# usb_rx_packet_parser

File: src/rtl/usb_rx_packet_parser.sv
// Packet stage behind the USB transceiver RX path: strips SYNC, validates the PID,
// checks CRC5/CRC16, streams data payload without its CRC and reports per-packet status.
module usb_rx_packet_parser #(
    parameter int MAX_PAYLOAD  = 64,
    parameter bit SYNC_PRESENT = 1'b1
) (
    input  logic       clk,
    input  logic       RST,
    input  logic [7:0] rx_data,
    input  logic       rx_valid,
    input  logic       rx_eop,
    output logic [3:0] pid,
    output logic       pid_valid,
    output logic [6:0] tok_addr,
    output logic [3:0] tok_endp,
    output logic       tok_valid,
    output logic [7:0] data_out,
    output logic       data_out_valid,
    output logic       pkt_done,
    output logic       pkt_ok,
    output logic       err_sync,
    output logic       err_pid,
    output logic       err_crc,
    output logic       err_len,
    output logic [6:0] byte_count
);

    // Stream semantics: rx_valid, rx_eop and every *_valid / pkt_done output are
    // single-cycle strobes with no ready; a strobe is consumed in the cycle it is high.

    typedef enum logic [2:0] {
        S_IDLE,
        S_PID,
        S_TOKEN,
        S_DATA,
        S_HSHAKE,
        S_DISCARD
    } state_t;

    localparam logic [4:0]  CRC5_RES  = 5'b01100;
    localparam logic [15:0] CRC16_RES = 16'h800D;
    localparam logic [6:0]  MAX_CNT   = 7'(MAX_PAYLOAD);

    state_t      state, n_state;
    logic [4:0]  crc5, n_crc5;
    logic [15:0] crc16, n_crc16;
    logic [7:0]  tok_b1, n_tok_b1;
    logic [7:0]  hold0, n_hold0, hold1, n_hold1;
    logic [1:0]  tok_cnt, n_tok_cnt, hold_cnt, n_hold_cnt;
    logic        acc_sync, n_acc_sync, acc_pid, n_acc_pid, acc_len, n_acc_len;

    logic [3:0]  n_pid;
    logic        n_pid_valid, n_tok_valid, n_data_out_valid;
    logic [6:0]  n_tok_addr, n_byte_count;
    logic [3:0]  n_tok_endp;
    logic [7:0]  n_data_out;
    logic        n_pkt_done, n_pkt_ok, n_err_sync, n_err_pid, n_err_crc, n_err_len;
    logic        take_pid, pid_good, accept_pid, eop_len, eop_crc;

    function automatic logic [4:0] crc5_step(input logic [4:0] crc, input logic [7:0] d);
        logic [4:0] c;
        c = crc;
        for (int i = 0; i < 8; i++) begin
            if (d[i] ^ c[4]) c = {c[3:0], 1'b0} ^ 5'h05;
            else             c = {c[3:0], 1'b0};
        end
        return c;
    endfunction

    function automatic logic [15:0] crc16_step(input logic [15:0] crc, input logic [7:0] d);
        logic [15:0] c;
        c = crc;
        for (int i = 0; i < 8; i++) begin
            if (d[i] ^ c[15]) c = {c[14:0], 1'b0} ^ 16'h8005;
            else              c = {c[14:0], 1'b0};
        end
        return c;
    endfunction

    always_comb begin
        n_state          = state;
        n_crc5           = crc5;
        n_crc16          = crc16;
        n_tok_b1         = tok_b1;
        n_hold0          = hold0;
        n_hold1          = hold1;
        n_tok_cnt        = tok_cnt;
        n_hold_cnt       = hold_cnt;
        n_acc_sync       = acc_sync;
        n_acc_pid        = acc_pid;
        n_acc_len        = acc_len;
        n_pid            = pid;
        n_pid_valid      = 1'b0;
        n_tok_addr       = tok_addr;
        n_tok_endp       = tok_endp;
        n_tok_valid      = 1'b0;
        n_data_out       = data_out;
        n_data_out_valid = 1'b0;
        n_byte_count     = byte_count;
        n_pkt_done       = 1'b0;
        n_pkt_ok         = pkt_ok;
        n_err_sync       = err_sync;
        n_err_pid        = err_pid;
        n_err_crc        = err_crc;
        n_err_len        = err_len;
        take_pid         = 1'b0;
        accept_pid       = 1'b0;
        eop_len          = 1'b0;
        eop_crc          = 1'b0;
        pid_good         = (rx_data[7:4] == ~rx_data[3:0]);

        if (rx_valid) begin
            case (state)
                S_IDLE: begin
                    // First byte of a new packet: previous status is dropped here.
                    n_acc_sync   = 1'b0;
                    n_acc_pid    = 1'b0;
                    n_acc_len    = 1'b0;
                    n_err_sync   = 1'b0;
                    n_err_pid    = 1'b0;
                    n_err_crc    = 1'b0;
                    n_err_len    = 1'b0;
                    n_pkt_ok     = 1'b0;
                    n_byte_count = '0;
                    n_tok_cnt    = '0;
                    n_hold_cnt   = '0;
                    n_crc5       = '1;
                    n_crc16      = '1;
                    if (SYNC_PRESENT) begin
                        if (rx_data != 8'h80) begin
                            n_acc_sync = 1'b1;
                            n_state    = S_DISCARD;
                        end else begin
                            n_state = S_PID;
                        end
                    end else begin
                        take_pid = 1'b1;
                    end
                end
                S_PID: take_pid = 1'b1;
                S_TOKEN: begin
                    n_crc5 = crc5_step(crc5, rx_data);
                    if (tok_cnt == 2'd0) begin
                        n_tok_b1 = rx_data;
                    end else if (tok_cnt == 2'd1 && n_crc5 == CRC5_RES) begin
                        n_tok_valid = 1'b1;
                        n_tok_addr  = tok_b1[6:0];
                        n_tok_endp  = {rx_data[2:0], tok_b1[7]};
                    end
                    if (tok_cnt != 2'd3) n_tok_cnt = tok_cnt + 2'd1;
                end
                S_DATA: begin
                    n_crc16 = crc16_step(crc16, rx_data);
                    if (hold_cnt == 2'd0) begin
                        n_hold0    = rx_data;
                        n_hold_cnt = 2'd1;
                    end else if (hold_cnt == 2'd1) begin
                        n_hold1    = rx_data;
                        n_hold_cnt = 2'd2;
                    end else if (byte_count == MAX_CNT) begin
                        n_acc_len = 1'b1;
                        n_state   = S_DISCARD;
                    end else begin
                        // The two newest bytes may be the CRC, so only the oldest leaves.
                        n_data_out       = hold0;
                        n_data_out_valid = 1'b1;
                        n_hold0          = hold1;
                        n_hold1          = rx_data;
                        n_byte_count     = byte_count + 7'd1;
                    end
                end
                S_HSHAKE: n_acc_len = 1'b1;
                default: ;
            endcase

            if (take_pid) begin
                if (!pid_good) begin
                    n_acc_pid = 1'b1;
                    n_state   = S_DISCARD;
                end else begin
                    case (rx_data[1:0])
                        2'b01: begin n_state = S_TOKEN;  accept_pid = 1'b1; end
                        2'b11: begin n_state = S_DATA;   accept_pid = 1'b1; end
                        2'b10: begin n_state = S_HSHAKE; accept_pid = 1'b1; end
                        default: begin
                            if (rx_data[3:0] == 4'hC) begin
                                n_state    = S_HSHAKE;
                                accept_pid = 1'b1;
                            end else begin
                                n_acc_pid = 1'b1;
                                n_state   = S_DISCARD;
                            end
                        end
                    endcase
                end
                if (accept_pid) begin
                    n_pid       = rx_data[3:0];
                    n_pid_valid = 1'b1;
                end
            end
        end

        // End of packet is judged on the post-byte view so a byte sharing the EOP cycle counts.
        if (rx_eop && n_state != S_IDLE) begin
            eop_len = (n_state == S_PID)
                   || (n_state == S_TOKEN && n_tok_cnt != 2'd2)
                   || (n_state == S_DATA && n_hold_cnt != 2'd2);
            eop_crc = (n_state == S_TOKEN && n_tok_cnt == 2'd2 && n_crc5 != CRC5_RES)
                   || (n_state == S_DATA && n_hold_cnt == 2'd2 && n_crc16 != CRC16_RES);
            n_err_sync = n_acc_sync;
            n_err_pid  = n_acc_pid;
            n_err_crc  = eop_crc;
            n_err_len  = n_acc_len | eop_len;
            n_pkt_ok   = !(n_acc_sync | n_acc_pid | eop_crc | n_acc_len | eop_len);
            n_pkt_done = 1'b1;
            n_state    = S_IDLE;
        end
    end

    always_ff @(posedge clk or posedge RST) begin
        if (RST) begin
            state          <= S_IDLE;
            crc5           <= '1;
            crc16          <= '1;
            tok_b1         <= '0;
            hold0          <= '0;
            hold1          <= '0;
            tok_cnt        <= '0;
            hold_cnt       <= '0;
            acc_sync       <= 1'b0;
            acc_pid        <= 1'b0;
            acc_len        <= 1'b0;
            pid            <= '0;
            pid_valid      <= 1'b0;
            tok_addr       <= '0;
            tok_endp       <= '0;
            tok_valid      <= 1'b0;
            data_out       <= '0;
            data_out_valid <= 1'b0;
            byte_count     <= '0;
            pkt_done       <= 1'b0;
            pkt_ok         <= 1'b0;
            err_sync       <= 1'b0;
            err_pid        <= 1'b0;
            err_crc        <= 1'b0;
            err_len        <= 1'b0;
        end else begin
            state          <= n_state;
            crc5           <= n_crc5;
            crc16          <= n_crc16;
            tok_b1         <= n_tok_b1;
            hold0          <= n_hold0;
            hold1          <= n_hold1;
            tok_cnt        <= n_tok_cnt;
            hold_cnt       <= n_hold_cnt;
            acc_sync       <= n_acc_sync;
            acc_pid        <= n_acc_pid;
            acc_len        <= n_acc_len;
            pid            <= n_pid;
            pid_valid      <= n_pid_valid;
            tok_addr       <= n_tok_addr;
            tok_endp       <= n_tok_endp;
            tok_valid      <= n_tok_valid;
            data_out       <= n_data_out;
            data_out_valid <= n_data_out_valid;
            byte_count     <= n_byte_count;
            pkt_done       <= n_pkt_done;
            pkt_ok         <= n_pkt_ok;
            err_sync       <= n_err_sync;
            err_pid        <= n_err_pid;
            err_crc        <= n_err_crc;
            err_len        <= n_err_len;
        end
    end

endmodule

File: config.mk
export PLATFORM = sky130hd
export DESIGN_NAME = usb_rx_packet_parser
export DESIGN_NICKNAME = d
export VERILOG_FILES = /design/src/rtl/usb_rx_packet_parser.sv
export SDC_FILE = /design/constraint.sdc
export NUM_CORES = 1
export LEC_CHECK = 0
export ABC_AREA = 1
export CAP_MARGIN = 30
export CORE_AREA = 2 2 104 106
export CTS_CLUSTER_SIZE = 24
export DETAILED_ROUTE_END_ITERATION = 8
export DIE_AREA = 0 0 106 108
export MAX_ROUTING_LAYER = met4
export PLACE_DENSITY = 0.73
export REMOVE_ABC_BUFFERS = 1
export SKIP_LAST_GASP = 1
export SYNTH_ARGS = -nofsm -noshare
export SYNTH_HDL_FRONTEND = slang
export SYNTH_SLANG_ARGS = --single-unit
File: constraint.sdc
create_clock -name clk -period 3.45 [get_ports clk]
set_input_delay 0.5175 -clock clk [delete_from_list [all_inputs] [get_ports clk]]
set_output_delay 0.5175 -clock clk [all_outputs]
set_load 0.01 [all_outputs]
==> results.toml <==
# synthesis and place-and-route metrics
[outcome]
status = "finished, final reports clean"

[critical_path]
cp.arrival_ns = 3.19
worstPathRequired_ns = 3.75
r2r-start = "state[2]"
crit_path_end = "tok_addr[6]"

[yosys]
synth_flops = 94
postSynthSeqShare_pct = 51.4
synth_top_area_share_pct = 39.5
edf_count = 0
ys_sh_adder_pct = 1.08

[final_layout]
fin_area_sq_mm = 0.00549
flop-count = 94
n_all_buffers = 58

[routing]
wl_met1_um = 4750
vias_per_cell = 5.06

[global_routing]
grt_pass1_wl_um = 17400
gr-total-overflow = 0
grt_pass1_vias = 3645
grtUsageTotal_pct = 19.7

[die]
rows = 37
die_area_sq_mm = 0.0114

[timing]
finalSetupViolations = 0
finalSetupTns_ns = 0
holdWs_ns = 0.480
skew_ns = 0.0185

[min_path]
hold_end = "tok_addr[2]"
hold_class = "reg -> reg"
min_path_cells = 2

[cts]
cts_buffer_depth = 2
[flip-flops by register name, summed over array words and instances (netlist names), 2 cells and up]
signal and flops:
data_out 8, pid 4, hold1 8, tok_cnt 2, hold_cnt 2, crc5 5
tok_endp 4, hold0 8, byte_count 7, state 3, crc16 16, tok_b1 8
tok_addr 7
[placed cells by master, fill, tap and decap left out, types with 4 or more instances in the layout]
master | synthesis | routed
o21ai_0 | 53 | 53
o22ai_1 | 12 | 12
o21ai_2 | 4 | 4
o211ai_1 | 11 | 11
nand3_1 | 23 | 23
nor2_1 | 37 | 37
o21ai_1 | 5 | 5
nor3_1 | 6 | 6
dfstp_2 | 21 | 21
nand2_2 | 11 | 11
ha_1 | 4 | 4
clkdlybuf4s50_1 | 0 | 50
dfrtp_1 | 73 | 73
inv_1 | 70 | 69
inv_2 | 10 | 10
buf_4 | 0 | 7
xor2_1 | 7 | 7
nand4_1 | 5 | 5
a21oi_1 | 10 | 10
clkbuf_8 | 0 | 10
xnor2_1 | 13 | 13
nand2_1 | 127 | 127
[critical path, delay by kind of cell]
family | cells | cell delay (ns)
xor+xnor | 3 | 0.60
simple gates | 5 | 1.05
buf+inv | 2 | 1.02
**usb_rx_packet_parser: sequential cells grouped by signal name**

Other sequential cells in the stronger gray, the rest of the logic in the fainter gray.
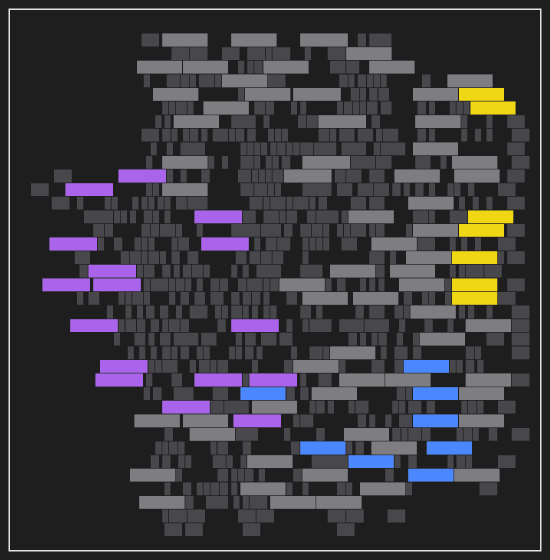
legend:
  `crc16`:
    color: purple
    sequential_cells: 16
    where: middle left
  `tok_addr`:
    color: yellow
    sequential_cells: 7
  `hold0`:
    color: blue
    sequential_cells: 8
    where: lower right
not colored: 63
register area: 0.00238 sq mm
Seq/total area: 43.3%

**usb_rx_packet_parser: clock wiring as the flow saved it**

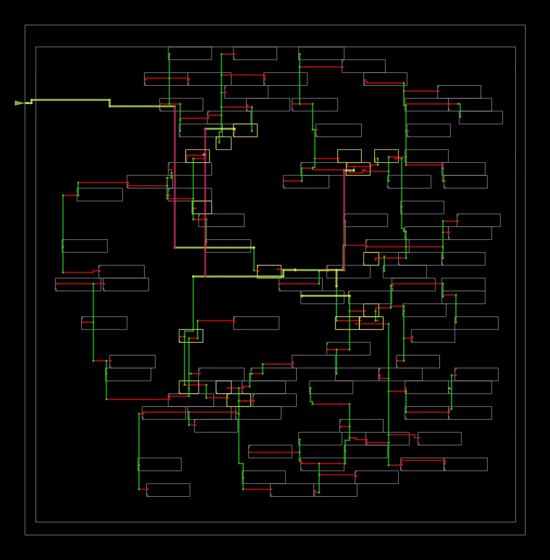
TritonCTS sink count: 94
Latency at later pin: 0.37 ns
clock buffers: 10


# stage_sequencer

File: config.mk
export PLATFORM = sky130hd
export DESIGN_NAME = stage_sequencer
export DESIGN_NICKNAME = d
export VERILOG_FILES = /design/src/rtl/stage_sequencer.sv
export SDC_FILE = /design/constraint.sdc
export NUM_CORES = 1
export LEC_CHECK = 0
export CORE_MARGIN = 5
export CORE_UTILIZATION = 49
export CTS_BUF_LIST = sky130_fd_sc_hd__clkbuf_16
export DETAILED_ROUTE_END_ITERATION = 7
export PLACE_DENSITY_LB_ADDON = 0.08
export SYNTH_ARGS = -nofsm -noshare
export SYNTH_HDL_FRONTEND = slang
export SYNTH_SLANG_ARGS = --single-unit
File: constraint.sdc
create_clock -name clk -period 2.5 [get_ports clk]
set_input_delay 0.25 -clock clk [delete_from_list [all_inputs] [get_ports clk]]
set_output_delay 0.25 -clock clk [all_outputs]
set_load 0.1 [all_outputs]
File: src/rtl/stage_sequencer.sv
// Game-flow controller: steps through NUM_STAGES stages with a lives counter and
// stage retry, driving the datapath with a one-hot phase vector and a stage index.
//
// state      | meaning
// WAIT_START | idle, waiting for a start key edge
// START_DISP | start screen being drawn
// BEGIN      | stage-begin drawing
// TOWER      | tower placement
// PROGRESS   | cars running, waiting for clear or loss
// END_DISP   | stage-end screen
// LOSE_DISP  | life-lost screen, then retry same stage
// WIN        | terminal win, start edge begins a new game
// GAME_OVER  | terminal loss, start edge begins a new game
module stage_sequencer #(
  parameter int NUM_STAGES = 3,
  parameter int STAGE_W    = 2,
  parameter int MAX_LIVES  = 3,
  parameter int LIFE_W     = 2
) (
  input  logic               clk,
  input  logic               resetn,
  input  logic               start,
  input  logic               start_display_done,
  input  logic               begin_done,
  input  logic               tower_done,
  input  logic               car_done,
  input  logic               end_display_done,
  input  logic               game_over_in,
  input  logic               lose_display_done,
  output logic               wait_start,
  output logic               start_display,
  output logic [3:0]         phase,
  output logic [STAGE_W-1:0] stage,
  output logic [LIFE_W-1:0]  lives,
  output logic               lose_display,
  output logic               win,
  output logic               game_over,
  output logic               phase_entry
);

  typedef enum logic [3:0] {
    WAIT_START = 4'd0,
    START_DISP = 4'd1,
    BEGIN      = 4'd2,
    TOWER      = 4'd3,
    PROGRESS   = 4'd4,
    END_DISP   = 4'd5,
    LOSE_DISP  = 4'd6,
    WIN        = 4'd7,
    GAME_OVER  = 4'd8
  } state_t;

  localparam logic [STAGE_W-1:0] LAST_STAGE = STAGE_W'(NUM_STAGES - 1);
  localparam logic [LIFE_W-1:0]  LIVES_INIT = LIFE_W'(MAX_LIVES);
  localparam logic [LIFE_W-1:0]  ONE_LIFE   = LIFE_W'(1);
  localparam logic [STAGE_W-1:0] ONE_STAGE  = STAGE_W'(1);

  state_t               state_q, state_d;
  logic                 start_q;
  logic [STAGE_W-1:0]   stage_q, stage_d;
  logic [LIFE_W-1:0]    lives_q, lives_d;
  logic                 phase_entry_q;
  logic                 start_edge;

  assign start_edge = start & ~start_q;

  always_ff @(posedge clk) begin
    if (!resetn) begin
      state_q       <= WAIT_START;
      start_q       <= 1'b0;
      stage_q       <= '0;
      lives_q       <= LIVES_INIT;
      phase_entry_q <= 1'b0;
    end else begin
      state_q       <= state_d;
      start_q       <= start;
      stage_q       <= stage_d;
      lives_q       <= lives_d;
      phase_entry_q <= (state_d != state_q);
    end
  end

  always_comb begin
    state_d = state_q;
    stage_d = stage_q;
    lives_d = lives_q;
    case (state_q)
      WAIT_START: if (start_edge) state_d = START_DISP;
      START_DISP: begin
        if (start_display_done) begin
          state_d = BEGIN;
          stage_d = '0;
          lives_d = LIVES_INIT;
        end
      end
      BEGIN:      if (begin_done) state_d = TOWER;
      TOWER:      if (tower_done) state_d = PROGRESS;
      PROGRESS: begin
        // A loss outranks a simultaneous stage clear.
        if (game_over_in) begin
          if (lives_q > ONE_LIFE) begin
            lives_d = lives_q - ONE_LIFE;
            state_d = LOSE_DISP;
          end else begin
            lives_d = '0;
            state_d = GAME_OVER;
          end
        end else if (car_done) begin
          state_d = END_DISP;
        end
      end
      END_DISP: begin
        if (end_display_done) begin
          if (stage_q == LAST_STAGE) begin
            state_d = WIN;
          end else begin
            stage_d = stage_q + ONE_STAGE;
            state_d = BEGIN;
          end
        end
      end
      LOSE_DISP:  if (lose_display_done) state_d = BEGIN;
      WIN:        if (start_edge) state_d = START_DISP;
      GAME_OVER:  if (start_edge) state_d = START_DISP;
      default:    state_d = WAIT_START;
    endcase
  end

  assign wait_start    = (state_q == WAIT_START);
  assign start_display = (state_q == START_DISP);
  assign phase         = {state_q == END_DISP, state_q == PROGRESS,
                          state_q == TOWER, state_q == BEGIN};
  assign lose_display  = (state_q == LOSE_DISP);
  assign win           = (state_q == WIN);
  assign game_over     = (state_q == GAME_OVER);
  assign stage         = stage_q;
  assign lives         = lives_q;
  assign phase_entry   = phase_entry_q;

endmodule

==> results.toml <==
# synthesis and place-and-route metrics
[yosys]
synthSimpleGateAreaFrac_pct = 36.6
xor_area_share_pct = 1.08

[outcome]
status = "finished, final reports clean"

[critical_path]
cp.arrival_ns = 1.89

[placed_design]
pre_cts_slack_ns = 0.504

[power_and_ir_drop]
p_clk_share_pct = 38.9
p_seq_share_pct = 26.3
p_leak_nw = 0.446
top_power_group = "clock"

[final_layout]
largest_reg_flops = 4
max_flop_register = "state_q"

[cts]
postCtsHoldBufs = 0
clock_tree.root_cell = "clkbuf_16"
postCtsSetupBuffers = 0

[global_routing]
gr-total-overflow = 0

[timing]
max_freq_ghz = 0.468
==> cells in the final DEF (no fill, tap or decap), types with 3 or more instances in the layout <==
master / n
dfxtp_1: 10
o21ai_0: 5
nor2b_1: 5
buf_4: 12
clkdlybuf4s50_1: 9
inv_1: 6
a21oi_1: 4
nor3_2: 3
nor2_1: 7
nand2b_1: 5
nand2_1: 6
nand3_1: 3
a21boi_1: 3
clkbuf_16: 3
nor3b_1: 3
buf_12: 4
==> metal layers <==
metal | global-route usage [%] | vias up | wire length (um)
li1 | - | 403 | -
met1 | 21.3 | 373 | 926
met2 | 28.3 | 48 | 980
met3 | 4.14 | 11 | 194
met4 | 9.79 | 0 | 77
met5 | 0 | - | 0
==> cell type report <==
type / count / area, sq um
Multi-Input combinational cell: 75 / 578
Fill cell: 116 / 382
Inverter: 6 / 22.5
Clock inverter: 1 / 3.75
Tap cell: 16 / 20.0
Sequential cell: 10 / 200
Timing Repair Buffer: 25 / 260
Clock buffer: 3 / 75.1
==> path summary, 6_finish.rpt <==
kind | startpoint | to | cells past startpoint
max | state_q[1] | win | 3
min | stage[0] | stage[0] | 2
max reg2reg | state_q[1] | phase_entry | 5
min reg2reg | stage[0] | stage[0] | 2
**stage_sequencer: supply network**

Pins as bars on the die edge.
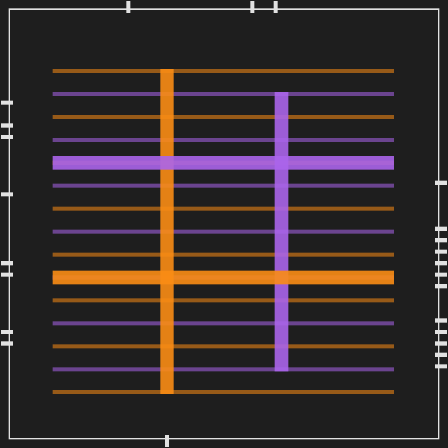
legend:
  VDD:
    color: purple
  VSS:
    color: orange
met4 straps: 2
met1 rails: 15
signal pins: 24
met5 straps: 2
rows: 14

**stage_sequencer: gate families picked out**

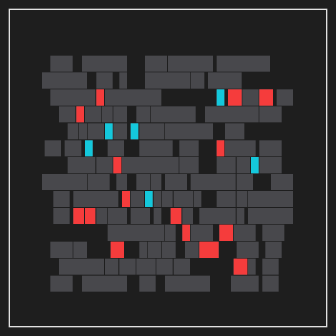
legend:
  inverters:
    color: cyan
    cells: 6
  NAND gates:
    color: red
    cells: 15

**stage_sequencer: metal 1**

Supply wires on this layer in gray.
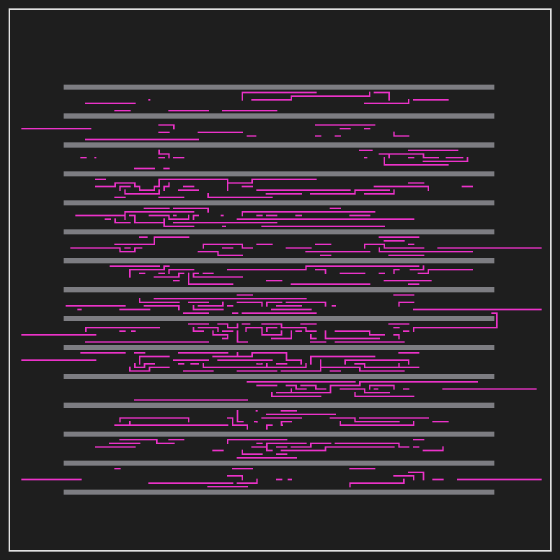
main direction: horizontal
share of all routed wire: 43%
longest straight run: 16.6 um
wire length on this layer: 926 um
nets with wire on the layer: 113
met1 GRT Util: 21.3%
routed wire length: 2180 um
Vias: 835


# uart_frame_tx

**uart_frame_tx: supply network**

Pins as bars on the die edge.
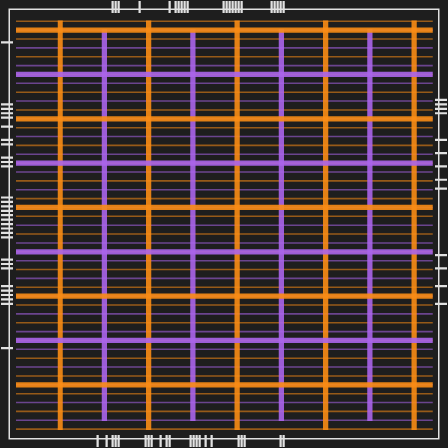
**uart_frame_tx: metal 1**

Supply wires on this layer in gray.
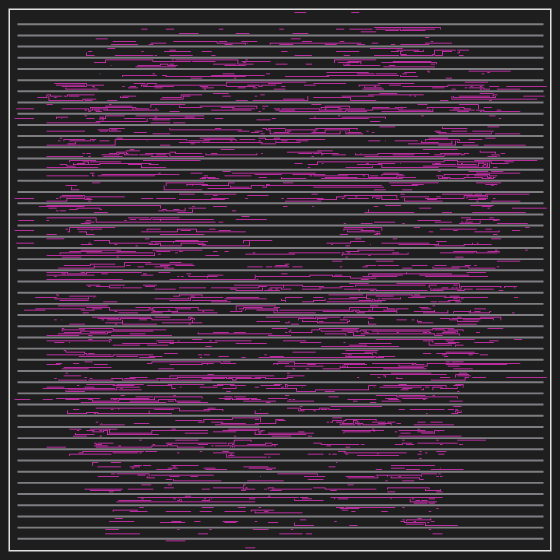
**uart_frame_tx: clock wiring as the flow saved it**

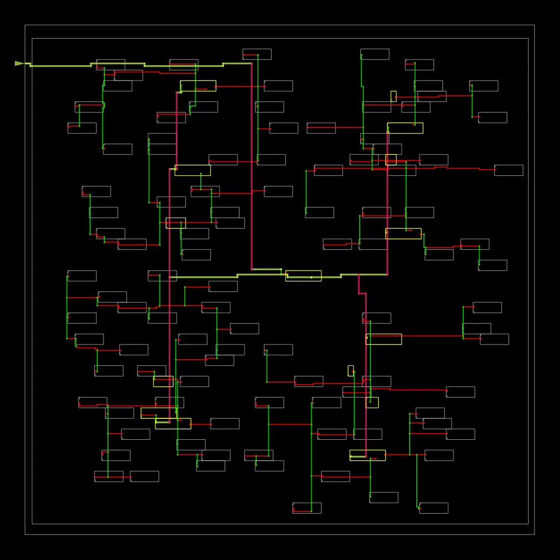
[config.mk]
export PLATFORM = sky130hd
export DESIGN_NAME = uart_frame_tx
export DESIGN_NICKNAME = d
export VERILOG_FILES = /design/src/rtl/uart_frame_tx.sv
export SDC_FILE = /design/constraint.sdc
export NUM_CORES = 1
export LEC_CHECK = 0
export ABC_CLOCK_PERIOD_IN_PS = 2190
export CELL_PAD_IN_SITES_DETAIL_PLACEMENT = 2
export CELL_PAD_IN_SITES_GLOBAL_PLACEMENT = 2
export CORE_MARGIN = 1.5
export CORE_UTILIZATION = 29
export DETAILED_ROUTE_END_ITERATION = 6
export GPL_ROUTABILITY_DRIVEN = 0
export PLACE_DENSITY_LB_ADDON = 0.2
export RECOVER_POWER = 25
export SYNTH_ARGS = -nofsm -noshare
export SYNTH_HDL_FRONTEND = slang
export SYNTH_SLANG_ARGS = --single-unit
[constraint.sdc]
create_clock -name clk_100MHz -period 2.19 [get_ports clk_100MHz]
set_input_delay 0.657 -clock clk_100MHz [delete_from_list [all_inputs] [get_ports clk_100MHz]]
set_output_delay 0.657 -clock clk_100MHz [all_outputs]
set_load 0.02 [all_outputs]
[src/rtl/uart_frame_tx.sv]
// rtl/uart_frame_tx.sv - multi-byte 8N1 UART frame transmitter
//
// Purpose: on start, latches NUM_BYTES bytes from data_flat and sends them
// back-to-back over tx, LSB first, byte 0 first. Every bit (start, data,
// stop) lasts CLKS_PER_BIT cycles.
//
// Optional feature: define UART_FRAME_CHECKSUM_EN to append one extra byte
// equal to the XOR of all latched payload bytes.
//
// Ports:
//   clk_100MHz  in   system clock, all logic on posedge
//   rst         in   synchronous active-high reset
//   start       in   frame request, honoured only while busy=0
//   data_flat   in   payload, byte i = data_flat[i*8 +: 8]
//   tx          out  UART serial line, idle high
//   busy        out  high from accept edge until the frame completes
//   byte_sent   out  1-cycle pulse as each byte's stop bit completes
//   done        out  1-cycle pulse as the final stop bit completes

module uart_frame_tx #(
  parameter int NUM_BYTES    = 10,
  parameter int CLKS_PER_BIT = 868
) (
  input  logic                   clk_100MHz,
  input  logic                   rst,
  input  logic                   start,
  input  logic [NUM_BYTES*8-1:0] data_flat,
  output logic                   tx,
  output logic                   busy,
  output logic                   byte_sent,
  output logic                   done
);

`ifdef UART_FRAME_CHECKSUM_EN
  localparam int TOTAL_BYTES = NUM_BYTES + 1;
`else
  localparam int TOTAL_BYTES = NUM_BYTES;
`endif

  localparam int IW = $clog2(NUM_BYTES + 2);
  localparam int BW = $clog2(CLKS_PER_BIT);
  localparam logic [IW-1:0] LAST_IDX = IW'(TOTAL_BYTES - 1);
  localparam logic [BW-1:0] BAUD_MAX = BW'(CLKS_PER_BIT - 1);

  typedef enum logic [1:0] {
    IDLE,
    START_BIT,
    DATA_BITS,
    STOP_BIT
  } state_t;

  state_t                 state, state_n;
  logic [BW-1:0]          baud_cnt, baud_n;
  logic [2:0]             bit_cnt, bit_cnt_n;
  logic [IW-1:0]          byte_idx, byte_idx_n;
  logic [NUM_BYTES*8-1:0] frame_reg, frame_n;
  logic [7:0]             shift_reg, shift_n;
  logic                   tx_n, busy_n, byte_sent_n, done_n;
  logic                   bit_end;

`ifdef UART_FRAME_CHECKSUM_EN
  localparam logic [IW-1:0] PAYLOAD_LAST = IW'(NUM_BYTES - 1);
  logic [7:0] csum_reg, csum_n;
  logic [7:0] data_xor;

  always_comb begin
    data_xor = '0;
    for (int i = 0; i < NUM_BYTES; i++) begin
      data_xor = data_xor ^ data_flat[i*8 +: 8];
    end
  end
`endif

  assign bit_end = (baud_cnt == BAUD_MAX);

  always_ff @(posedge clk_100MHz) begin
    if (rst) begin
      state     <= IDLE;
      baud_cnt  <= '0;
      bit_cnt   <= '0;
      byte_idx  <= '0;
      frame_reg <= '0;
      shift_reg <= '0;
      tx        <= 1'b1;
      busy      <= 1'b0;
      byte_sent <= 1'b0;
      done      <= 1'b0;
`ifdef UART_FRAME_CHECKSUM_EN
      csum_reg  <= '0;
`endif
    end else begin
      state     <= state_n;
      baud_cnt  <= baud_n;
      bit_cnt   <= bit_cnt_n;
      byte_idx  <= byte_idx_n;
      frame_reg <= frame_n;
      shift_reg <= shift_n;
      tx        <= tx_n;
      busy      <= busy_n;
      byte_sent <= byte_sent_n;
      done      <= done_n;
`ifdef UART_FRAME_CHECKSUM_EN
      csum_reg  <= csum_n;
`endif
    end
  end

  // frame_reg holds the bytes still to be sent; it shifts down one byte each
  // time the next byte moves into shift_reg, so byte_idx is only a counter.
  always_comb begin
    state_n     = state;
    baud_n      = baud_cnt;
    bit_cnt_n   = bit_cnt;
    byte_idx_n  = byte_idx;
    frame_n     = frame_reg;
    shift_n     = shift_reg;
    tx_n        = tx;
    busy_n      = busy;
    byte_sent_n = 1'b0;
    done_n      = 1'b0;
`ifdef UART_FRAME_CHECKSUM_EN
    csum_n      = csum_reg;
`endif

    case (state)
      IDLE: begin
        tx_n   = 1'b1;
        busy_n = 1'b0;
        baud_n = '0;
        if (start) begin
          frame_n    = data_flat >> 8;
          shift_n    = data_flat[7:0];
          byte_idx_n = '0;
          bit_cnt_n  = '0;
          tx_n       = 1'b0;
          busy_n     = 1'b1;
          state_n    = START_BIT;
`ifdef UART_FRAME_CHECKSUM_EN
          csum_n     = data_xor;
`endif
        end
      end

      START_BIT: begin
        if (bit_end) begin
          baud_n  = '0;
          tx_n    = shift_reg[0];
          state_n = DATA_BITS;
        end else begin
          baud_n = baud_cnt + 1'b1;
        end
      end

      DATA_BITS: begin
        if (bit_end) begin
          baud_n  = '0;
          shift_n = shift_reg >> 1;
          if (bit_cnt == 3'd7) begin
            bit_cnt_n = '0;
            tx_n      = 1'b1;
            state_n   = STOP_BIT;
          end else begin
            bit_cnt_n = bit_cnt + 3'd1;
            tx_n      = shift_reg[1];
          end
        end else begin
          baud_n = baud_cnt + 1'b1;
        end
      end

      STOP_BIT: begin
        if (bit_end) begin
          baud_n      = '0;
          byte_sent_n = 1'b1;
          if (byte_idx == LAST_IDX) begin
            done_n  = 1'b1;
            busy_n  = 1'b0;
            tx_n    = 1'b1;
            state_n = IDLE;
          end else begin
            byte_idx_n = byte_idx + 1'b1;
            frame_n    = frame_reg >> 8;
            shift_n    = frame_reg[7:0];
`ifdef UART_FRAME_CHECKSUM_EN
            if (byte_idx == PAYLOAD_LAST) begin
              shift_n = csum_reg;
            end
`endif
            tx_n    = 1'b0;
            state_n = START_BIT;
          end
        end else begin
          baud_n = baud_cnt + 1'b1;
        end
      end

      default: begin
        state_n = IDLE;
      end
    endcase
  end

endmodule
==> results.toml <==
# synthesis and place-and-route metrics
[outcome]
status = "finished with violations"
violations = "setup timing"

[die]
rows = 46

[timing]
skew_ns = 0.00789
finalSetupViolations = 1
finalMaxSlewViolations = 0
worst_slack_ns = -0.00467

[critical_path]
crit_type = "reg -> reg"
worstPathRequired_ns = 2.45

[routing]
wl_met1_um = 7260
wl_met2_um = 7570
drt_iter0_drc = 140

[power_and_ir_drop]
p_seq_share_pct = 35.4
powerSeq_w = 0.00302
ir_drop_mv = 0.515

[yosys]
synth_flops = 103
syn_inst = 502
edf_count = 0

[global_routing]
busiest_layer = "met2"
met2_usage_pct = 30.2
grt_pass1_wl_um = 24800

[final_layout]
seq_area_share_pct = 31.4
syn_to_final_growth_pct = 37.4
Notes on 'supply network' of uart_frame_tx above:
legend:
  VDD:
    color: purple
  VSS:
    color: orange
signal pins: 87
met1 rails: 47

Notes on 'metal 1' of uart_frame_tx above:
main direction: horizontal
share of all routed wire: 47%
nets with wire on the layer: 632
longest straight run: 39.1 um
wire length on this layer: 7,260 um
routed wire length: 15,500 um
met1 GRT Util: 22.6%

Notes on 'clock wiring as the flow saved it' of uart_frame_tx above:
TritonCTS sink count: 103
flip-flops: 103
CTS buffer count: 9
Latency at later pin: 0.36 ns
clock group power: 0.00156 W

-- cells in the final DEF (no fill, tap or decap), types with 2 or more instances in the layout --
cell type	instances
o31ai_1	2
nand4_1	2
a21oi_1	87
nand3_1	11
nand2b_1	3
a311oi_1	8
o211ai_1	5
nor2_1	18
clkdlybuf4s50_1	85
xnor2_1	6
mux2i_1	64
or2_2	2
clkbuf_8	2
a22o_1	15
nand2_1	9
buf_4	26
o21ai_0	3
a211oi_2	17
clkbuf_16	10
ha_1	9
dfxtp_1	103
xor2_1	2
nand4b_1	2
nor3_1	5
or3_1	3
inv_1	10
buf_12	9
a211oi_1	47
clkbuf_1	4
-- path summary, 6_finish.rpt --
path	start	to	slack, ns	cells after the start
worst max-delay path	baud_cnt[3]	frame_reg[38]	-0.005	7
worst max register to register	baud_cnt[3]	frame_reg[38]	-0.005	7
worst min-delay path	baud_cnt[0]	baud_cnt[0]	0.48	1
worst min register to register	baud_cnt[0]	baud_cnt[0]	0.48	1
-- cells by family after synthesis --
family	count (synthesis)	share of synthesized area, %
and+or+nand+nor	66	7.21
xor gates and xnor gates	8	1.47
adders and majority gates	10	2.62
buffers and inverters	55	4.98
DFF	103	43.2
muxes	64	13.4
AOI/OAI and AO/OA	196	27.1

# eeg_wram_rdgen_flat

==> src/rtl/eeg_wram_rdgen_if.sv <==
// Channel bundle for eeg_wram_rdgen: job config, WRAM address/data and packed-output handshakes.
// master = the read generator, slave = the surrounding WRAM/engine environment.
interface eeg_wram_rdgen_if #(
  parameter int unsigned ADD_AW   = 13,
  parameter int unsigned DAT_DW   = 8,
  parameter int unsigned PACK_NUM = 4
);
  logic                       CFG_VLD;
  logic                       CFG_RDY;
  logic [ADD_AW-1:0]          CFG_BASE;
  logic [ADD_AW-1:0]          CFG_STRD;
  logic [ADD_AW-1:0]          CFG_LEN;

  logic                       ADD_VLD;
  logic                       ADD_LST;
  logic                       ADD_RDY;
  logic [ADD_AW-1:0]          ADD_ADD;

  logic                       DAT_VLD;
  logic                       DAT_LST;
  logic                       DAT_RDY;
  logic [DAT_DW-1:0]          DAT_DAT;

  logic                       OUT_VLD;
  logic                       OUT_LST;
  logic                       OUT_RDY;
  logic [PACK_NUM*DAT_DW-1:0] OUT_DAT;

  modport master (
    input  CFG_VLD, CFG_BASE, CFG_STRD, CFG_LEN,
    output CFG_RDY,
    output ADD_VLD, ADD_LST, ADD_ADD,
    input  ADD_RDY,
    input  DAT_VLD, DAT_LST, DAT_DAT,
    output DAT_RDY,
    output OUT_VLD, OUT_LST, OUT_DAT,
    input  OUT_RDY
  );

  modport slave (
    output CFG_VLD, CFG_BASE, CFG_STRD, CFG_LEN,
    input  CFG_RDY,
    input  ADD_VLD, ADD_LST, ADD_ADD,
    output ADD_RDY,
    output DAT_VLD, DAT_LST, DAT_DAT,
    input  DAT_RDY,
    input  OUT_VLD, OUT_LST, OUT_DAT,
    output OUT_RDY
  );
endinterface

==> src/rtl/eeg_wram_rdgen.sv <==
// Strided WRAM read generator: credit-limited address issue, return FIFO, LSB-first word packer.
// Define EEG_RDGEN_ERRCHK_EN to enable the sticky DAT_LST position check on ERR.
module eeg_wram_rdgen #(
  parameter int unsigned ADD_AW   = 13,
  parameter int unsigned DAT_DW   = 8,
  parameter int unsigned PACK_NUM = 4,
  parameter int unsigned CRD_NUM  = 4
) (
  input  logic                   clk,
  input  logic                   rst,
  output logic                   IS_IDLE,
  output logic                   DONE,
  output logic                   ERR,
  eeg_wram_rdgen_if.master       bus
);

  localparam int unsigned CW = $clog2(CRD_NUM + 1);
  localparam int unsigned PW = (CRD_NUM > 1) ? $clog2(CRD_NUM) : 1;
  localparam int unsigned SW = $clog2(PACK_NUM);
  localparam logic [CW-1:0] CRD_MAX   = CW'(CRD_NUM);
  localparam logic [PW-1:0] PTR_LAST  = PW'(CRD_NUM - 1);
  localparam logic [SW-1:0] SLOT_LAST = SW'(PACK_NUM - 1);

  typedef enum logic [1:0] {IDLE, ISSUE, DRAIN} state_t;

  state_t state, state_nxt;

  logic [ADD_AW-1:0]          len_q, strd_q, addr_q, iss_cnt, pop_cnt;
  logic [CW-1:0]              outst_cnt, fifo_cnt;
  logic [PW-1:0]              wr_ptr, rd_ptr;
  logic [DAT_DW-1:0]          fifo_mem [CRD_NUM];
  logic [SW-1:0]              slot;
  logic [PACK_NUM*DAT_DW-1:0] pk_dat, pk_nxt, out_dat;
  logic                       out_vld, out_lst, done_zl;
  logic                       cfg_hs, add_vld, add_lst, add_hs, out_hs;
  logic                       push, pop, pk_full, pk_last;

  always_comb begin
    cfg_hs  = bus.CFG_VLD && (state == IDLE);
    add_lst = (iss_cnt == len_q - 1'b1);
    // outst_cnt covers both in-flight reads and FIFO occupancy
    add_vld = (state == ISSUE) && (outst_cnt != CRD_MAX);
    add_hs  = add_vld && bus.ADD_RDY;
    out_hs  = out_vld && bus.OUT_RDY;
    push    = bus.DAT_VLD && (state != IDLE);
    pop     = (fifo_cnt != '0) && (!out_vld || bus.OUT_RDY);
    pk_last = (pop_cnt == len_q - 1'b1);
    pk_full = (slot == SLOT_LAST);
    pk_nxt  = pk_dat;
    pk_nxt[slot*DAT_DW +: DAT_DW] = fifo_mem[rd_ptr];
  end

  always_ff @(posedge clk) begin
    if (rst) state <= IDLE;
    else     state <= state_nxt;
  end

  always_comb begin
    state_nxt   = state;
    IS_IDLE     = (state == IDLE);
    bus.CFG_RDY = (state == IDLE);
    bus.ADD_VLD = add_vld;
    bus.ADD_LST = add_vld && add_lst;
    bus.ADD_ADD = addr_q;
    bus.DAT_RDY = 1'b1;
    bus.OUT_VLD = out_vld;
    bus.OUT_LST = out_lst;
    bus.OUT_DAT = out_dat;
    DONE        = done_zl || (out_hs && out_lst);
    case (state)
      IDLE:    if (cfg_hs && (bus.CFG_LEN != '0)) state_nxt = ISSUE;
      ISSUE:   if (add_hs && add_lst)             state_nxt = DRAIN;
      DRAIN:   if (out_hs && out_lst)             state_nxt = IDLE;
      default:                                    state_nxt = IDLE;
    endcase
  end

  always_ff @(posedge clk) begin
    if (push) fifo_mem[wr_ptr] <= bus.DAT_DAT;
  end

  always_ff @(posedge clk) begin
    if (rst) begin
      len_q     <= '0;
      strd_q    <= '0;
      addr_q    <= '0;
      iss_cnt   <= '0;
      pop_cnt   <= '0;
      outst_cnt <= '0;
      fifo_cnt  <= '0;
      wr_ptr    <= '0;
      rd_ptr    <= '0;
      slot      <= '0;
      pk_dat    <= '0;
      out_dat   <= '0;
      out_vld   <= 1'b0;
      out_lst   <= 1'b0;
      done_zl   <= 1'b0;
    end else begin
      done_zl <= cfg_hs && (bus.CFG_LEN == '0);

      if (cfg_hs) begin
        len_q   <= bus.CFG_LEN;
        strd_q  <= bus.CFG_STRD;
        addr_q  <= bus.CFG_BASE;
        iss_cnt <= '0;
        pop_cnt <= '0;
      end else if (add_hs) begin
        addr_q  <= addr_q + strd_q;
        iss_cnt <= iss_cnt + 1'b1;
      end

      if (add_hs && !pop)      outst_cnt <= outst_cnt + 1'b1;
      else if (!add_hs && pop) outst_cnt <= outst_cnt - 1'b1;

      if (push && !pop)        fifo_cnt <= fifo_cnt + 1'b1;
      else if (!push && pop)   fifo_cnt <= fifo_cnt - 1'b1;

      if (push) wr_ptr <= (wr_ptr == PTR_LAST) ? '0 : wr_ptr + 1'b1;
      if (pop)  rd_ptr <= (rd_ptr == PTR_LAST) ? '0 : rd_ptr + 1'b1;

      // a pop in the same cycle as an output handshake may immediately refill the output
      if (out_hs) begin
        out_vld <= 1'b0;
        out_lst <= 1'b0;
      end
      if (pop) begin
        pop_cnt <= pop_cnt + 1'b1;
        if (pk_full || pk_last) begin
          out_vld <= 1'b1;
          out_lst <= pk_last;
          out_dat <= pk_nxt;
          pk_dat  <= '0;
          slot    <= '0;
        end else begin
          pk_dat  <= pk_nxt;
          slot    <= slot + 1'b1;
        end
      end
    end
  end

`ifdef EEG_RDGEN_ERRCHK_EN
  logic [ADD_AW-1:0] ret_cnt;
  logic              err_q;

  always_ff @(posedge clk) begin
    if (rst) begin
      ret_cnt <= '0;
      err_q   <= 1'b0;
    end else if (cfg_hs) begin
      ret_cnt <= '0;
      err_q   <= 1'b0;
    end else if (push) begin
      ret_cnt <= ret_cnt + 1'b1;
      if (bus.DAT_LST != (ret_cnt == len_q - 1'b1)) err_q <= 1'b1;
    end
  end

  assign ERR = err_q;
`else
  logic unused_dat_lst;
  assign unused_dat_lst = bus.DAT_LST;
  assign ERR = 1'b0;
`endif

endmodule

==> src/flat_wrapper.sv <==
// flat-port wrapper written by rule: the top's interface ports become plain ports
module eeg_wram_rdgen_flat 
#(
  parameter int unsigned ADD_AW   = 13,
  parameter int unsigned DAT_DW   = 8,
  parameter int unsigned PACK_NUM = 4,
  parameter int unsigned CRD_NUM  = 4
)
  (clk, rst, IS_IDLE, DONE, ERR, bus_CFG_VLD, bus_CFG_BASE, bus_CFG_STRD, bus_CFG_LEN, bus_CFG_RDY, bus_ADD_VLD, bus_ADD_LST, bus_ADD_ADD, bus_ADD_RDY, bus_DAT_VLD, bus_DAT_LST, bus_DAT_DAT, bus_DAT_RDY, bus_OUT_VLD, bus_OUT_LST, bus_OUT_DAT, bus_OUT_RDY);
  eeg_wram_rdgen_if #(.ADD_AW(ADD_AW), .DAT_DW(DAT_DW), .PACK_NUM(PACK_NUM)) bus_i ();
  input  logic clk;
  input  logic rst;
  output logic IS_IDLE;
  output logic DONE;
  output logic ERR;
  input wire logic [$bits(bus_i.CFG_VLD)-1:0] bus_CFG_VLD;
  input wire logic [$bits(bus_i.CFG_BASE)-1:0] bus_CFG_BASE;
  input wire logic [$bits(bus_i.CFG_STRD)-1:0] bus_CFG_STRD;
  input wire logic [$bits(bus_i.CFG_LEN)-1:0] bus_CFG_LEN;
  output wire logic [$bits(bus_i.CFG_RDY)-1:0] bus_CFG_RDY;
  output wire logic [$bits(bus_i.ADD_VLD)-1:0] bus_ADD_VLD;
  output wire logic [$bits(bus_i.ADD_LST)-1:0] bus_ADD_LST;
  output wire logic [$bits(bus_i.ADD_ADD)-1:0] bus_ADD_ADD;
  input wire logic [$bits(bus_i.ADD_RDY)-1:0] bus_ADD_RDY;
  input wire logic [$bits(bus_i.DAT_VLD)-1:0] bus_DAT_VLD;
  input wire logic [$bits(bus_i.DAT_LST)-1:0] bus_DAT_LST;
  input wire logic [$bits(bus_i.DAT_DAT)-1:0] bus_DAT_DAT;
  output wire logic [$bits(bus_i.DAT_RDY)-1:0] bus_DAT_RDY;
  output wire logic [$bits(bus_i.OUT_VLD)-1:0] bus_OUT_VLD;
  output wire logic [$bits(bus_i.OUT_LST)-1:0] bus_OUT_LST;
  output wire logic [$bits(bus_i.OUT_DAT)-1:0] bus_OUT_DAT;
  input wire logic [$bits(bus_i.OUT_RDY)-1:0] bus_OUT_RDY;
  assign bus_i.CFG_VLD = bus_CFG_VLD;
  assign bus_i.CFG_BASE = bus_CFG_BASE;
  assign bus_i.CFG_STRD = bus_CFG_STRD;
  assign bus_i.CFG_LEN = bus_CFG_LEN;
  assign bus_CFG_RDY = bus_i.CFG_RDY;
  assign bus_ADD_VLD = bus_i.ADD_VLD;
  assign bus_ADD_LST = bus_i.ADD_LST;
  assign bus_ADD_ADD = bus_i.ADD_ADD;
  assign bus_i.ADD_RDY = bus_ADD_RDY;
  assign bus_i.DAT_VLD = bus_DAT_VLD;
  assign bus_i.DAT_LST = bus_DAT_LST;
  assign bus_i.DAT_DAT = bus_DAT_DAT;
  assign bus_DAT_RDY = bus_i.DAT_RDY;
  assign bus_OUT_VLD = bus_i.OUT_VLD;
  assign bus_OUT_LST = bus_i.OUT_LST;
  assign bus_OUT_DAT = bus_i.OUT_DAT;
  assign bus_i.OUT_RDY = bus_OUT_RDY;
  eeg_wram_rdgen #(.ADD_AW(ADD_AW), .DAT_DW(DAT_DW), .PACK_NUM(PACK_NUM), .CRD_NUM(CRD_NUM)) u_core (.clk(clk), .rst(rst), .IS_IDLE(IS_IDLE), .DONE(DONE), .ERR(ERR), .bus(bus_i));
endmodule
==> config.mk <==
export PLATFORM = sky130hd
export DESIGN_NAME = eeg_wram_rdgen_flat
export DESIGN_NICKNAME = d
export VERILOG_FILES = /design/src/rtl/eeg_wram_rdgen_if.sv /design/src/rtl/eeg_wram_rdgen.sv /design/src/flat_wrapper.sv
export SDC_FILE = /design/constraint.sdc
export NUM_CORES = 1
export LEC_CHECK = 0
export CAP_MARGIN = 10
export CORE_MARGIN = 2
export CORE_UTILIZATION = 56
export DETAILED_ROUTE_END_ITERATION = 16
export PLACE_DENSITY = 0.9
export SYNTH_ARGS = -nofsm -noshare
export SYNTH_HDL_FRONTEND = slang
export SYNTH_SLANG_ARGS = --single-unit
==> constraint.sdc <==
create_clock -name clk -period 3.8 [get_ports clk]
set_input_delay 0.38 -clock clk [delete_from_list [all_inputs] [get_ports clk]]
set_output_delay 0.38 -clock clk [all_outputs]
set_load 0.02 [all_outputs]
**eeg_wram_rdgen_flat: gate families picked out**

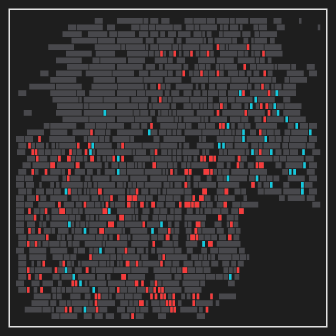
legend:
  NAND gates:
    color: red
    cells: 168
    where: widely spread
  inverters:
    color: cyan
    cells: 46
most used logic cell in the final layout: dfxtp_1
fin cells: 1,311
Comb area share: 43.4%

==> results.toml <==
# synthesis and place-and-route metrics
[power_and_ir_drop]
intPower_w = 0.00359
power.net_switching_w = 0.00190

[yosys]
ys_chip_area_sq_mm = 0.00903
largest_area_cell = "dfxtp_1"
syn-num-nets = 1086

[routing]
wl_met2_um = 10800
wire_per_inst_um = 16.8
drt_iter0_drc = 571

[min_path]
min_path_cells = 2
hp-start = "rst"

[critical_path]
crit_path_end = "bus_ADD_LST"
reg2reg_depth = 10

[timing]
tightest_slew_ns = 0.988
max_freq_ghz = 0.279
min_period_ns = 3.58

[placed_design]
port_buffers = 104

[final_layout]
fin_area_sq_mm = 0.0108

[die]
tapCellCount = 216

[outcome]
status = "finished, final reports clean"

[cts]
cts_buffers = 17
**eeg_wram_rdgen_flat: clock wiring as the flow saved it**

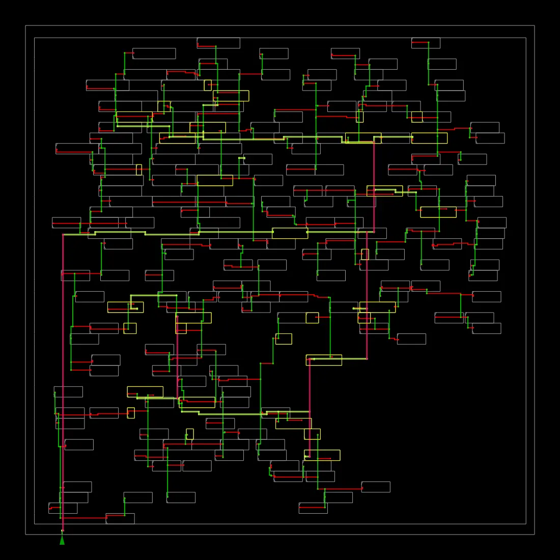
clock buffers: 19
clock skew: 0.00607 ns
Latency at later pin: 0.43 ns
TritonCTS sink count: 180

==> cells by family (layout without fill, tap and decap cells) <==
group                    count (synthesis)  in the layout  synth area share (%)
other                                    2              2                0.0831
AND/OR/NAND/NOR                        362            362                  19.4
adder cells (fa/ha/maj)                 31             31                  4.54
XOR/XNOR                                47             47                  4.56
multiplexers                            28             28                  4.95
flip-flops                             180            180                  43.4
buffers and inverters                  107            201                  4.99
AND-OR/OR-AND                          244            244                  18.1
==> stage by stage <==
step | utilization, % | setup slack, ns
4_1_cts | 68.2 | 0.0291
2_1_floorplan | - | 0.818
6_report | 68.3 | 0.217
3_3_place_gp | 64.6 | 0.431
5_1_grt | 68.3 | 0.0417
3_5_place_dp | 64.6 | 0.387
==> routing by layer <==
metal / global-route usage, % / up-vias
met5: 0 / -
met4: 9.70 / 0
met3: 5.37 / 38
met2: 43.1 / 299
met1: 33.5 / 3685
li1: - / 3722

# memory_responder

<file path="src/rtl/mem_pkg.sv">
// Shared state encoding and sizing helpers for the memory responder.
package mem_pkg;

  localparam logic [1:0] CLEAR = 2'd0;
  localparam logic [1:0] LOAD  = 2'd1;
  localparam logic [1:0] RUN   = 2'd2;

  typedef enum logic [1:0] {
    StClear = CLEAR,
    StLoad  = LOAD,
    StRun   = RUN
  } state_e;

  localparam int unsigned MEM_ADDR_WIDTH = 6;
  localparam int unsigned MEM_DEPTH      = 2 ** MEM_ADDR_WIDTH;

  function automatic int unsigned depth_of(input int unsigned aw);
    return 32'd1 << aw;
  endfunction

endpackage

</file>
<file path="src/rtl/memory_array.sv">
// Single-port synchronous RAM with registered, write-first read data.
module memory_array
  import mem_pkg::*;
#(
  parameter int unsigned ADDR_WIDTH = MEM_ADDR_WIDTH,
  parameter int unsigned DATA_WIDTH = 16
) (
  input  logic                  clk,
  input  logic                  we,
  input  logic [ADDR_WIDTH-1:0] addr,
  input  logic [DATA_WIDTH-1:0] din,
  output logic [DATA_WIDTH-1:0] dout
);

  localparam int unsigned Depth = depth_of(ADDR_WIDTH);

  logic [DATA_WIDTH-1:0] mem [Depth];

  always_ff @(posedge clk) begin
    if (we) begin
      mem[addr] <= din;
      dout      <= din;
    end else begin
      dout <= mem[addr];
    end
  end

endmodule

</file>
<file path="src/rtl/memory_responder.sv">
// Memory-side responder: clears the array, optionally loads an image, then serves the processor.
// Optional build macro MEMORY_WRITE_PROTECT_EN drops RUN writes below PROTECT_TOP and adds wp_hit.
module memory_responder
  import mem_pkg::*;
#(
  parameter int unsigned ADDR_WIDTH  = MEM_ADDR_WIDTH,
  parameter int unsigned DATA_WIDTH  = 16,
  parameter int unsigned LOAD_BASE   = 8
`ifdef MEMORY_WRITE_PROTECT_EN
  ,
  parameter int unsigned PROTECT_TOP = 8
`endif
) (
  input  logic                  clk,
  input  logic                  rst_n,
  input  logic                  we,
  input  logic [ADDR_WIDTH-1:0] addr,
  input  logic [DATA_WIDTH-1:0] data,
  output logic [DATA_WIDTH-1:0] out,
  output logic                  busy,
  input  logic                  ld_en,
  input  logic                  ld_valid,
  input  logic [DATA_WIDTH-1:0] ld_data,
  input  logic                  ld_last,
  output logic                  ld_ready,
`ifdef MEMORY_WRITE_PROTECT_EN
  output logic                  wp_hit,
`endif
  output logic [ADDR_WIDTH:0]   ld_count
);

  localparam int unsigned           Depth    = depth_of(ADDR_WIDTH);
  localparam logic [ADDR_WIDTH-1:0] LastAddr = ADDR_WIDTH'(Depth - 1);
  localparam logic [ADDR_WIDTH-1:0] LoadBase = ADDR_WIDTH'(LOAD_BASE);

  state_e                state_q, state_d;
  logic [ADDR_WIDTH-1:0] clr_cnt_q, clr_cnt_d;
  logic [ADDR_WIDTH:0]   ld_count_q, ld_count_d;
  logic                  rd_valid_q;

  logic                  arr_we;
  logic [ADDR_WIDTH-1:0] arr_addr;
  logic [DATA_WIDTH-1:0] arr_din, arr_dout;
  logic [ADDR_WIDTH-1:0] load_addr;
  logic                  ld_accept;
  logic                  run_we;

  assign load_addr = LoadBase + ld_count_q[ADDR_WIDTH-1:0];
  assign ld_ready  = (state_q == StLoad);
  assign ld_accept = ld_valid & ld_ready;
  assign busy      = (state_q != StRun);
  assign ld_count  = ld_count_q;

`ifdef MEMORY_WRITE_PROTECT_EN
  logic wp_drop;
  logic wp_hit_q;

  // Reads still happen on a dropped write, so out returns the old contents.
  assign wp_drop = (state_q == StRun) && we && (32'(addr) < PROTECT_TOP);
  assign run_we  = we & ~wp_drop;
  assign wp_hit  = wp_hit_q;
`else
  assign run_we  = we;
`endif

  always_comb begin
    state_d    = state_q;
    clr_cnt_d  = clr_cnt_q;
    ld_count_d = ld_count_q;
    arr_we     = 1'b0;
    arr_addr   = addr;
    arr_din    = data;
    unique case (state_q)
      StClear: begin
        arr_we     = 1'b1;
        arr_addr   = clr_cnt_q;
        arr_din    = '0;
        clr_cnt_d  = clr_cnt_q + 1'b1;
        ld_count_d = '0;
        if (clr_cnt_q == LastAddr) begin
          state_d = ld_en ? StLoad : StRun;
        end
      end
      StLoad: begin
        arr_addr = load_addr;
        arr_din  = ld_data;
        if (ld_accept) begin
          arr_we     = 1'b1;
          ld_count_d = ld_count_q + 1'b1;
          // Writing the top address ends the load so the address never wraps.
          if (ld_last || (load_addr == LastAddr)) begin
            state_d = StRun;
          end
        end
      end
      StRun: begin
        arr_we = run_we;
      end
      default: begin
        state_d = StClear;
      end
    endcase
  end

  always_ff @(posedge clk or negedge rst_n) begin
    if (!rst_n) begin
      state_q    <= StClear;
      clr_cnt_q  <= '0;
      ld_count_q <= '0;
      rd_valid_q <= 1'b0;
    end else begin
      state_q    <= state_d;
      clr_cnt_q  <= clr_cnt_d;
      ld_count_q <= ld_count_d;
      // Only reads launched while serving the processor may reach out.
      rd_valid_q <= (state_q == StRun);
    end
  end

`ifdef MEMORY_WRITE_PROTECT_EN
  always_ff @(posedge clk or negedge rst_n) begin
    if (!rst_n) begin
      wp_hit_q <= 1'b0;
    end else begin
      wp_hit_q <= wp_drop;
    end
  end
`endif

  memory_array #(
    .ADDR_WIDTH (ADDR_WIDTH),
    .DATA_WIDTH (DATA_WIDTH)
  ) u_array (
    .clk  (clk),
    .we   (arr_we),
    .addr (arr_addr),
    .din  (arr_din),
    .dout (arr_dout)
  );

  assign out = rd_valid_q ? arr_dout : '0;

endmodule

</file>
<file path="config.mk">
export PLATFORM = sky130hd
export DESIGN_NAME = memory_responder
export DESIGN_NICKNAME = d
export VERILOG_FILES = /design/src/rtl/mem_pkg.sv /design/src/rtl/memory_array.sv /design/src/rtl/memory_responder.sv
export SDC_FILE = /design/constraint.sdc
export NUM_CORES = 1
export LEC_CHECK = 0
export CORE_MARGIN = 10
export CORE_UTILIZATION = 45
export CTS_BUF_LIST = sky130_fd_sc_hd__clkbuf_8
export CTS_CLUSTER_DIAMETER = 200
export DETAILED_ROUTE_END_ITERATION = 8
export PLACE_DENSITY = 0.65
export REMOVE_ABC_BUFFERS = 1
export SKIP_CTS_REPAIR_TIMING = 1
export SYNTH_ARGS = -nofsm -noshare
export SYNTH_HDL_FRONTEND = slang
export SYNTH_SLANG_ARGS = --single-unit
</file>
<file path="constraint.sdc">
create_clock -name clk -period 10.1 [get_ports clk]
set_clock_uncertainty 0.15 [all_clocks]
set_input_delay 2.02 -clock clk [delete_from_list [all_inputs] [get_ports clk]]
set_output_delay 2.02 -clock clk [all_outputs]
set_load 0.05 [all_outputs]
</file>
**memory_responder: supply network**

Pins as bars on the die edge.
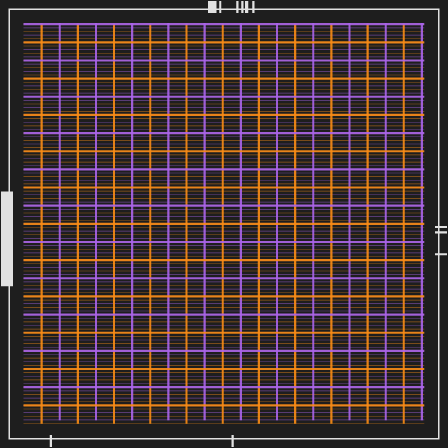
legend:
  VDD:
    color: purple
  VSS:
    color: orange
signal pins: 69
met1 rails: 111
VDD IR max: 0.0985 mV
Die H: 321 um
Core ar.: 0.0899 sq mm
die span in x: 321 um

**memory_responder: clock wiring as the flow saved it**

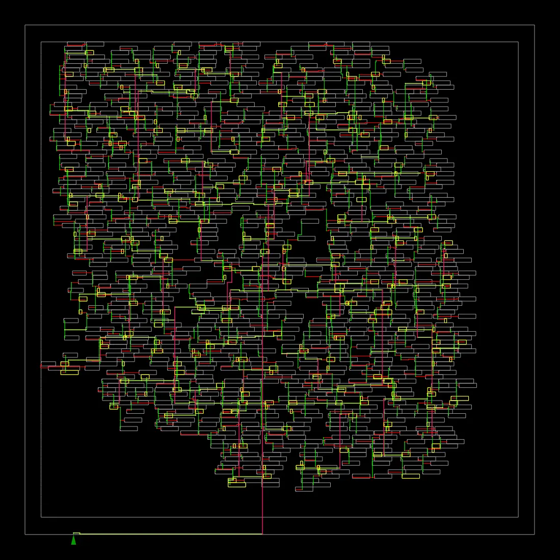
CTS buffer count: 161
TritonCTS sink count: 1,046
clock group power: 0.00326 W
clock buffers: 162
flip-flops: 1,046

==> results.toml <==
# synthesis and place-and-route metrics
[timing]
holdWs_ns = 0.380
worst_slack_ns = 2.89
hold_viol = 0
finalSetupTns_ns = 0

[critical_path]
startpoint_type = "register"
worstPathCellList = "buf_12, mux4_2, mux2_2, o22ai_1, or4_1, o31ai_1, clkdlybuf4s50_1"
endpoint_kind = "output pin"
critical_path_peak_fanout = 103

[run]
cap_violations = 0

[die]
die_area_sq_mm = 0.103

[outcome]
status = "finished, final reports clean"

[placed_design]
pre_cts_slack_ns = 3.70
gp_congestion = 0.815
hpwlAfterDp_um = 52000
dp_cells = 3079

[min_path]
hold_class = "reg -> reg"

[routing]
wl_um = 93800
drt_iter0_drc = 2180

[final_layout]
stdcell_count = 3361
nFillCells = 6984
sh_comb_area_pct = 19.2
n_all_buffers = 158

[global_routing]
grtUsageTotal_pct = 18.3
grt_max_degree = 118

[yosys]
ys_sh_adder_pct = 0.0922
synth-cells-yosys = 1843

[cts]
clock_tree.root_cell = "clkbuf_8"
cts_tree = "yes"

[power_and_ir_drop]
power.net_switching_w = 0.00192
p_comb_share_pct = 5.4
## power groups by stage
stage                     Clock (W)  Combinational [W]  Sequential [W]
final                       0.00326           0.000459         0.00478
after global routing        0.00353           0.000484         0.00478
after CTS                   0.00332           0.000463         0.00479
after detailed placement          0           0.000463         0.00488
after global placement            0           0.000454         0.00488
after floorplan                   0           0.000308         0.00492
## metal layers
layer	vias to the layer above	GRT usage (%)	share of wire [%]
met5	-	0	0
li1	8218	-	-
met4	0	5.79	2.5
met3	153	4.33	7.9
met1	10500	25.3	41
met2	894	28.5	48
## flip-flops by register name, summed over array words and instances, names as in the netlist, named ones only
name         flops
ld_count         7
u_array.mem   1024
clr_cnt_q        6
rd_valid_q       1
state_q          2
## path summary, 6_finish.rpt
kind                               from            endpoint  slack, ns  cells past startpoint
max in group asynchronous         rst_n          state_q[1]       7.76                      1
max reg2reg                  state_q[0]  u_array.mem[49][3]       5.70                      6
min reg2reg                clr_cnt_q[2]        clr_cnt_q[2]       0.38                      1
max                            register              out[1]       2.89                      7
min                        clr_cnt_q[2]        clr_cnt_q[2]       0.38                      1
min in group asynchronous         rst_n         ld_count[5]       1.51                      1

# puf_measure_ctrl

**puf_measure_ctrl: clock wiring as the flow saved it**

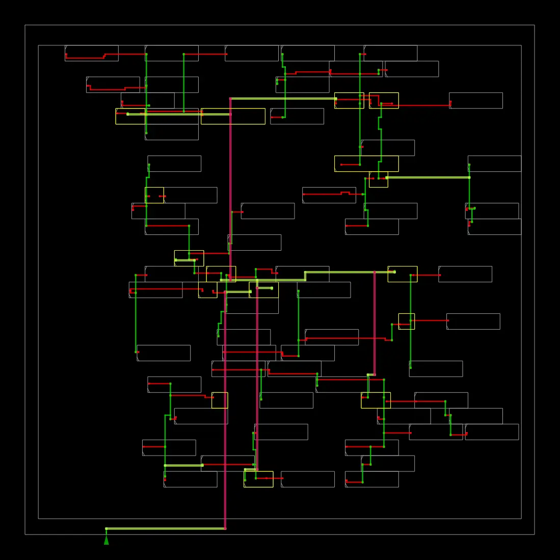
**puf_measure_ctrl: supply network**

Pins as bars on the die edge.
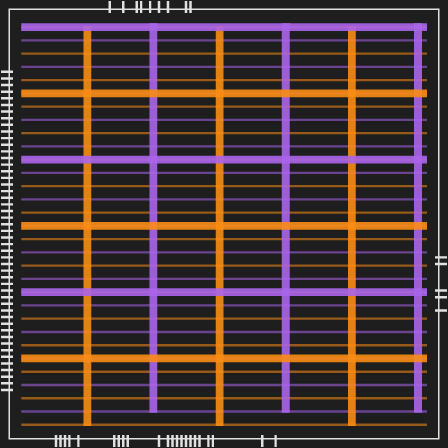
--- src/rtl/puf_measure_ctrl.sv ---
// Ring-oscillator PUF measurement sequencer: clears, gates and compares RO pairs to build a response word.
// Optional tie flag output enabled by defining PUF_TIE_FLAG_EN.
module puf_measure_ctrl #(
    parameter int unsigned RESP_W = 16,
    parameter int unsigned CNT_W  = 20,
    parameter int unsigned SETTLE = 4
) (
    input  logic                  clk,
    input  logic                  rst,
    input  logic                  start,
    input  logic                  abort,
    input  logic [15:0]           window_cycles,
    input  logic [CNT_W-1:0]      cnt_a,
    input  logic [CNT_W-1:0]      cnt_b,
    output logic [((RESP_W > 1) ? $clog2(RESP_W) : 1)-1:0] ro_sel,
    output logic                  ro_clear,
    output logic                  ro_ce,
    output logic                  time_stop,
    output logic [RESP_W-1:0]     response,
`ifdef PUF_TIE_FLAG_EN
    output logic [RESP_W-1:0]     tie_mask,
`endif
    output logic                  busy,
    output logic                  done
);

    localparam int unsigned SEL_W = (RESP_W > 1) ? $clog2(RESP_W) : 1;
    localparam int unsigned TMR_W = 16;
    localparam logic [SEL_W-1:0] LAST_SEL = SEL_W'(RESP_W - 1);

    typedef enum logic [2:0] {
        S_IDLE, S_CLEAR, S_COUNT, S_SETTLE, S_COMPARE, S_DONE
    } state_e;

    state_e              state_q, state_d;
    logic [TMR_W-1:0]    win_q, win_d;
    logic [TMR_W-1:0]    tmr_q, tmr_d;
    logic [SEL_W-1:0]    sel_q, sel_d;
    logic [RESP_W-1:0]   resp_q, resp_d;
    logic [RESP_W-1:0]   tie_q, tie_d;
    logic                ro_clear_q, ro_ce_q, time_stop_q, busy_q, done_q;

    // Next-state logic; abort overrides every transition out of a busy state.
    always_comb begin
        state_d = state_q;
        win_d   = win_q;
        tmr_d   = tmr_q;
        sel_d   = sel_q;
        resp_d  = resp_q;
        tie_d   = tie_q;
        case (state_q)
            S_IDLE: begin
                if (start && !abort) begin
                    state_d = S_CLEAR;
                    win_d   = window_cycles;
                    sel_d   = '0;
                    resp_d  = '0;
                    tie_d   = '0;
                end
            end
            S_CLEAR: begin
                state_d = S_COUNT;
                tmr_d   = (win_q == '0) ? '0 : win_q - TMR_W'(1);
            end
            S_COUNT: begin
                if (tmr_q == '0) begin
                    state_d = S_SETTLE;
                    tmr_d   = TMR_W'(SETTLE - 1);
                end else begin
                    tmr_d = tmr_q - TMR_W'(1);
                end
            end
            S_SETTLE: begin
                if (tmr_q == '0) begin
                    state_d = S_COMPARE;
                end else begin
                    tmr_d = tmr_q - TMR_W'(1);
                end
            end
            S_COMPARE: begin
                resp_d[sel_q] = (cnt_a > cnt_b);
                tie_d[sel_q]  = (cnt_a == cnt_b);
                if (sel_q == LAST_SEL) begin
                    state_d = S_DONE;
                end else begin
                    sel_d   = sel_q + SEL_W'(1);
                    state_d = S_CLEAR;
                end
            end
            S_DONE:  state_d = S_IDLE;
            default: state_d = S_IDLE;
        endcase
        if (abort && (state_q != S_IDLE)) begin
            state_d = S_IDLE;
            sel_d   = '0;
            resp_d  = '0;
            tie_d   = '0;
        end
    end

    // Outputs are registered from the next state so they line up with the state they describe.
    always_ff @(posedge clk or posedge rst) begin
        if (rst) begin
            state_q     <= S_IDLE;
            win_q       <= '0;
            tmr_q       <= '0;
            sel_q       <= '0;
            resp_q      <= '0;
            tie_q       <= '0;
            ro_clear_q  <= 1'b0;
            ro_ce_q     <= 1'b0;
            time_stop_q <= 1'b0;
            busy_q      <= 1'b0;
            done_q      <= 1'b0;
        end else begin
            state_q     <= state_d;
            win_q       <= win_d;
            tmr_q       <= tmr_d;
            sel_q       <= sel_d;
            resp_q      <= resp_d;
            tie_q       <= tie_d;
            ro_clear_q  <= (state_d == S_CLEAR);
            ro_ce_q     <= (state_d == S_COUNT);
            time_stop_q <= (state_d == S_SETTLE);
            busy_q      <= (state_d != S_IDLE);
            done_q      <= (state_d == S_DONE);
        end
    end

    assign ro_sel    = sel_q;
    assign ro_clear  = ro_clear_q;
    assign ro_ce     = ro_ce_q;
    assign time_stop = time_stop_q;
    assign response  = resp_q;
    assign busy      = busy_q;
    assign done      = done_q;

`ifdef PUF_TIE_FLAG_EN
    assign tie_mask = tie_q;
`else
    logic unused_tie;
    assign unused_tie = ^tie_q;
`endif

endmodule

--- config.mk ---
export PLATFORM = sky130hd
export DESIGN_NAME = puf_measure_ctrl
export DESIGN_NICKNAME = d
export VERILOG_FILES = /design/src/rtl/puf_measure_ctrl.sv
export SDC_FILE = /design/constraint.sdc
export NUM_CORES = 1
export LEC_CHECK = 0
export CORE_MARGIN = 2
export CORE_UTILIZATION = 56
export CTS_CLUSTER_SIZE = 24
export DETAILED_ROUTE_END_ITERATION = 7
export PLACE_DENSITY = 0.86
export SLEW_MARGIN = 10
export SYNTH_ARGS = -nofsm -noshare
export SYNTH_HDL_FRONTEND = slang
export SYNTH_SLANG_ARGS = --single-unit
--- constraint.sdc ---
create_clock -name clk -period 7.3 [get_ports clk]
set_input_delay 0.73 -clock clk [delete_from_list [all_inputs] [get_ports clk]]
set_output_delay 0.73 -clock clk [all_outputs]
set_load 0.01 [all_outputs]
==> results.toml <==
# synthesis and place-and-route metrics
[min_path]
hold_end = "response[0]"

[critical_path]
critPathSlowestCell = "or4b_2"

[outcome]
status = "finished, final reports clean"

[routing]
routed-wl-met3_um = 909
drt_iter0_drc = 354

[global_routing]
use_met1_pct = 36.2
grt_pass1_wl_um = 16400
busiest_layer = "met2"
met2_usage_pct = 41.2

[cts]
ctsHtreeMaxLevel = 3
clock_sinks = 60

[timing]
finalSetupTns_ns = 0
finalMaxSlewViolations = 0

[final_layout]
fin_area_sq_mm = 0.00504

[yosys]
synthAoiAreaFrac_pct = 21.8
syn_inst = 443
## Picture notes: 'clock wiring as the flow saved it' of puf_measure_ctrl
CTS buffer count: 9
flip-flops: 60
Latency at later pin: 0.35 ns

## Picture notes: 'supply network' of puf_measure_ctrl
legend:
  VDD:
    color: purple
  VSS:
    color: orange
met4 straps: 6
signal pins: 85
VDD IR max: 0.151 mV
die span in x: 87.8 um
Core ar.: 0.00679 sq mm
Die H: 87.8 um

## cell type report
cell class / instances / area, sq um / share of cell area, %
Clock inverter: 7 / 101 / 2.01
Timing Repair Buffer: 86 / 856 / 17.0
Tap cell: 96 / 120 / 2.38
Sequential cell: 60 / 1500 / 29.8
Clock buffer: 9 / 124 / 2.46
Multi-Input combinational cell: 324 / 2210 / 43.8
Inverter: 35 / 131 / 2.61
## report_power, final
part           total, W  switching, W  internal, W  leakage (nW)
Clock          0.000339      0.000146     0.000194         0.106
Combinational  0.000293      0.000149     0.000143          1.28
Sequential     0.000461     0.0000738     0.000387         0.776
## critical path: cells and delay by family
family | cells | cell delay, ns
AND-OR/OR-AND | 2 | 0.90
buffers and inverters | 1 | 0.58
AND/OR/NAND/NOR | 2 | 1.13
## worst max-delay path by stage
stage	slack [ns]	end
finish	4.21	response[7]
global route	4.06	response[2]
CTS	3.87	response[7]
detailed placement	3.48	response[7]
global placement	3.64	response[2]
floorplan	4.62	response[3]
## state kept, by name, summed over array words and instances, names as in the netlist
name	flops
response	16
tmr_q	16
win_q	16
ro_sel	4
state_q	3
busy	1
done	1
ro_ce	1
ro_clear	1
time_stop	1

# rdata_packetizer

`src/rtl/rdata_packetizer.sv`:
```
// rdata_packetizer: groups read-data beats into packets of cfg_pkt_beats,
// closing a partial packet early on an idle timeout or a flush request.
module rdata_packetizer #(
    parameter int DATA_WIDTH  = 512,
    parameter int KEEP_WIDTH  = 64,
    parameter int TIMER_WIDTH = 16
) (
    input  logic                   axi_aclk,
    input  logic                   axi_aresetn,
    input  logic [15:0]            cfg_pkt_beats,
    input  logic [TIMER_WIDTH-1:0] cfg_timeout,
    input  logic                   flush,
    input  logic [DATA_WIDTH-1:0]  S_AXIS_RDATA_tdata,
    input  logic [KEEP_WIDTH-1:0]  S_AXIS_RDATA_tkeep,
    input  logic                   S_AXIS_RDATA_tlast,
    input  logic                   S_AXIS_RDATA_tvalid,
    output logic                   S_AXIS_RDATA_tready,
    output logic [DATA_WIDTH-1:0]  M_AXIS_PKT_tdata,
    output logic [KEEP_WIDTH-1:0]  M_AXIS_PKT_tkeep,
    output logic                   M_AXIS_PKT_tlast,
    output logic                   M_AXIS_PKT_tvalid,
    input  logic                   M_AXIS_PKT_tready,
    output logic [31:0]            pkt_count,
    output logic [15:0]            timeout_count
);
    logic                   hold_valid_q, hold_valid_d;
    logic [DATA_WIDTH-1:0]  hold_data_q, hold_data_d;
    logic [KEEP_WIDTH-1:0]  hold_keep_q, hold_keep_d;
    logic [15:0]            hold_idx_q, hold_idx_d;
    logic [15:0]            pkt_idx_q, pkt_idx_d;
    logic [TIMER_WIDTH-1:0] idle_q, idle_d;
    logic                   out_valid_q, out_valid_d;
    logic [DATA_WIDTH-1:0]  out_data_q, out_data_d;
    logic [KEEP_WIDTH-1:0]  out_keep_q, out_keep_d;
    logic                   out_last_q, out_last_d;
    logic [31:0]            pkt_cnt_q, pkt_cnt_d;
    logic [15:0]            to_cnt_q, to_cnt_d;

    logic [15:0] n_beats, n_last, cap_idx;
    logic        out_free, s_fire, hold_last, timeout_hit;
    logic        release_c, rel_last;
    logic        unused_tlast;

    assign unused_tlast = S_AXIS_RDATA_tlast;

    assign n_beats     = (cfg_pkt_beats == 16'd0) ? 16'd1 : cfg_pkt_beats;
    assign n_last      = n_beats - 16'd1;
    assign out_free    = !out_valid_q || M_AXIS_PKT_tready;
    assign S_AXIS_RDATA_tready = axi_aresetn && (!hold_valid_q || out_free);
    assign s_fire      = S_AXIS_RDATA_tvalid && S_AXIS_RDATA_tready;
    assign hold_last   = (hold_idx_q == n_last);
    assign timeout_hit = (cfg_timeout != '0) && (idle_q >= cfg_timeout);
    assign rel_last    = hold_last || timeout_hit || flush;
    assign release_c   = hold_valid_q && out_free &&
                         (s_fire || hold_last || timeout_hit || flush);

    // A lowered packet length can leave pkt_idx past the end: close there.
    always_comb begin
        cap_idx = pkt_idx_q;
        if (release_c && rel_last)
            cap_idx = 16'd0;
        else if (pkt_idx_q >= n_beats)
            cap_idx = n_last;
    end

    always_comb begin
        hold_valid_d = hold_valid_q;
        hold_data_d  = hold_data_q;
        hold_keep_d  = hold_keep_q;
        hold_idx_d   = hold_idx_q;
        pkt_idx_d    = pkt_idx_q;
        idle_d       = idle_q;
        out_valid_d  = out_valid_q && !M_AXIS_PKT_tready;
        out_data_d   = out_data_q;
        out_keep_d   = out_keep_q;
        out_last_d   = out_last_q;
        pkt_cnt_d    = pkt_cnt_q;
        to_cnt_d     = to_cnt_q;

        if (release_c) begin
            hold_valid_d = 1'b0;
            out_valid_d  = 1'b1;
            out_data_d   = hold_data_q;
            out_keep_d   = hold_keep_q;
            out_last_d   = rel_last;
            if (rel_last)
                pkt_idx_d = 16'd0;
            if (!hold_last && (timeout_hit || flush))
                to_cnt_d = to_cnt_q + 16'd1;
        end

        if (s_fire) begin
            hold_valid_d = 1'b1;
            hold_data_d  = S_AXIS_RDATA_tdata;
            hold_keep_d  = S_AXIS_RDATA_tkeep;
            hold_idx_d   = cap_idx;
            pkt_idx_d    = (cap_idx == n_last) ? 16'd0 : cap_idx + 16'd1;
        end

        if (s_fire || release_c)
            idle_d = '0;
        else if (hold_valid_q && (idle_q != '1))
            idle_d = idle_q + 1'b1;

        if (out_valid_q && M_AXIS_PKT_tready && out_last_q)
            pkt_cnt_d = pkt_cnt_q + 32'd1;
    end

    always_ff @(posedge axi_aclk) begin
        if (!axi_aresetn) begin
            hold_valid_q <= 1'b0;
            hold_data_q  <= '0;
            hold_keep_q  <= '0;
            hold_idx_q   <= '0;
            pkt_idx_q    <= '0;
            idle_q       <= '0;
            out_valid_q  <= 1'b0;
            out_data_q   <= '0;
            out_keep_q   <= '0;
            out_last_q   <= 1'b0;
            pkt_cnt_q    <= '0;
            to_cnt_q     <= '0;
        end else begin
            hold_valid_q <= hold_valid_d;
            hold_data_q  <= hold_data_d;
            hold_keep_q  <= hold_keep_d;
            hold_idx_q   <= hold_idx_d;
            pkt_idx_q    <= pkt_idx_d;
            idle_q       <= idle_d;
            out_valid_q  <= out_valid_d;
            out_data_q   <= out_data_d;
            out_keep_q   <= out_keep_d;
            out_last_q   <= out_last_d;
            pkt_cnt_q    <= pkt_cnt_d;
            to_cnt_q     <= to_cnt_d;
        end
    end

    assign M_AXIS_PKT_tdata  = out_data_q;
    assign M_AXIS_PKT_tkeep  = out_keep_q;
    assign M_AXIS_PKT_tlast  = out_last_q;
    assign M_AXIS_PKT_tvalid = out_valid_q;
    assign pkt_count         = pkt_cnt_q;
    assign timeout_count     = to_cnt_q;
endmodule

```
`config.mk`:
```
export PLATFORM = sky130hd
export DESIGN_NAME = rdata_packetizer
export DESIGN_NICKNAME = d
export VERILOG_FILES = /design/src/rtl/rdata_packetizer.sv
export SDC_FILE = /design/constraint.sdc
export NUM_CORES = 2
export LEC_CHECK = 0
export ABC_AREA = 1
export CAP_MARGIN = 20
export CORE_AREA = 2 2 476 478
export CTS_CLUSTER_DIAMETER = 80
export DETAILED_ROUTE_END_ITERATION = 8
export DIE_AREA = 0 0 478 480
export SLEW_MARGIN = 10
export SYNTH_ARGS = -nofsm -noshare
export SYNTH_HDL_FRONTEND = slang
export SYNTH_SLANG_ARGS = --single-unit
```
`constraint.sdc`:
```
create_clock -name axi_aclk -period 6.4 [get_ports axi_aclk]
set_clock_uncertainty 0.1 [all_clocks]
set_input_delay 1.92 -clock axi_aclk [delete_from_list [all_inputs] [get_ports axi_aclk]]
set_output_delay 1.92 -clock axi_aclk [all_outputs]
set_load 0.03 [all_outputs]
```
==> results.toml <==
# synthesis and place-and-route metrics
[timing]
max_freq_ghz = 0.178
tightest_slew_ns = 1.39

[yosys]
syn_area_per_cell_sq_um = 7.65
synth_top_area_share_pct = 53.7
topCellsByArea = "dfxtp_1 54%, nand2_1 16%, nand3_1 13%"

[critical_path]
critPathSlowestCell = "clkdlybuf4s50_1"
max_stage_delay_ns = 0.71
worstSetupStartpoint = "M_AXIS_PKT_tready"
critical_path_peak_fanout = 3

[outcome]
status = "finished, final reports clean"

[power_and_ir_drop]
power.net_switching_w = 0.00529
comb_cell_power_w = 0.00230
cellPowerDensity_mw_per_mm2 = 285

[global_routing]
met2_usage_pct = 26.6

[routing]
wl_met1_um = 85800

[min_path]
hold_end = "M_AXIS_PKT_tdata[410]"

[final_layout]
drive_gt1_share_pct = 6.20
stdcell_count = 10300

[cts]
cts_tree = "yes"
postCtsHoldBufs = 0

[die]
die_x_um = 478
io_pins = 1241
die_area_sq_mm = 0.229

[placed_design]
port_buffers = 1239
hpwlAfterDp_um = 150000
per-stage QoR:
step | hold slack [ns] | total power, W | setup WS [ns] | area (sq um)
2_1_floorplan | 0.326 | 0.00969 | 1.49 | 46700
3_3_place_gp | 0.348 | 0.0109 | 0.300 | 62800
3_5_place_dp | 0.346 | 0.0109 | 0.233 | 62800
4_1_cts | 0.358 | 0.0196 | 0.717 | 67800
5_1_grt | 0.369 | 0.0201 | 0.663 | 67900
6_report | 0.346 | 0.0194 | 0.767 | 67900
cell usage in the layout (no fill, tap or decap), drive strengths merged:
cell type and count:
dfxtp 1251, nor4 15, nand2 2004, diode 31, xnor2 3, buf 171
clkbuf 205, nor3b 10, xnor3 1, o211ai 1, ha 36, nor2 107
a21oi 634, clkinvlp 4, nor3 24, nand4 16, a221oi 1, o221ai 1
xor2 20, clkdlybuf4s50 1238, a21o 1, bufinv 7, o21ai 51, a211oi 1
and3 3, or2 2, nand3 1258, clkinv 31, o22ai 13, inv 182
o31ai 3, o21a 7
area by class of cell:
type                       instances  area share (%)
timing repair buffer            1409            21.0
clock buffer                     205            6.21
multi-input combinational       4212            28.2
inverter                         168           0.965
sequential                      1251            36.9
antenna                           31           0.114
clock inverter                    56            1.13
tap                             2992            5.51
**rdata_packetizer: supply network**

Pins as bars on the die edge.
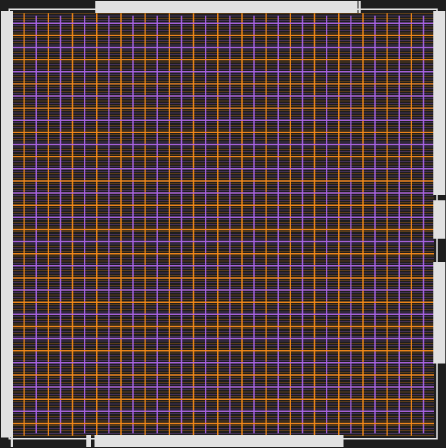
legend:
  VDD:
    color: purple
  VSS:
    color: orange
signal pins: 1,241
met4 straps: 34
met5 straps: 34
Core ar.: 0.224 sq mm
VDD IR max: 0.218 mV


# reg_wb_arbiter

**reg_wb_arbiter: supply network**

Pins as bars on the die edge.
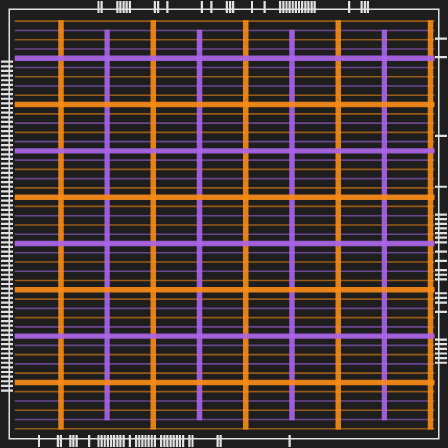
**reg_wb_arbiter: gate families picked out**

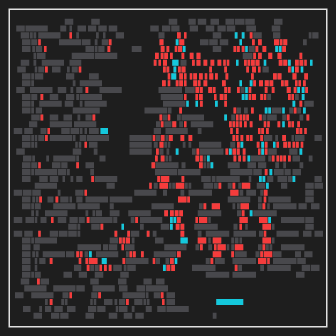
[config.mk]
export PLATFORM = sky130hd
export DESIGN_NAME = reg_wb_arbiter
export DESIGN_NICKNAME = d
export VERILOG_FILES = /design/src/rtl/reg_wb_arbiter.sv
export SDC_FILE = /design/constraint.sdc
export NUM_CORES = 1
export LEC_CHECK = 0
export ABC_AREA = 1
export CAP_MARGIN = 15
export CORE_UTILIZATION = 30
export DETAILED_ROUTE_END_ITERATION = 10
export GPL_TIMING_DRIVEN = 0
export PLACE_DENSITY_LB_ADDON = 0.08
export SYNTH_ARGS = -nofsm -noshare
export SYNTH_HDL_FRONTEND = slang
export SYNTH_SLANG_ARGS = --single-unit
[constraint.sdc]
create_clock -name clk -period 2.4 [get_ports clk]
set_input_delay 0.48 -clock clk [delete_from_list [all_inputs] [get_ports clk]]
set_output_delay 0.48 -clock clk [all_outputs]
set_load 0.01 [all_outputs]
[src/rtl/reg_wb_arbiter.sv]
`default_nettype none
// ============================================================================
// Module      : reg_wb_arbiter
// Description : Write-back controller for the register file. Round-robin
//               arbitration of the single write port between the ALU and
//               load result paths (valid/ready), registered write port
//               outputs, and a per-register busy scoreboard that stalls
//               issue on RAW and WAW hazards against pending writes.
// Revision    : 1.0 - initial release
// ============================================================================
module reg_wb_arbiter #(
  parameter int NUM_REG        = 32,
  parameter int REG_ADDR_WIDTH = 5,
  parameter int REG_WIDTH      = 32
) (
  input  logic                      clk,
  input  logic                      reset,
  // ALU result path
  input  logic                      alu_valid,
  input  logic [REG_ADDR_WIDTH-1:0] alu_rd,
  input  logic [REG_WIDTH-1:0]      alu_data,
  output logic                      alu_ready,
  // Load result path
  input  logic                      mem_valid,
  input  logic [REG_ADDR_WIDTH-1:0] mem_rd,
  input  logic [REG_WIDTH-1:0]      mem_data,
  output logic                      mem_ready,
  // Register file write port
  output logic                      wr_en,
  output logic [REG_ADDR_WIDTH-1:0] addr_rd,
  output logic [REG_WIDTH-1:0]      data_rd,
  // Issue interface
  input  logic                      issue_valid,
  input  logic [REG_ADDR_WIDTH-1:0] issue_rs1,
  input  logic [REG_ADDR_WIDTH-1:0] issue_rs2,
  input  logic [REG_ADDR_WIDTH-1:0] issue_rd,
  input  logic                      issue_wb,
  output logic                      issue_stall,
  output logic [NUM_REG-1:0]        busy
);

  // Identity of the requester granted most recently.
  typedef enum logic [0:0] {
    GRANT_ALU = 1'b0,
    GRANT_MEM = 1'b1
  } grant_t;

  localparam logic [REG_ADDR_WIDTH-1:0] c_ZERO_REG = '0;

  grant_t                      last_q, last_d;
  logic                        wr_en_q, wr_en_d;
  logic [REG_ADDR_WIDTH-1:0]   addr_rd_q, addr_rd_d;
  logic [REG_WIDTH-1:0]        data_rd_q, data_rd_d;
  logic [NUM_REG-1:0]          busy_q, busy_d;

  logic                        w_alu_grant;
  logic                        w_mem_grant;
  logic                        w_fire;
  logic [REG_ADDR_WIDTH-1:0]   w_grant_rd;
  logic [REG_WIDTH-1:0]        w_grant_data;
  logic                        w_issue_accept;

  // Round-robin grant: a lone requester wins; on conflict the requester not
  // granted last time wins. Readies are held low while reset is asserted.
  always_comb begin
    w_alu_grant = 1'b0;
    w_mem_grant = 1'b0;
    if (!reset) begin
      if (alu_valid && mem_valid) begin
        w_alu_grant = (last_q == GRANT_MEM);
        w_mem_grant = (last_q == GRANT_ALU);
      end else begin
        w_alu_grant = alu_valid;
        w_mem_grant = mem_valid;
      end
    end
  end

  assign alu_ready = w_alu_grant;
  assign mem_ready = w_mem_grant;
  assign w_fire    = w_alu_grant | w_mem_grant;

  // Select the granted request's destination and data, and update the
  // last-grant pointer whenever any transfer fires (including rd == 0).
  always_comb begin
    last_d       = last_q;
    w_grant_rd   = alu_rd;
    w_grant_data = alu_data;
    if (w_mem_grant) begin
      w_grant_rd   = mem_rd;
      w_grant_data = mem_data;
      last_d       = GRANT_MEM;
    end else if (w_alu_grant) begin
      last_d       = GRANT_ALU;
    end
  end

  // Write port: load for one cycle on a grant to a real register; a write to
  // x0 is swallowed. Address and data hold when no write is launched.
  always_comb begin
    wr_en_d   = 1'b0;
    addr_rd_d = addr_rd_q;
    data_rd_d = data_rd_q;
    if (w_fire && (w_grant_rd != c_ZERO_REG)) begin
      wr_en_d   = 1'b1;
      addr_rd_d = w_grant_rd;
      data_rd_d = w_grant_data;
    end
  end

  // Hazard check against pending writes; x0 never reads as busy because
  // busy_q[0] is held at zero.
  always_comb begin
    issue_stall = issue_valid &
                  (busy_q[issue_rs1] | busy_q[issue_rs2] |
                   (issue_wb & busy_q[issue_rd]));
  end

  assign w_issue_accept = issue_valid & issue_wb & ~issue_stall &
                          (issue_rd != c_ZERO_REG);

  // Scoreboard next state: clear on the edge the register file captures the
  // write, then apply the issue set so a same-edge set takes precedence.
  always_comb begin
    busy_d = busy_q;
    if (wr_en_q) begin
      busy_d[addr_rd_q] = 1'b0;
    end
    if (w_issue_accept) begin
      busy_d[issue_rd] = 1'b1;
    end
    busy_d[0] = 1'b0;
  end

  // State registers with asynchronous reset; a pending write is dropped.
  always_ff @(posedge clk or posedge reset) begin
    if (reset) begin
      last_q    <= GRANT_MEM;
      wr_en_q   <= 1'b0;
      addr_rd_q <= '0;
      data_rd_q <= '0;
      busy_q    <= '0;
    end else begin
      last_q    <= last_d;
      wr_en_q   <= wr_en_d;
      addr_rd_q <= addr_rd_d;
      data_rd_q <= data_rd_d;
      busy_q    <= busy_d;
    end
  end

  assign wr_en   = wr_en_q;
  assign addr_rd = addr_rd_q;
  assign data_rd = data_rd_q;
  assign busy    = busy_q;

endmodule
`default_nettype wire

==> results.toml <==
# synthesis and place-and-route metrics
[placed_design]
pre_cts_slack_ns = -1.40
dpl_cell_area_sq_mm = 0.00644
dp_cells = 1022

[die]
die_x_um = 126
io_pins = 168

[final_layout]
final-clk-cell-share_pct = 4.60
syn_to_final_growth_pct = 51.1
combGateArea_sq_mm = 0.00242
fin_area_sq_mm = 0.00693
dominant_cells = "multi-input combinational cells"
logic_gate_count = 511

[yosys]
postSynthSeqShare_pct = 38.2
synth_flops = 70
synth_top_cell_by_count = "nand2_1"
synthDistinctLibCells = 26

[cts]
clk_pin_slew_worst_paths_ns = 0.06
ctsHtreeMaxLevel = 3

[routing]
ant_nets = 0
drc = 9
dr.pass1.iters = 8

[min_path]
hold_class = "in -> async"

[critical_path]
cp.arrival_ns = 1.89
critPathSlowestCell = "dfrtp_1"

[global_routing]
grt_pass1_vias = 5063
busiest_layer = "met2"
grt_max_degree = 37

[outcome]
status = "finished with violations"
violations = "DRC"

[run]
cap_violations = 0

[timing]
min_period_ns = 2.37
About 'supply network' of reg_wb_arbiter:
legend:
  VSS:
    color: orange
  VDD:
    color: purple
met4 straps: 9
met1 rails: 45

About 'gate families picked out' of reg_wb_arbiter:
legend:
  NAND gates:
    color: red
    cells: 312
  inverters:
    color: cyan
    cells: 63
Comb area share: 34.9%
fin cells: 1,044
most used logic cell in the final layout: nand2_1

stage by stage:
stage	utilization [%]	setup TNS (ns)
final	47.0	0
after global routing	47.0	-0.0782
after CTS	46.8	0
after detailed placement	43.7	-38.85
after global placement	43.7	-38.00
after floorplan	-	0
power breakdown:
| part | switching, W | internal [W] | total [W] |
|---|---|---|---|
| combinational | 0.00124 | 0.00130 | 0.00254 |
| sequential | 0.000657 | 0.00161 | 0.00227 |
| clock | 0.000522 | 0.000894 | 0.00142 |
path summary, 6_finish.rpt:
path | start | end | slack [ns] | cells after the start
min | reset | data_rd[31] | 0.17 | 2
max reg2reg | last_q | data_rd[13] | 0.33 | 10
max in group asynchronous | reset | last_q | 1.77 | 3
max | busy[12] | issue_stall | 0.03 | 11
min reg2reg | data_rd[20] | data_rd[20] | 0.48 | 2
min in group clk | data_rd[20] | data_rd[20] | 0.48 | 2
cells by family after synthesis:
group	count (synthesis)	synth area share (%)
DFF	70	38.2
muxes	1	0.218
buffers and inverters	95	10.2
and+or+nand+nor	424	40.1
other	1	0.0817
AOI/OAI and AO/OA	85	11.3
state kept, by name, summed over array words and instances, names as in the netlist:
register,count
data_rd,32
addr_rd,5
wr_en,1
last_q,1
busy,31

# sreg_stage_fifo

### src/rtl/sreg_stage_fifo.sv
// Elastic pipeline-stage register: DEPTH-entry circular buffer of PC/payload pairs with valid/ready and flush.
// Optional zero-latency empty-buffer bypass via `define SREG_STAGE_BYPASS_EN.
module sreg_stage_fifo #(
    parameter int DATA_W = 32,
    parameter int PC_W   = 32,
    parameter int DEPTH  = 2
) (
    input  logic                       clk,
    input  logic                       rst,
    input  logic                       flush,
    input  logic                       in_valid,
    output logic                       in_ready,
    input  logic [PC_W-1:0]            in_pc,
    input  logic [DATA_W-1:0]          in_data,
    output logic                       out_valid,
    input  logic                       out_ready,
    output logic [PC_W-1:0]            out_pc,
    output logic [DATA_W-1:0]          out_data,
    output logic [$clog2(DEPTH+1)-1:0] count
);
    localparam int PTR_W = $clog2(DEPTH);
    localparam int CNT_W = $clog2(DEPTH+1);
    localparam logic [CNT_W-1:0] FULL = CNT_W'(DEPTH);

    generate
        if (DEPTH < 2 || (DEPTH & (DEPTH - 1)) != 0) begin : g_bad_depth
            $error("sreg_stage_fifo: DEPTH must be a power of two >= 2");
        end
    endgenerate

    typedef struct packed {
        logic [PC_W-1:0]   pc;
        logic [DATA_W-1:0] data;
    } entry_t;

    entry_t           mem [DEPTH];
    logic [PTR_W-1:0] wr_ptr, rd_ptr;
    logic             occ, byp, push, pop;

    assign occ      = (count != '0);
    assign in_ready = (count != FULL);

`ifdef SREG_STAGE_BYPASS_EN
    // Empty buffer forwards the producer straight through; a taken pair is never stored.
    assign byp = !occ && in_valid && !flush;
`else
    assign byp = 1'b0;
`endif

    assign out_valid = occ | byp;
    assign push      = in_valid & in_ready & ~(byp & out_ready);
    assign pop       = occ & out_ready;

    always_comb begin
        out_pc   = '0;
        out_data = '0;
        if (occ) begin
            out_pc   = mem[rd_ptr].pc;
            out_data = mem[rd_ptr].data;
        end else if (byp) begin
            out_pc   = in_pc;
            out_data = in_data;
        end
    end

    always_ff @(posedge clk or posedge rst) begin
        if (rst) begin
            for (int i = 0; i < DEPTH; i++) mem[i] <= '0;
        end else if (!flush && push) begin
            mem[wr_ptr] <= '{pc: in_pc, data: in_data};
        end
    end

    // Flush drops any same-cycle push/pop; storage is left stale but unreachable.
    always_ff @(posedge clk or posedge rst) begin
        if (rst) begin
            wr_ptr <= '0;
            rd_ptr <= '0;
            count  <= '0;
        end else if (flush) begin
            wr_ptr <= '0;
            rd_ptr <= '0;
            count  <= '0;
        end else begin
            if (push) wr_ptr <= wr_ptr + PTR_W'(1);
            if (pop)  rd_ptr <= rd_ptr + PTR_W'(1);
            case ({push, pop})
                2'b10:   count <= count + CNT_W'(1);
                2'b01:   count <= count - CNT_W'(1);
                default: count <= count;
            endcase
        end
    end

endmodule

### config.mk
export PLATFORM = sky130hd
export DESIGN_NAME = sreg_stage_fifo
export DESIGN_NICKNAME = d
export VERILOG_FILES = /design/src/rtl/sreg_stage_fifo.sv
export SDC_FILE = /design/constraint.sdc
export NUM_CORES = 1
export LEC_CHECK = 0
export CORE_AREA = 2 2 109 111
export CTS_BUF_LIST = sky130_fd_sc_hd__clkbuf_4 sky130_fd_sc_hd__clkbuf_8
export CTS_CLUSTER_DIAMETER = 60
export DETAILED_ROUTE_END_ITERATION = 7
export DIE_AREA = 0 0 111 113
export GPL_TIMING_DRIVEN = 1
export PLACE_DENSITY = 0.85
export RECOVER_POWER = 25
export SETUP_SLACK_MARGIN = 0.02
export SYNTH_ARGS = -nofsm -noshare
export SYNTH_HDL_FRONTEND = slang
export SYNTH_SLANG_ARGS = --single-unit
### constraint.sdc
create_clock -name clk -period 9 [get_ports clk]
set_clock_uncertainty 0.05 [all_clocks]
set_input_delay 2.25 -clock clk [delete_from_list [all_inputs] [get_ports clk]]
set_output_delay 2.25 -clock clk [all_outputs]
set_load 0.01 [all_outputs]
**sreg_stage_fifo: clock wiring as the flow saved it**

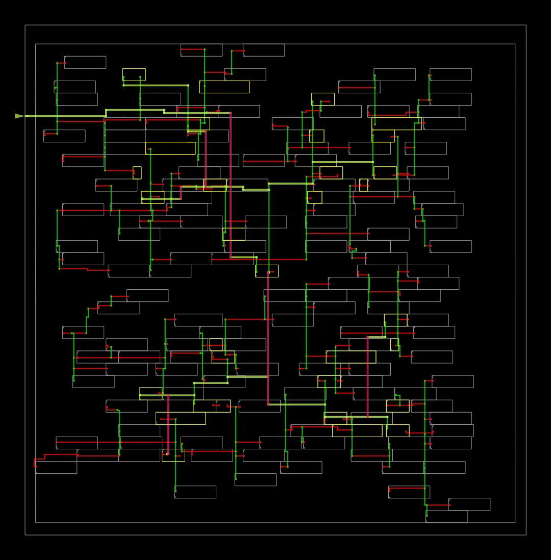
clock group power: 0.000597 W
flip-flops: 132
clock buffers: 19
CTS buffer count: 17
Latency at later pin: 0.43 ns

**sreg_stage_fifo: sequential cells grouped by signal name**

Other sequential cells in the stronger gray, the rest of the logic in the fainter gray.
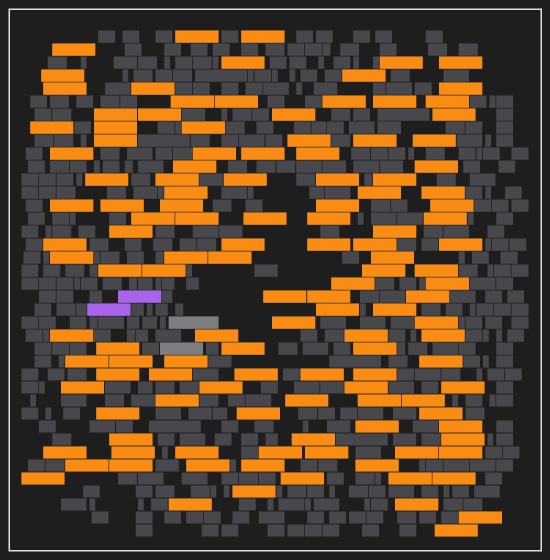
legend:
  `count`:
    color: purple
    sequential_cells: 2
  `mem`:
    color: orange
    sequential_cells: 128
    where: widely spread
not colored: 2

==> results.toml <==
# synthesis and place-and-route metrics
[outcome]
status = "finished with violations"
violations = "capacitance limit, slew limit"

[power_and_ir_drop]
cellPowerDensity_mw_per_mm2 = 231
comb_cell_power_w = 0.000425
power.net_switching_w = 0.000469

[timing]
finalCritPeriodShare_pct = 55.6
finalMaxSlewViolations = 95
max_freq_ghz = 0.200

[yosys]
synth_top_cell_by_count = "dfrtp_1"
topCellsByArea = "dfrtp_1 54%, mux2_4 15%, mux2_2 12%"

[critical_path]
cp.arrival_ns = 5.34

[die]
fp_util_pct = 54.7

[final_layout]
syn_to_final_growth_pct = 30.2
stdcell_count = 727

[global_routing]
busiest_layer = "met2"

[routing]
wl_um = 12800

[run]
cap_violations = 2

[min_path]
hold_class = "reg -> reg"
==> logic make-up (layout without fill, tap and decap cells) <==
logic type	count (synthesis)	in the layout	synth area share, %
XOR/XNOR	1	1	0.142
buffers and inverters	31	177	2.86
flip-flops	132	132	53.6
multiplexers	193	193	37.6
AND-OR/OR-AND	8	8	0.731
AND/OR/NAND/NOR	73	73	5.11
==> cell usage in the layout, fill, tap and decap left out, types with 4 or more instances in the layout <==
master,n
mux2i_1,65
mux2_1,10
dfrtp_1,131
mux2_2,68
a21oi_1,4
mux2_4,50
bufinv_16,6
buf_4,4
clkbuf_8,19
clkdlybuf4s50_1,133
nor2_1,65
==> worst max path at each step <==
stage	startpoint	end	cells after the start
after floorplan	rst	count[0]	1
after global placement	rd_ptr	out_pc[1]	3
after detailed placement	rd_ptr	out_pc[1]	3
after CTS	rd_ptr	out_pc[1]	3
after global routing	rst	rd_ptr	3
final	rst	rd_ptr	3
==> area by class of cell <==
cell class | count | area share (%)
multi-input combinational | 275 | 32.9
tap | 143 | 2.23
clock buffer | 19 | 3.26
inverter | 4 | 0.203
timing repair buffer | 141 | 17.4
sequential | 132 | 41.2
clock inverter | 13 | 2.85

# shift_right_seq

**shift_right_seq: gate families picked out**

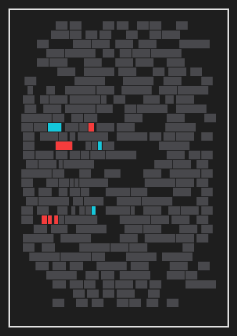
**shift_right_seq: clock wiring as the flow saved it**

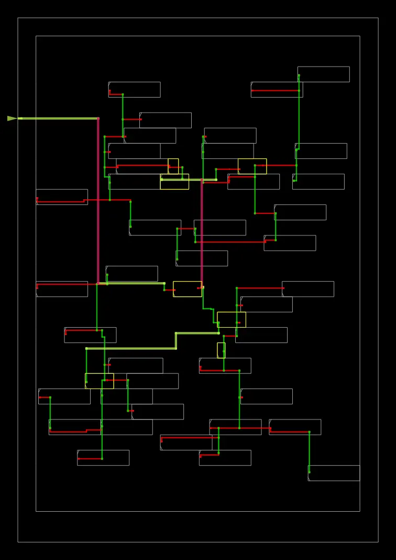
--- config.mk ---
export PLATFORM = sky130hd
export DESIGN_NAME = shift_right_seq
export DESIGN_NICKNAME = d
export VERILOG_FILES = /design/src/rtl/shift_right_seq_pkg.sv /design/src/rtl/shift_right_seq.sv
export SDC_FILE = /design/constraint.sdc
export NUM_CORES = 1
export LEC_CHECK = 0
export CAP_MARGIN = 20
export CORE_ASPECT_RATIO = 1.5
export CORE_MARGIN = 3
export CORE_UTILIZATION = 46
export CTS_CLUSTER_SIZE = 40
export DETAILED_ROUTE_END_ITERATION = 10
export PLACE_DENSITY = 0.88
export SLEW_MARGIN = 15
export SYNTH_ARGS = -nofsm -noshare
export SYNTH_HDL_FRONTEND = slang
export SYNTH_SLANG_ARGS = --single-unit
export TNS_END_PERCENT = 50
--- constraint.sdc ---
create_clock -name clk -period 2.4 [get_ports clk]
set_clock_uncertainty 0.2 [all_clocks]
set_input_delay 0.6 -clock clk [delete_from_list [all_inputs] [get_ports clk]]
set_output_delay 0.6 -clock clk [all_outputs]
set_load 0.01 [all_outputs]
--- src/rtl/shift_right_seq_pkg.sv ---
// rtl/shift_right_seq_pkg.sv - shared types and constants for the sequential right shifter
//
// Purpose : FSM state encoding, shift-type constants, ALU width constants and
//           the fill-bit helper used by shift_right_seq.
// Contents: XLEN, SHAMT_W, SH_LOGIC, SH_ARITH, state_t, fill_bit()

package shift_right_seq_pkg;

    // ALU width constants (RV32)
    localparam int XLEN    = 32;
    localparam int SHAMT_W = 5;

    // Shift type selected by the arith input
    localparam logic SH_LOGIC = 1'b0;
    localparam logic SH_ARITH = 1'b1;

    // Controller states
    typedef enum logic [1:0] {
        S_IDLE  = 2'd0,
        S_SHIFT = 2'd1,
        S_DONE  = 2'd2
    } state_t;

    // Bit shifted in from the top for the whole operation: the operand sign
    // for SRA/SRAI, zero for SRL/SRLI.
    function automatic logic fill_bit(input logic shift_type, input logic msb);
        return (shift_type == SH_ARITH) ? msb : 1'b0;
    endfunction

endpackage

--- src/rtl/shift_right_seq.sv ---
// rtl/shift_right_seq.sv - multi-cycle SRL/SRA unit, one bit per clock
//
// Purpose : Right shifter for the ALU that trades latency for area by
//           shifting the result register one position per clock.
// Ports   :
//   clk    in   1      system clock, rising edge
//   rst_n  in   1      asynchronous active-low reset
//   start  in   1      request, sampled only in IDLE
//   A      in   WIDTH  value to shift
//   B      in   SHW    shift amount
//   arith  in   1      1 = sign fill, 0 = zero fill
//   busy   out  1      shift in progress
//   done   out  1      one-cycle pulse, result valid from this cycle on
//   out    out  WIDTH  result, held until the next accepted start

module shift_right_seq
    import shift_right_seq_pkg::*;
#(
    parameter int WIDTH = XLEN,
    parameter int SHW   = SHAMT_W
) (
    input  logic             clk,
    input  logic             rst_n,
    input  logic             start,
    input  logic [WIDTH-1:0] A,
    input  logic [SHW-1:0]   B,
    input  logic             arith,
    output logic             busy,
    output logic             done,
    output logic [WIDTH-1:0] out
);

    state_t           state_q, state_d;
    logic [WIDTH-1:0] out_q,   out_d;
    logic [SHW-1:0]   count_q, count_d;
    logic             fill_q,  fill_d;

    // State and datapath registers
    always_ff @(posedge clk or negedge rst_n) begin
        if (!rst_n) begin
            state_q <= S_IDLE;
            out_q   <= '0;
            count_q <= '0;
            fill_q  <= 1'b0;
        end else begin
            state_q <= state_d;
            out_q   <= out_d;
            count_q <= count_d;
            fill_q  <= fill_d;
        end
    end

    // Next-state and datapath update. Operands are only looked at in IDLE,
    // so changes on A/B/arith while busy cannot disturb a running shift.
    always_comb begin
        state_d = state_q;
        out_d   = out_q;
        count_d = count_q;
        fill_d  = fill_q;

        case (state_q)
            S_IDLE: begin
                if (start) begin
                    out_d   = A;
                    count_d = B;
                    fill_d  = fill_bit(arith, A[WIDTH-1]);
                    state_d = S_SHIFT;
                end
            end
            S_SHIFT: begin
                // The count==0 cycle is spent in SHIFT as well, so a shift
                // by B keeps busy high for B+1 cycles.
                if (count_q != '0) begin
                    out_d   = {fill_q, out_q[WIDTH-1:1]};
                    count_d = count_q - SHW'(1);
                end else begin
                    state_d = S_DONE;
                end
            end
            S_DONE: begin
                state_d = S_IDLE;
            end
            default: begin
                state_d = S_IDLE;
            end
        endcase
    end

    // Decoded straight from the state register, so busy and done are
    // mutually exclusive and both drop as soon as reset asserts.
    assign busy = (state_q == S_SHIFT);
    assign done = (state_q == S_DONE);
    assign out  = out_q;

endmodule

==> results.toml <==
# synthesis and place-and-route metrics
[global_routing]
antenna_found_initial = 0

[cts]
postCtsHoldBufs = 0

[yosys]
yosys_most_used_dff = "dfrtp_1"
synth_top_area_share_pct = 43.1
synth_flops = 40

[critical_path]
crit_type = "reg -> out"
path_delay_family = "buffers and inverters"

[final_layout]
final-clk-cell-share_pct = 2.43
syn_to_final_growth_pct = 37.4
combGateArea_sq_mm = 0.00117
dominant_cells = "multi-input combinational cells"

[die]
rows = 31
tapCellCount = 66
dieHeight_um = 93.0

[power_and_ir_drop]
p_leak_nw = 1.47
swShare_pct = 31.6
p_comb_share_pct = 61.3

[timing]
finalSetupViolations = 0
finalMaxSlewViolations = 0

[outcome]
status = "finished, final reports clean"

[min_path]
hold_class = "in -> async"

[routing]
dr.pass1.iters = 4
drt_iter0_drc = 53

[placed_design]
dp_cells = 287
port_buffers = 74
About 'gate families picked out' of shift_right_seq:
legend:
  NAND gates:
    color: red
    cells: 5
  inverters:
    color: cyan
    cells: 3

About 'clock wiring as the flow saved it' of shift_right_seq:
clock group power: 0.000413 W
CTS buffer count: 5

-- per-stage QoR --
stage	instance area (sq um)	TNS (ns)	utilization, %	power, W
finish	3190	0	65.8	0.00456
global route	3190	0	65.8	0.00484
CTS	3180	0	65.6	0.00461
detailed placement	3100	-1.50	64.0	0.00417
global placement	3100	-1.26	64.0	0.00411
floorplan	2320	0	-	0.00332
-- synthesized netlist by cell type, types with 2 or more instances --
| master | count |
|---|---|
| nand2_1 | 2 |
| mux2_2 | 12 |
| inv_1 | 2 |
| nor2_1 | 4 |
| nand3_1 | 2 |
| nor3b_1 | 2 |
| a21oi_1 | 4 |
| mux2_4 | 52 |
| buf_6 | 3 |
| buf_12 | 5 |
| dfrtp_1 | 40 |
-- flip-flops by register name, summed over array words and instances, names as in the netlist --
register / cells
out: 32
fill_q: 1
state_q: 2
count_q: 5
-- final timing paths --
| check | end | cells after the start |
|---|---|---|
| worst min-delay path | count_q[4] | 1 |
| min in group clk | fill_q | 2 |
| worst min register to register | fill_q | 2 |
| max in group asynchronous | out[0] | 2 |
| worst max register to register | count_q[0] | 5 |
| worst max-delay path | done | 2 |

# jump_lut_bank

**jump_lut_bank: clock wiring as the flow saved it**

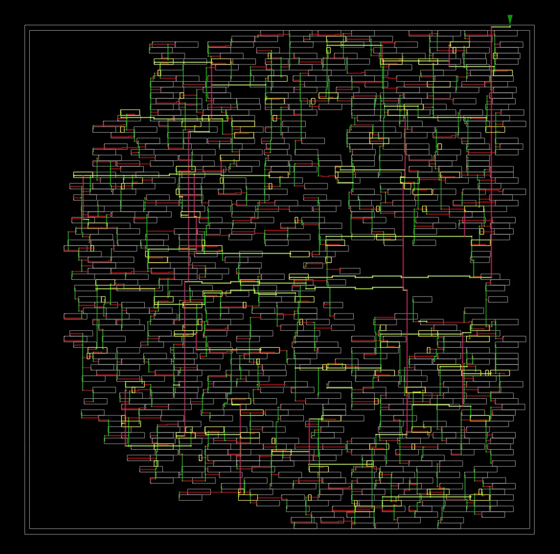
**jump_lut_bank: sequential cells grouped by signal name**

Other sequential cells in the stronger gray, the rest of the logic in the fainter gray.
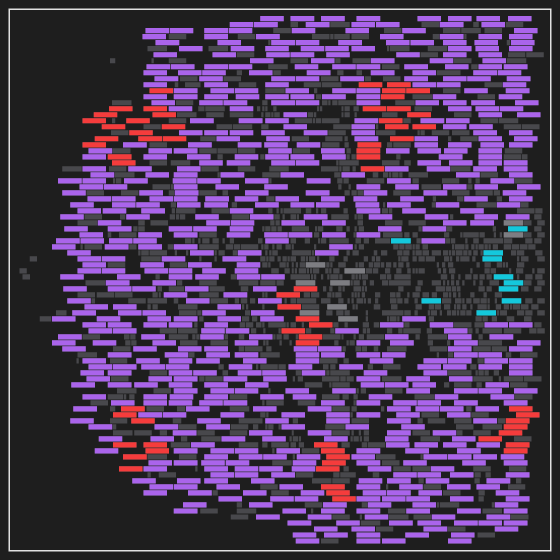
==> src/rtl/jump_lut_bank.sv <==
// Writable multi-bank jump-target table with registered absolute/PC-relative reads.
// After reset, an init sweep clears every entry. Until it finishes, Busy is high and all traffic is ignored.
module jump_lut_bank #(
  parameter int PTR_W  = 4,
  parameter int ADDR_W = 10,
  parameter int BANK_W = 2
) (
  input  logic              Clk,
  input  logic              Reset,
  input  logic [BANK_W-1:0] Bank,
  input  logic [PTR_W-1:0]  LutPointer,
  input  logic              RdEn,
  input  logic              Relative,
  input  logic [ADDR_W-1:0] PC,
  input  logic              WrEn,
  input  logic [BANK_W-1:0] WrBank,
  input  logic [PTR_W-1:0]  WrPtr,
  input  logic [ADDR_W-1:0] WrData,
  output logic              Busy,
  output logic [ADDR_W-1:0] AbsAddress,
  output logic              TargetValid,
  output logic              Miss
);

  localparam int IDX_W = BANK_W + PTR_W;
  localparam int DEPTH = 1 << IDX_W;
  localparam logic [IDX_W-1:0] LAST_IDX = {IDX_W{1'b1}};

  typedef enum logic {
    S_INIT,
    S_RUN
  } state_t;

  state_t            state_q, state_d;
  logic [IDX_W-1:0]  cnt_q, cnt_d;
  logic [ADDR_W-1:0] abs_q, abs_d;
  logic              tv_q, tv_d;
  logic              miss_q, miss_d;

  // Storage carries no reset; the init sweep clears it.
  logic [ADDR_W-1:0] data_mem  [DEPTH];
  logic              valid_mem [DEPTH];

  logic [IDX_W-1:0]  rd_idx, wr_idx;
  logic              mem_we;
  logic [IDX_W-1:0]  mem_idx;
  logic [ADDR_W-1:0] mem_wdata;
  logic              mem_wvalid;

  logic              rd_bypass;
  logic              rd_valid;
  logic [ADDR_W-1:0] rd_raw;
  logic [ADDR_W-1:0] rd_sum;

  assign rd_idx = {Bank, LutPointer};
  assign wr_idx = {WrBank, WrPtr};

  // The memory has a single write port, shared by the init sweep and run-time loads.
  always_comb begin
    mem_we     = 1'b0;
    mem_idx    = wr_idx;
    mem_wdata  = WrData;
    mem_wvalid = 1'b1;
    if (state_q == S_INIT) begin
      mem_we     = 1'b1;
      mem_idx    = cnt_q;
      mem_wdata  = '0;
      mem_wvalid = 1'b0;
    end else if (WrEn) begin
      mem_we = 1'b1;
    end
  end

  always_ff @(posedge Clk) begin
    if (mem_we) begin
      data_mem[mem_idx]  <= mem_wdata;
      valid_mem[mem_idx] <= mem_wvalid;
    end
  end

  // A write to the index being read in the same cycle is forwarded (write-first).
  always_comb begin
    rd_bypass = WrEn && (wr_idx == rd_idx);
    rd_valid  = rd_bypass || valid_mem[rd_idx];
    rd_raw    = '0;
    if (rd_bypass) begin
      rd_raw = WrData;
    end else if (valid_mem[rd_idx]) begin
      rd_raw = data_mem[rd_idx];
    end
    rd_sum = PC + rd_raw;
  end

  always_comb begin
    state_d = state_q;
    cnt_d   = cnt_q;
    tv_d    = 1'b0;
    abs_d   = abs_q;
    miss_d  = miss_q;
    case (state_q)
      S_INIT: begin
        cnt_d = cnt_q + {{(IDX_W-1){1'b0}}, 1'b1};
        if (cnt_q == LAST_IDX) begin
          state_d = S_RUN;
        end
      end
      S_RUN: begin
        if (RdEn) begin
          tv_d   = 1'b1;
          miss_d = !rd_valid;
          if (!rd_valid) begin
            abs_d = '0;
          end else if (Relative) begin
            abs_d = rd_sum;
          end else begin
            abs_d = rd_raw;
          end
        end
      end
      default: state_d = S_INIT;
    endcase
  end

  always_ff @(posedge Clk or posedge Reset) begin
    if (Reset) begin
      state_q <= S_INIT;
      cnt_q   <= '0;
      abs_q   <= '0;
      tv_q    <= 1'b0;
      miss_q  <= 1'b0;
    end else begin
      state_q <= state_d;
      cnt_q   <= cnt_d;
      abs_q   <= abs_d;
      tv_q    <= tv_d;
      miss_q  <= miss_d;
    end
  end

  assign Busy        = (state_q == S_INIT);
  assign AbsAddress  = abs_q;
  assign TargetValid = tv_q;
  assign Miss        = miss_q;

endmodule

==> config.mk <==
export PLATFORM = sky130hd
export DESIGN_NAME = jump_lut_bank
export DESIGN_NICKNAME = d
export VERILOG_FILES = /design/src/rtl/jump_lut_bank.sv
export SDC_FILE = /design/constraint.sdc
export NUM_CORES = 1
export LEC_CHECK = 0
export CAP_MARGIN = 20
export CORE_MARGIN = 2
export CORE_UTILIZATION = 50
export CTS_CLUSTER_DIAMETER = 80
export DETAILED_ROUTE_END_ITERATION = 8
export GPL_ROUTABILITY_DRIVEN = 0
export HOLD_SLACK_MARGIN = 0.06
export MAX_ROUTING_LAYER = met4
export PLACE_DENSITY = 0.66
export SYNTH_ARGS = -nofsm -noshare
export SYNTH_HDL_FRONTEND = slang
export SYNTH_SLANG_ARGS = --single-unit
==> constraint.sdc <==
create_clock -name Clk -period 5.3 [get_ports Clk]
set_input_delay 1.06 -clock Clk [delete_from_list [all_inputs] [get_ports Clk]]
set_output_delay 1.06 -clock Clk [all_outputs]
set_load 0.05 [all_outputs]
==> results.toml <==
# synthesis and place-and-route metrics
[outcome]
status = "finished, final reports clean"

[timing]
worst_slack_ns = 0.648
max_freq_ghz = 0.215
relSlewSlack_pct = 29.4
finalSetupTns_ns = 0
holdWs_ns = 0.493
finalSetupViolations = 0

[global_routing]
use_met1_pct = 34.6

[routing]
routed-wl-met3_um = 6880
top_layer = "met4"
wl_um = 71800

[run]
cap_violations = 0

[critical_path]
critPathBufInv = 2

[die]
die_x_um = 245
dieHeight_um = 245

[power_and_ir_drop]
ir_drop_mv = 0.201

[cts]
cts_buffer_depth = 3

[yosys]
synthDistinctLibCells = 65
async_flop_share_pct = 2.63

[placed_design]
pre_cts_slack_ns = 0.195

[final_layout]
mostFrequentLayoutCell = "edfxtp_1"
Notes on 'clock wiring as the flow saved it' of jump_lut_bank above:
clock group power: 0.00487 W
flip-flops: 723
clock skew: 0.0238 ns
Latency at later pin: 0.61 ns

Notes on 'sequential cells grouped by signal name' of jump_lut_bank above:
legend:
  `valid_mem`:
    color: red
    sequential_cells: 64
    where: widely spread
  `AbsAddress`:
    color: cyan
    sequential_cells: 10
    where: middle right
  `data_mem`:
    color: purple
    sequential_cells: 640
    where: widely spread

==> cell type report <==
cell class / count / area (sq um) / area share (%)
clock inverters: 44 / 348 / 1.04
flip-flops and latches: 723 / 21600 / 64.7
well taps: 765 / 957 / 2.86
repair buffers: 184 / 1690 / 5.06
inverters: 14 / 52.6 / 0.157
clock buffers: 87 / 1880 / 5.62
multi-input cells: 621 / 6880 / 20.6
==> report_power, final <==
| part | internal, W | switching [W] | leakage (nW) | total, W |
|---|---|---|---|---|
| Clock | 0.00278 | 0.00209 | 1.09 | 0.00487 |
| Combinational | 0.000196 | 0.000272 | 2.90 | 0.000468 |
| Sequential | 0.00617 | 0 | 5.22 | 0.00617 |
| Total | 0.00915 | 0.00236 | 9.22 | 0.0115 |
==> final timing paths <==
kind / from / endpoint / slack (ns) / cells past startpoint
hold / removal: AbsAddress[4] / AbsAddress[4] / 0.49 / 2
max in group asynchronous: Reset / state_q / 3.75 / 2
hold reg to reg: AbsAddress[4] / AbsAddress[4] / 0.49 / 2
setup reg to reg: valid_mem[53] / AbsAddress[9] / 1.31 / 13
min in group asynchronous: Reset / AbsAddress[9] / 0.94 / 2
setup / recovery: LutPointer[3] / AbsAddress[9] / 0.65 / 15

# cla_adder_16

**cla_adder_16: clock wiring as the flow saved it**

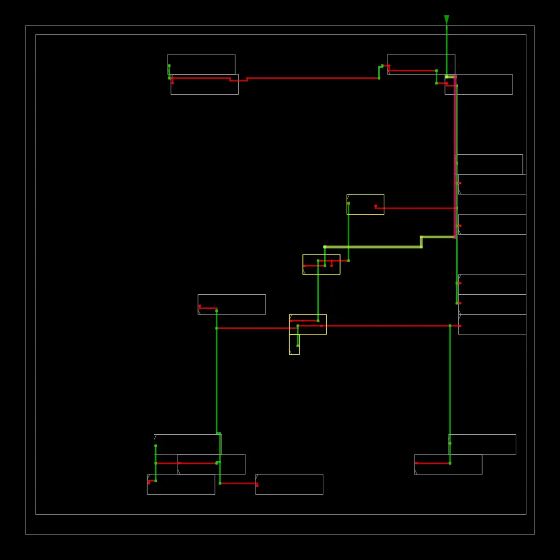
**cla_adder_16: metal 1**

Supply wires on this layer in gray.
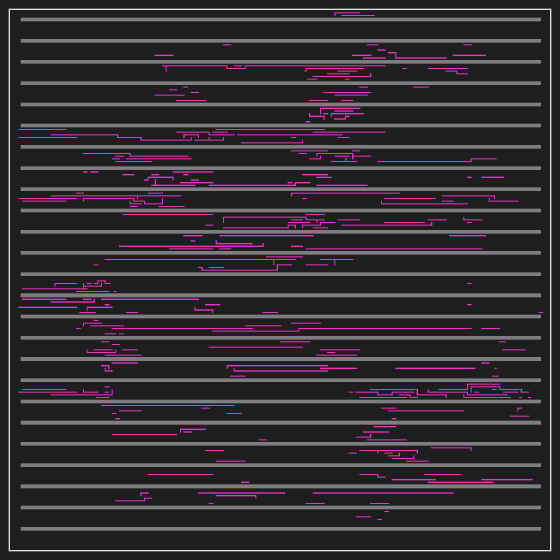
$ cat src/rtl/cla_adder_16.sv
// 16-bit two-level carry-lookahead adder with a combinational sum and a one-cycle registered copy.
// Optional signed-overflow outputs ovf/ovf_r are built when CLA_OVF_EN is defined.
module cla_adder_16 (
  input  logic        clk,
  input  logic        rst_n,
  input  logic [15:0] A,
  input  logic [15:0] B,
  input  logic        cin,
  output logic [15:0] S,
  output logic        cout,
  output logic [15:0] S_r,
  output logic        cout_r
`ifdef CLA_OVF_EN
  ,
  output logic        ovf,
  output logic        ovf_r
`endif
);

  // Group generate/propagate for one 4-bit group: {GG, GP}.
  function automatic logic [1:0] grp_gen_prop(input logic [3:0] g, input logic [3:0] p);
    logic gg;
    logic gp;
    gg = g[3] | (p[3] & g[2]) | (p[3] & p[2] & g[1]) | (p[3] & p[2] & p[1] & g[0]);
    gp = p[3] & p[2] & p[1] & p[0];
    return {gg, gp};
  endfunction

  // Internal carries of one group, each expanded directly from the group carry-in: {c3, c2, c1}.
  function automatic logic [2:0] grp_carries(input logic [3:0] g, input logic [3:0] p,
                                             input logic ci);
    logic c1;
    logic c2;
    logic c3;
    c1 = g[0] | (p[0] & ci);
    c2 = g[1] | (p[1] & g[0]) | (p[1] & p[0] & ci);
    c3 = g[2] | (p[2] & g[1]) | (p[2] & p[1] & g[0]) | (p[2] & p[1] & p[0] & ci);
    return {c3, c2, c1};
  endfunction

  logic [15:0] gen_s;
  logic [15:0] prop_s;
  logic [3:0]  gg_s;
  logic [3:0]  gp_s;
  logic [4:0]  grp_c_s;
  logic [15:0] int_c_s;
  logic [15:0] sum_s;
  logic        c16_s;

  assign gen_s  = A & B;
  assign prop_s = A ^ B;

  for (genvar k = 0; k < 4; k++) begin : g_grp
    assign {gg_s[k], gp_s[k]} = grp_gen_prop(gen_s[4*k+3 -: 4], prop_s[4*k+3 -: 4]);
    assign int_c_s[4*k+3 -: 4] =
      {grp_carries(gen_s[4*k+3 -: 4], prop_s[4*k+3 -: 4], grp_c_s[k]), grp_c_s[k]};
  end

  // Second-level lookahead: every group carry is a flat sum of products of GG/GP and cin.
  always_comb begin
    grp_c_s    = 5'b00000;
    grp_c_s[0] = cin;
    grp_c_s[1] = gg_s[0] | (gp_s[0] & cin);
    grp_c_s[2] = gg_s[1] | (gp_s[1] & gg_s[0]) | (gp_s[1] & gp_s[0] & cin);
    grp_c_s[3] = gg_s[2] | (gp_s[2] & gg_s[1]) | (gp_s[2] & gp_s[1] & gg_s[0])
               | (gp_s[2] & gp_s[1] & gp_s[0] & cin);
    grp_c_s[4] = gg_s[3] | (gp_s[3] & gg_s[2]) | (gp_s[3] & gp_s[2] & gg_s[1])
               | (gp_s[3] & gp_s[2] & gp_s[1] & gg_s[0])
               | (gp_s[3] & gp_s[2] & gp_s[1] & gp_s[0] & cin);
  end

  assign sum_s = prop_s ^ int_c_s;
  assign c16_s = grp_c_s[4];
  assign S     = sum_s;
  assign cout  = c16_s;

  logic [15:0] s_d;
  logic [15:0] s_q;
  logic        cout_d;
  logic        cout_q;

  assign s_d    = sum_s;
  assign cout_d = c16_s;

  // Output register stage, cleared asynchronously by rst_n.
  always_ff @(posedge clk or negedge rst_n) begin
    if (!rst_n) begin
      s_q    <= 16'h0000;
      cout_q <= 1'b0;
    end else begin
      s_q    <= s_d;
      cout_q <= cout_d;
    end
  end

  assign S_r    = s_q;
  assign cout_r = cout_q;

`ifdef CLA_OVF_EN
  logic ovf_d;
  logic ovf_q;

  assign ovf_d = c16_s ^ int_c_s[15];
  assign ovf   = ovf_d;

  // Registered overflow flag, same reset behaviour as cout_r.
  always_ff @(posedge clk or negedge rst_n) begin
    if (!rst_n) begin
      ovf_q <= 1'b0;
    end else begin
      ovf_q <= ovf_d;
    end
  end

  assign ovf_r = ovf_q;
`endif

endmodule

$ cat config.mk
export PLATFORM = sky130hd
export DESIGN_NAME = cla_adder_16
export DESIGN_NICKNAME = d
export VERILOG_FILES = /design/src/rtl/cla_adder_16.sv
export SDC_FILE = /design/constraint.sdc
export NUM_CORES = 1
export LEC_CHECK = 0
export CAP_MARGIN = 0
export CELL_PAD_IN_SITES_DETAIL_PLACEMENT = 0
export CELL_PAD_IN_SITES_GLOBAL_PLACEMENT = 1
export CORE_MARGIN = 1
export CORE_UTILIZATION = 26
export CTS_CLUSTER_DIAMETER = 80
export DETAILED_ROUTE_END_ITERATION = 7
export DONT_BUFFER_PORTS = 1
export PLACE_DENSITY_LB_ADDON = 0.1
export SLEW_MARGIN = 20
export SYNTH_ARGS = -nofsm -noshare
export SYNTH_HDL_FRONTEND = slang
export SYNTH_SLANG_ARGS = --single-unit
$ cat constraint.sdc
create_clock -name clk -period 2.35 [get_ports clk]
set_input_delay 0.235 -clock clk [delete_from_list [all_inputs] [get_ports clk]]
set_output_delay 0.235 -clock clk [all_outputs]
set_load 0.01 [all_outputs]
==> results.toml <==
# synthesis and place-and-route metrics
[placed_design]
hpwlAfterDp_um = 2270

[power_and_ir_drop]
p_seq_share_pct = 45.2
total_power_w = 0.000902
intPower_w = 0.000583

[yosys]
syn-num-nets = 162
synth-cells-yosys = 107

[critical_path]
crit_type = "in -> out"
critPathBufInv = 0

[cts]
cts_buffer_depth = 2

[outcome]
status = "finished, final reports clean"

[routing]
vias_per_cell = 5.04
routed-wl-met3_um = 229
wire_per_inst_um = 15.8

[final_layout]
syn_to_final_growth_pct = 13.4

[timing]
rsz0062_at_grt = "false"
Notes on 'clock wiring as the flow saved it' of cla_adder_16 above:
clock group power: 0.000220 W
TritonCTS sink count: 17
CTS buffer count: 3
flip-flops: 17

Notes on 'metal 1' of cla_adder_16 above:
main direction: horizontal
wire length on this layer: 1,150 um
met1 GRT Util: 14.8%
Vias: 847
routed wire length: 2650 um

cells in the final DEF, fill, tap and decap left out, types with 2 or more instances in the layout:
master	n
buf_4	4
clkbuf_8	3
fa_1	4
a21oi_2	2
a211o_1	2
dfrtp_1	17
o22ai_1	2
xnor2_1	7
xor2_1	3
ha_1	16
a21oi_1	7
nand2_1	3
a21o_1	2
nor2_1	5
inv_1	7
o21ai_0	3
metrics by stage:
| step | std cells | instance area [sq um] |
|---|---|---|
| 6_report | 168 | 1330 |
| 2_1_floorplan | 107 | 1170 |
| 3_3_place_gp | 163 | 1270 |
| 4_1_cts | 168 | 1330 |
| 3_5_place_dp | 163 | 1270 |
| 5_1_grt | 168 | 1330 |
state kept, by name, indices dropped and copies added, names as in the netlist:
| name | flops |
|---|---|
| cout_r | 1 |
| S_r | 16 |
layout make-up:
| class | count | area [sq um] |
|---|---|---|
| fillers | 456 | 3020 |
| multi-input cells | 83 | 731 |
| flip-flops and latches | 17 | 425 |
| well taps | 52 | 65.1 |
| clock buffers | 4 | 45.0 |
| repair buffers | 5 | 40.0 |
| inverters | 7 | 26.3 |
timing repair:
item	4_1_cts	5_1_grt
hold endpoints to repair	17	0
gates resized	0	1
setup endpoints to repair	0	1
hold buffers	1	0


==> gallery <==
Clock wiring as the flow saved it.
(a)
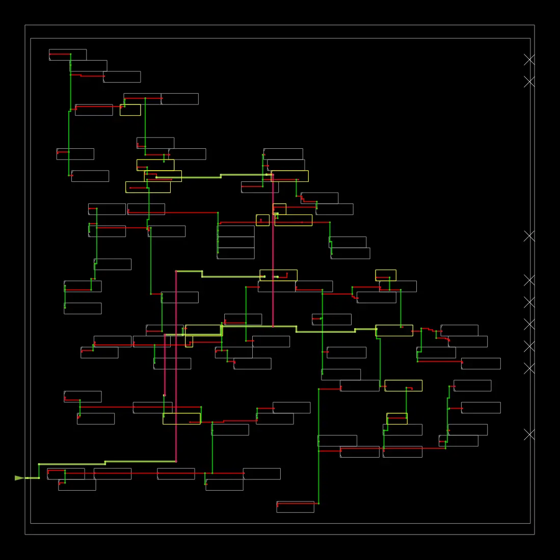
(b)
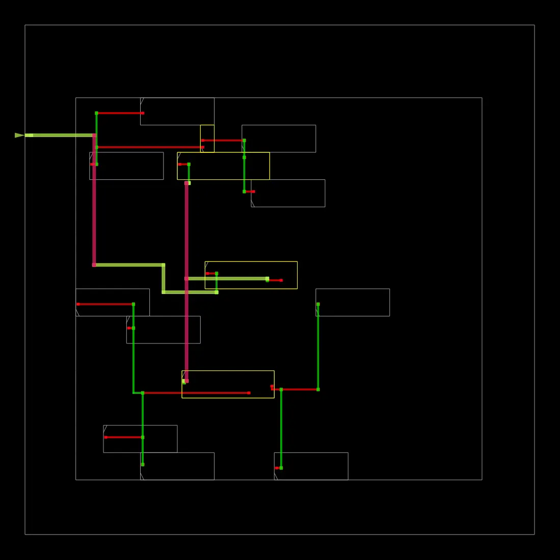
(c)
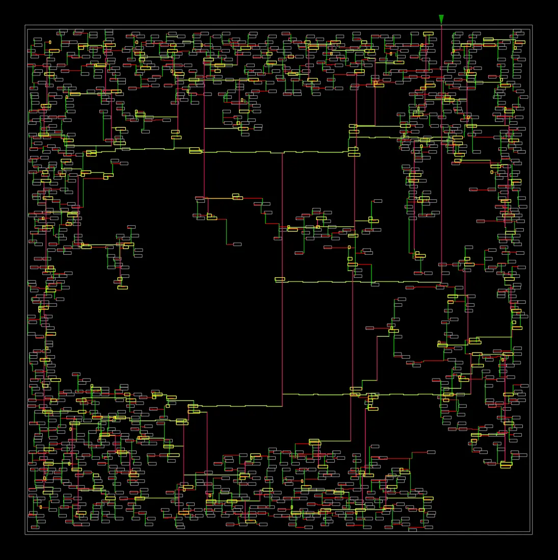
(b) -> stage_sequencer
(c) -> rdata_packetizer
(a) -> reg_wb_arbiter
- most clock buffers: (c)
- most sequential cells: (c)


==> gallery <==
Gate families picked out.
panel A
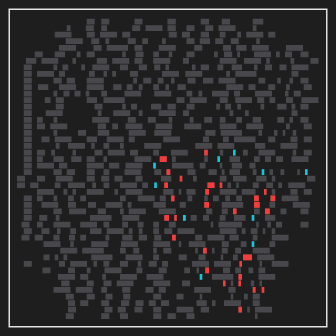
panel B
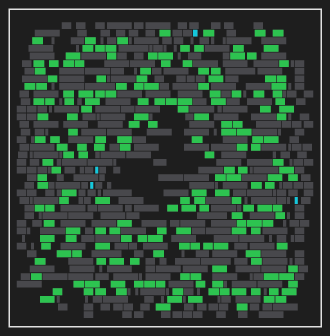
panel C
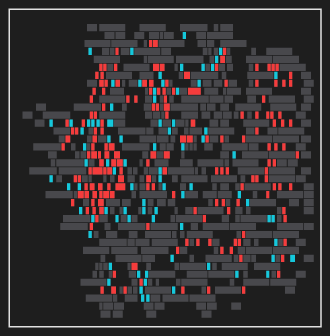
panel D
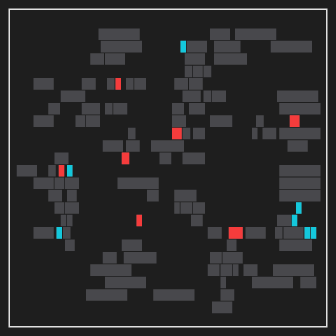
panel E
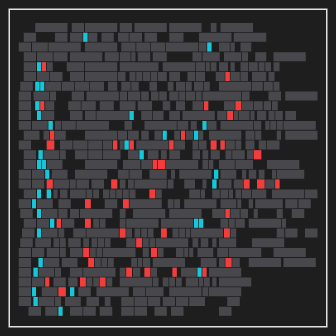
Panel B is sreg_stage_fifo.
Panel E is puf_measure_ctrl.
Panel C is usb_rx_packet_parser.
Panel A is uart_frame_tx.
Panel D is cla_adder_16.
- fewest cells: panel D

Key to panel A:
legend:
  inverters:
    color: cyan
    cells: 10
  NAND gates:
    color: red
    cells: 29

Power and IR drop assume default switching activity.
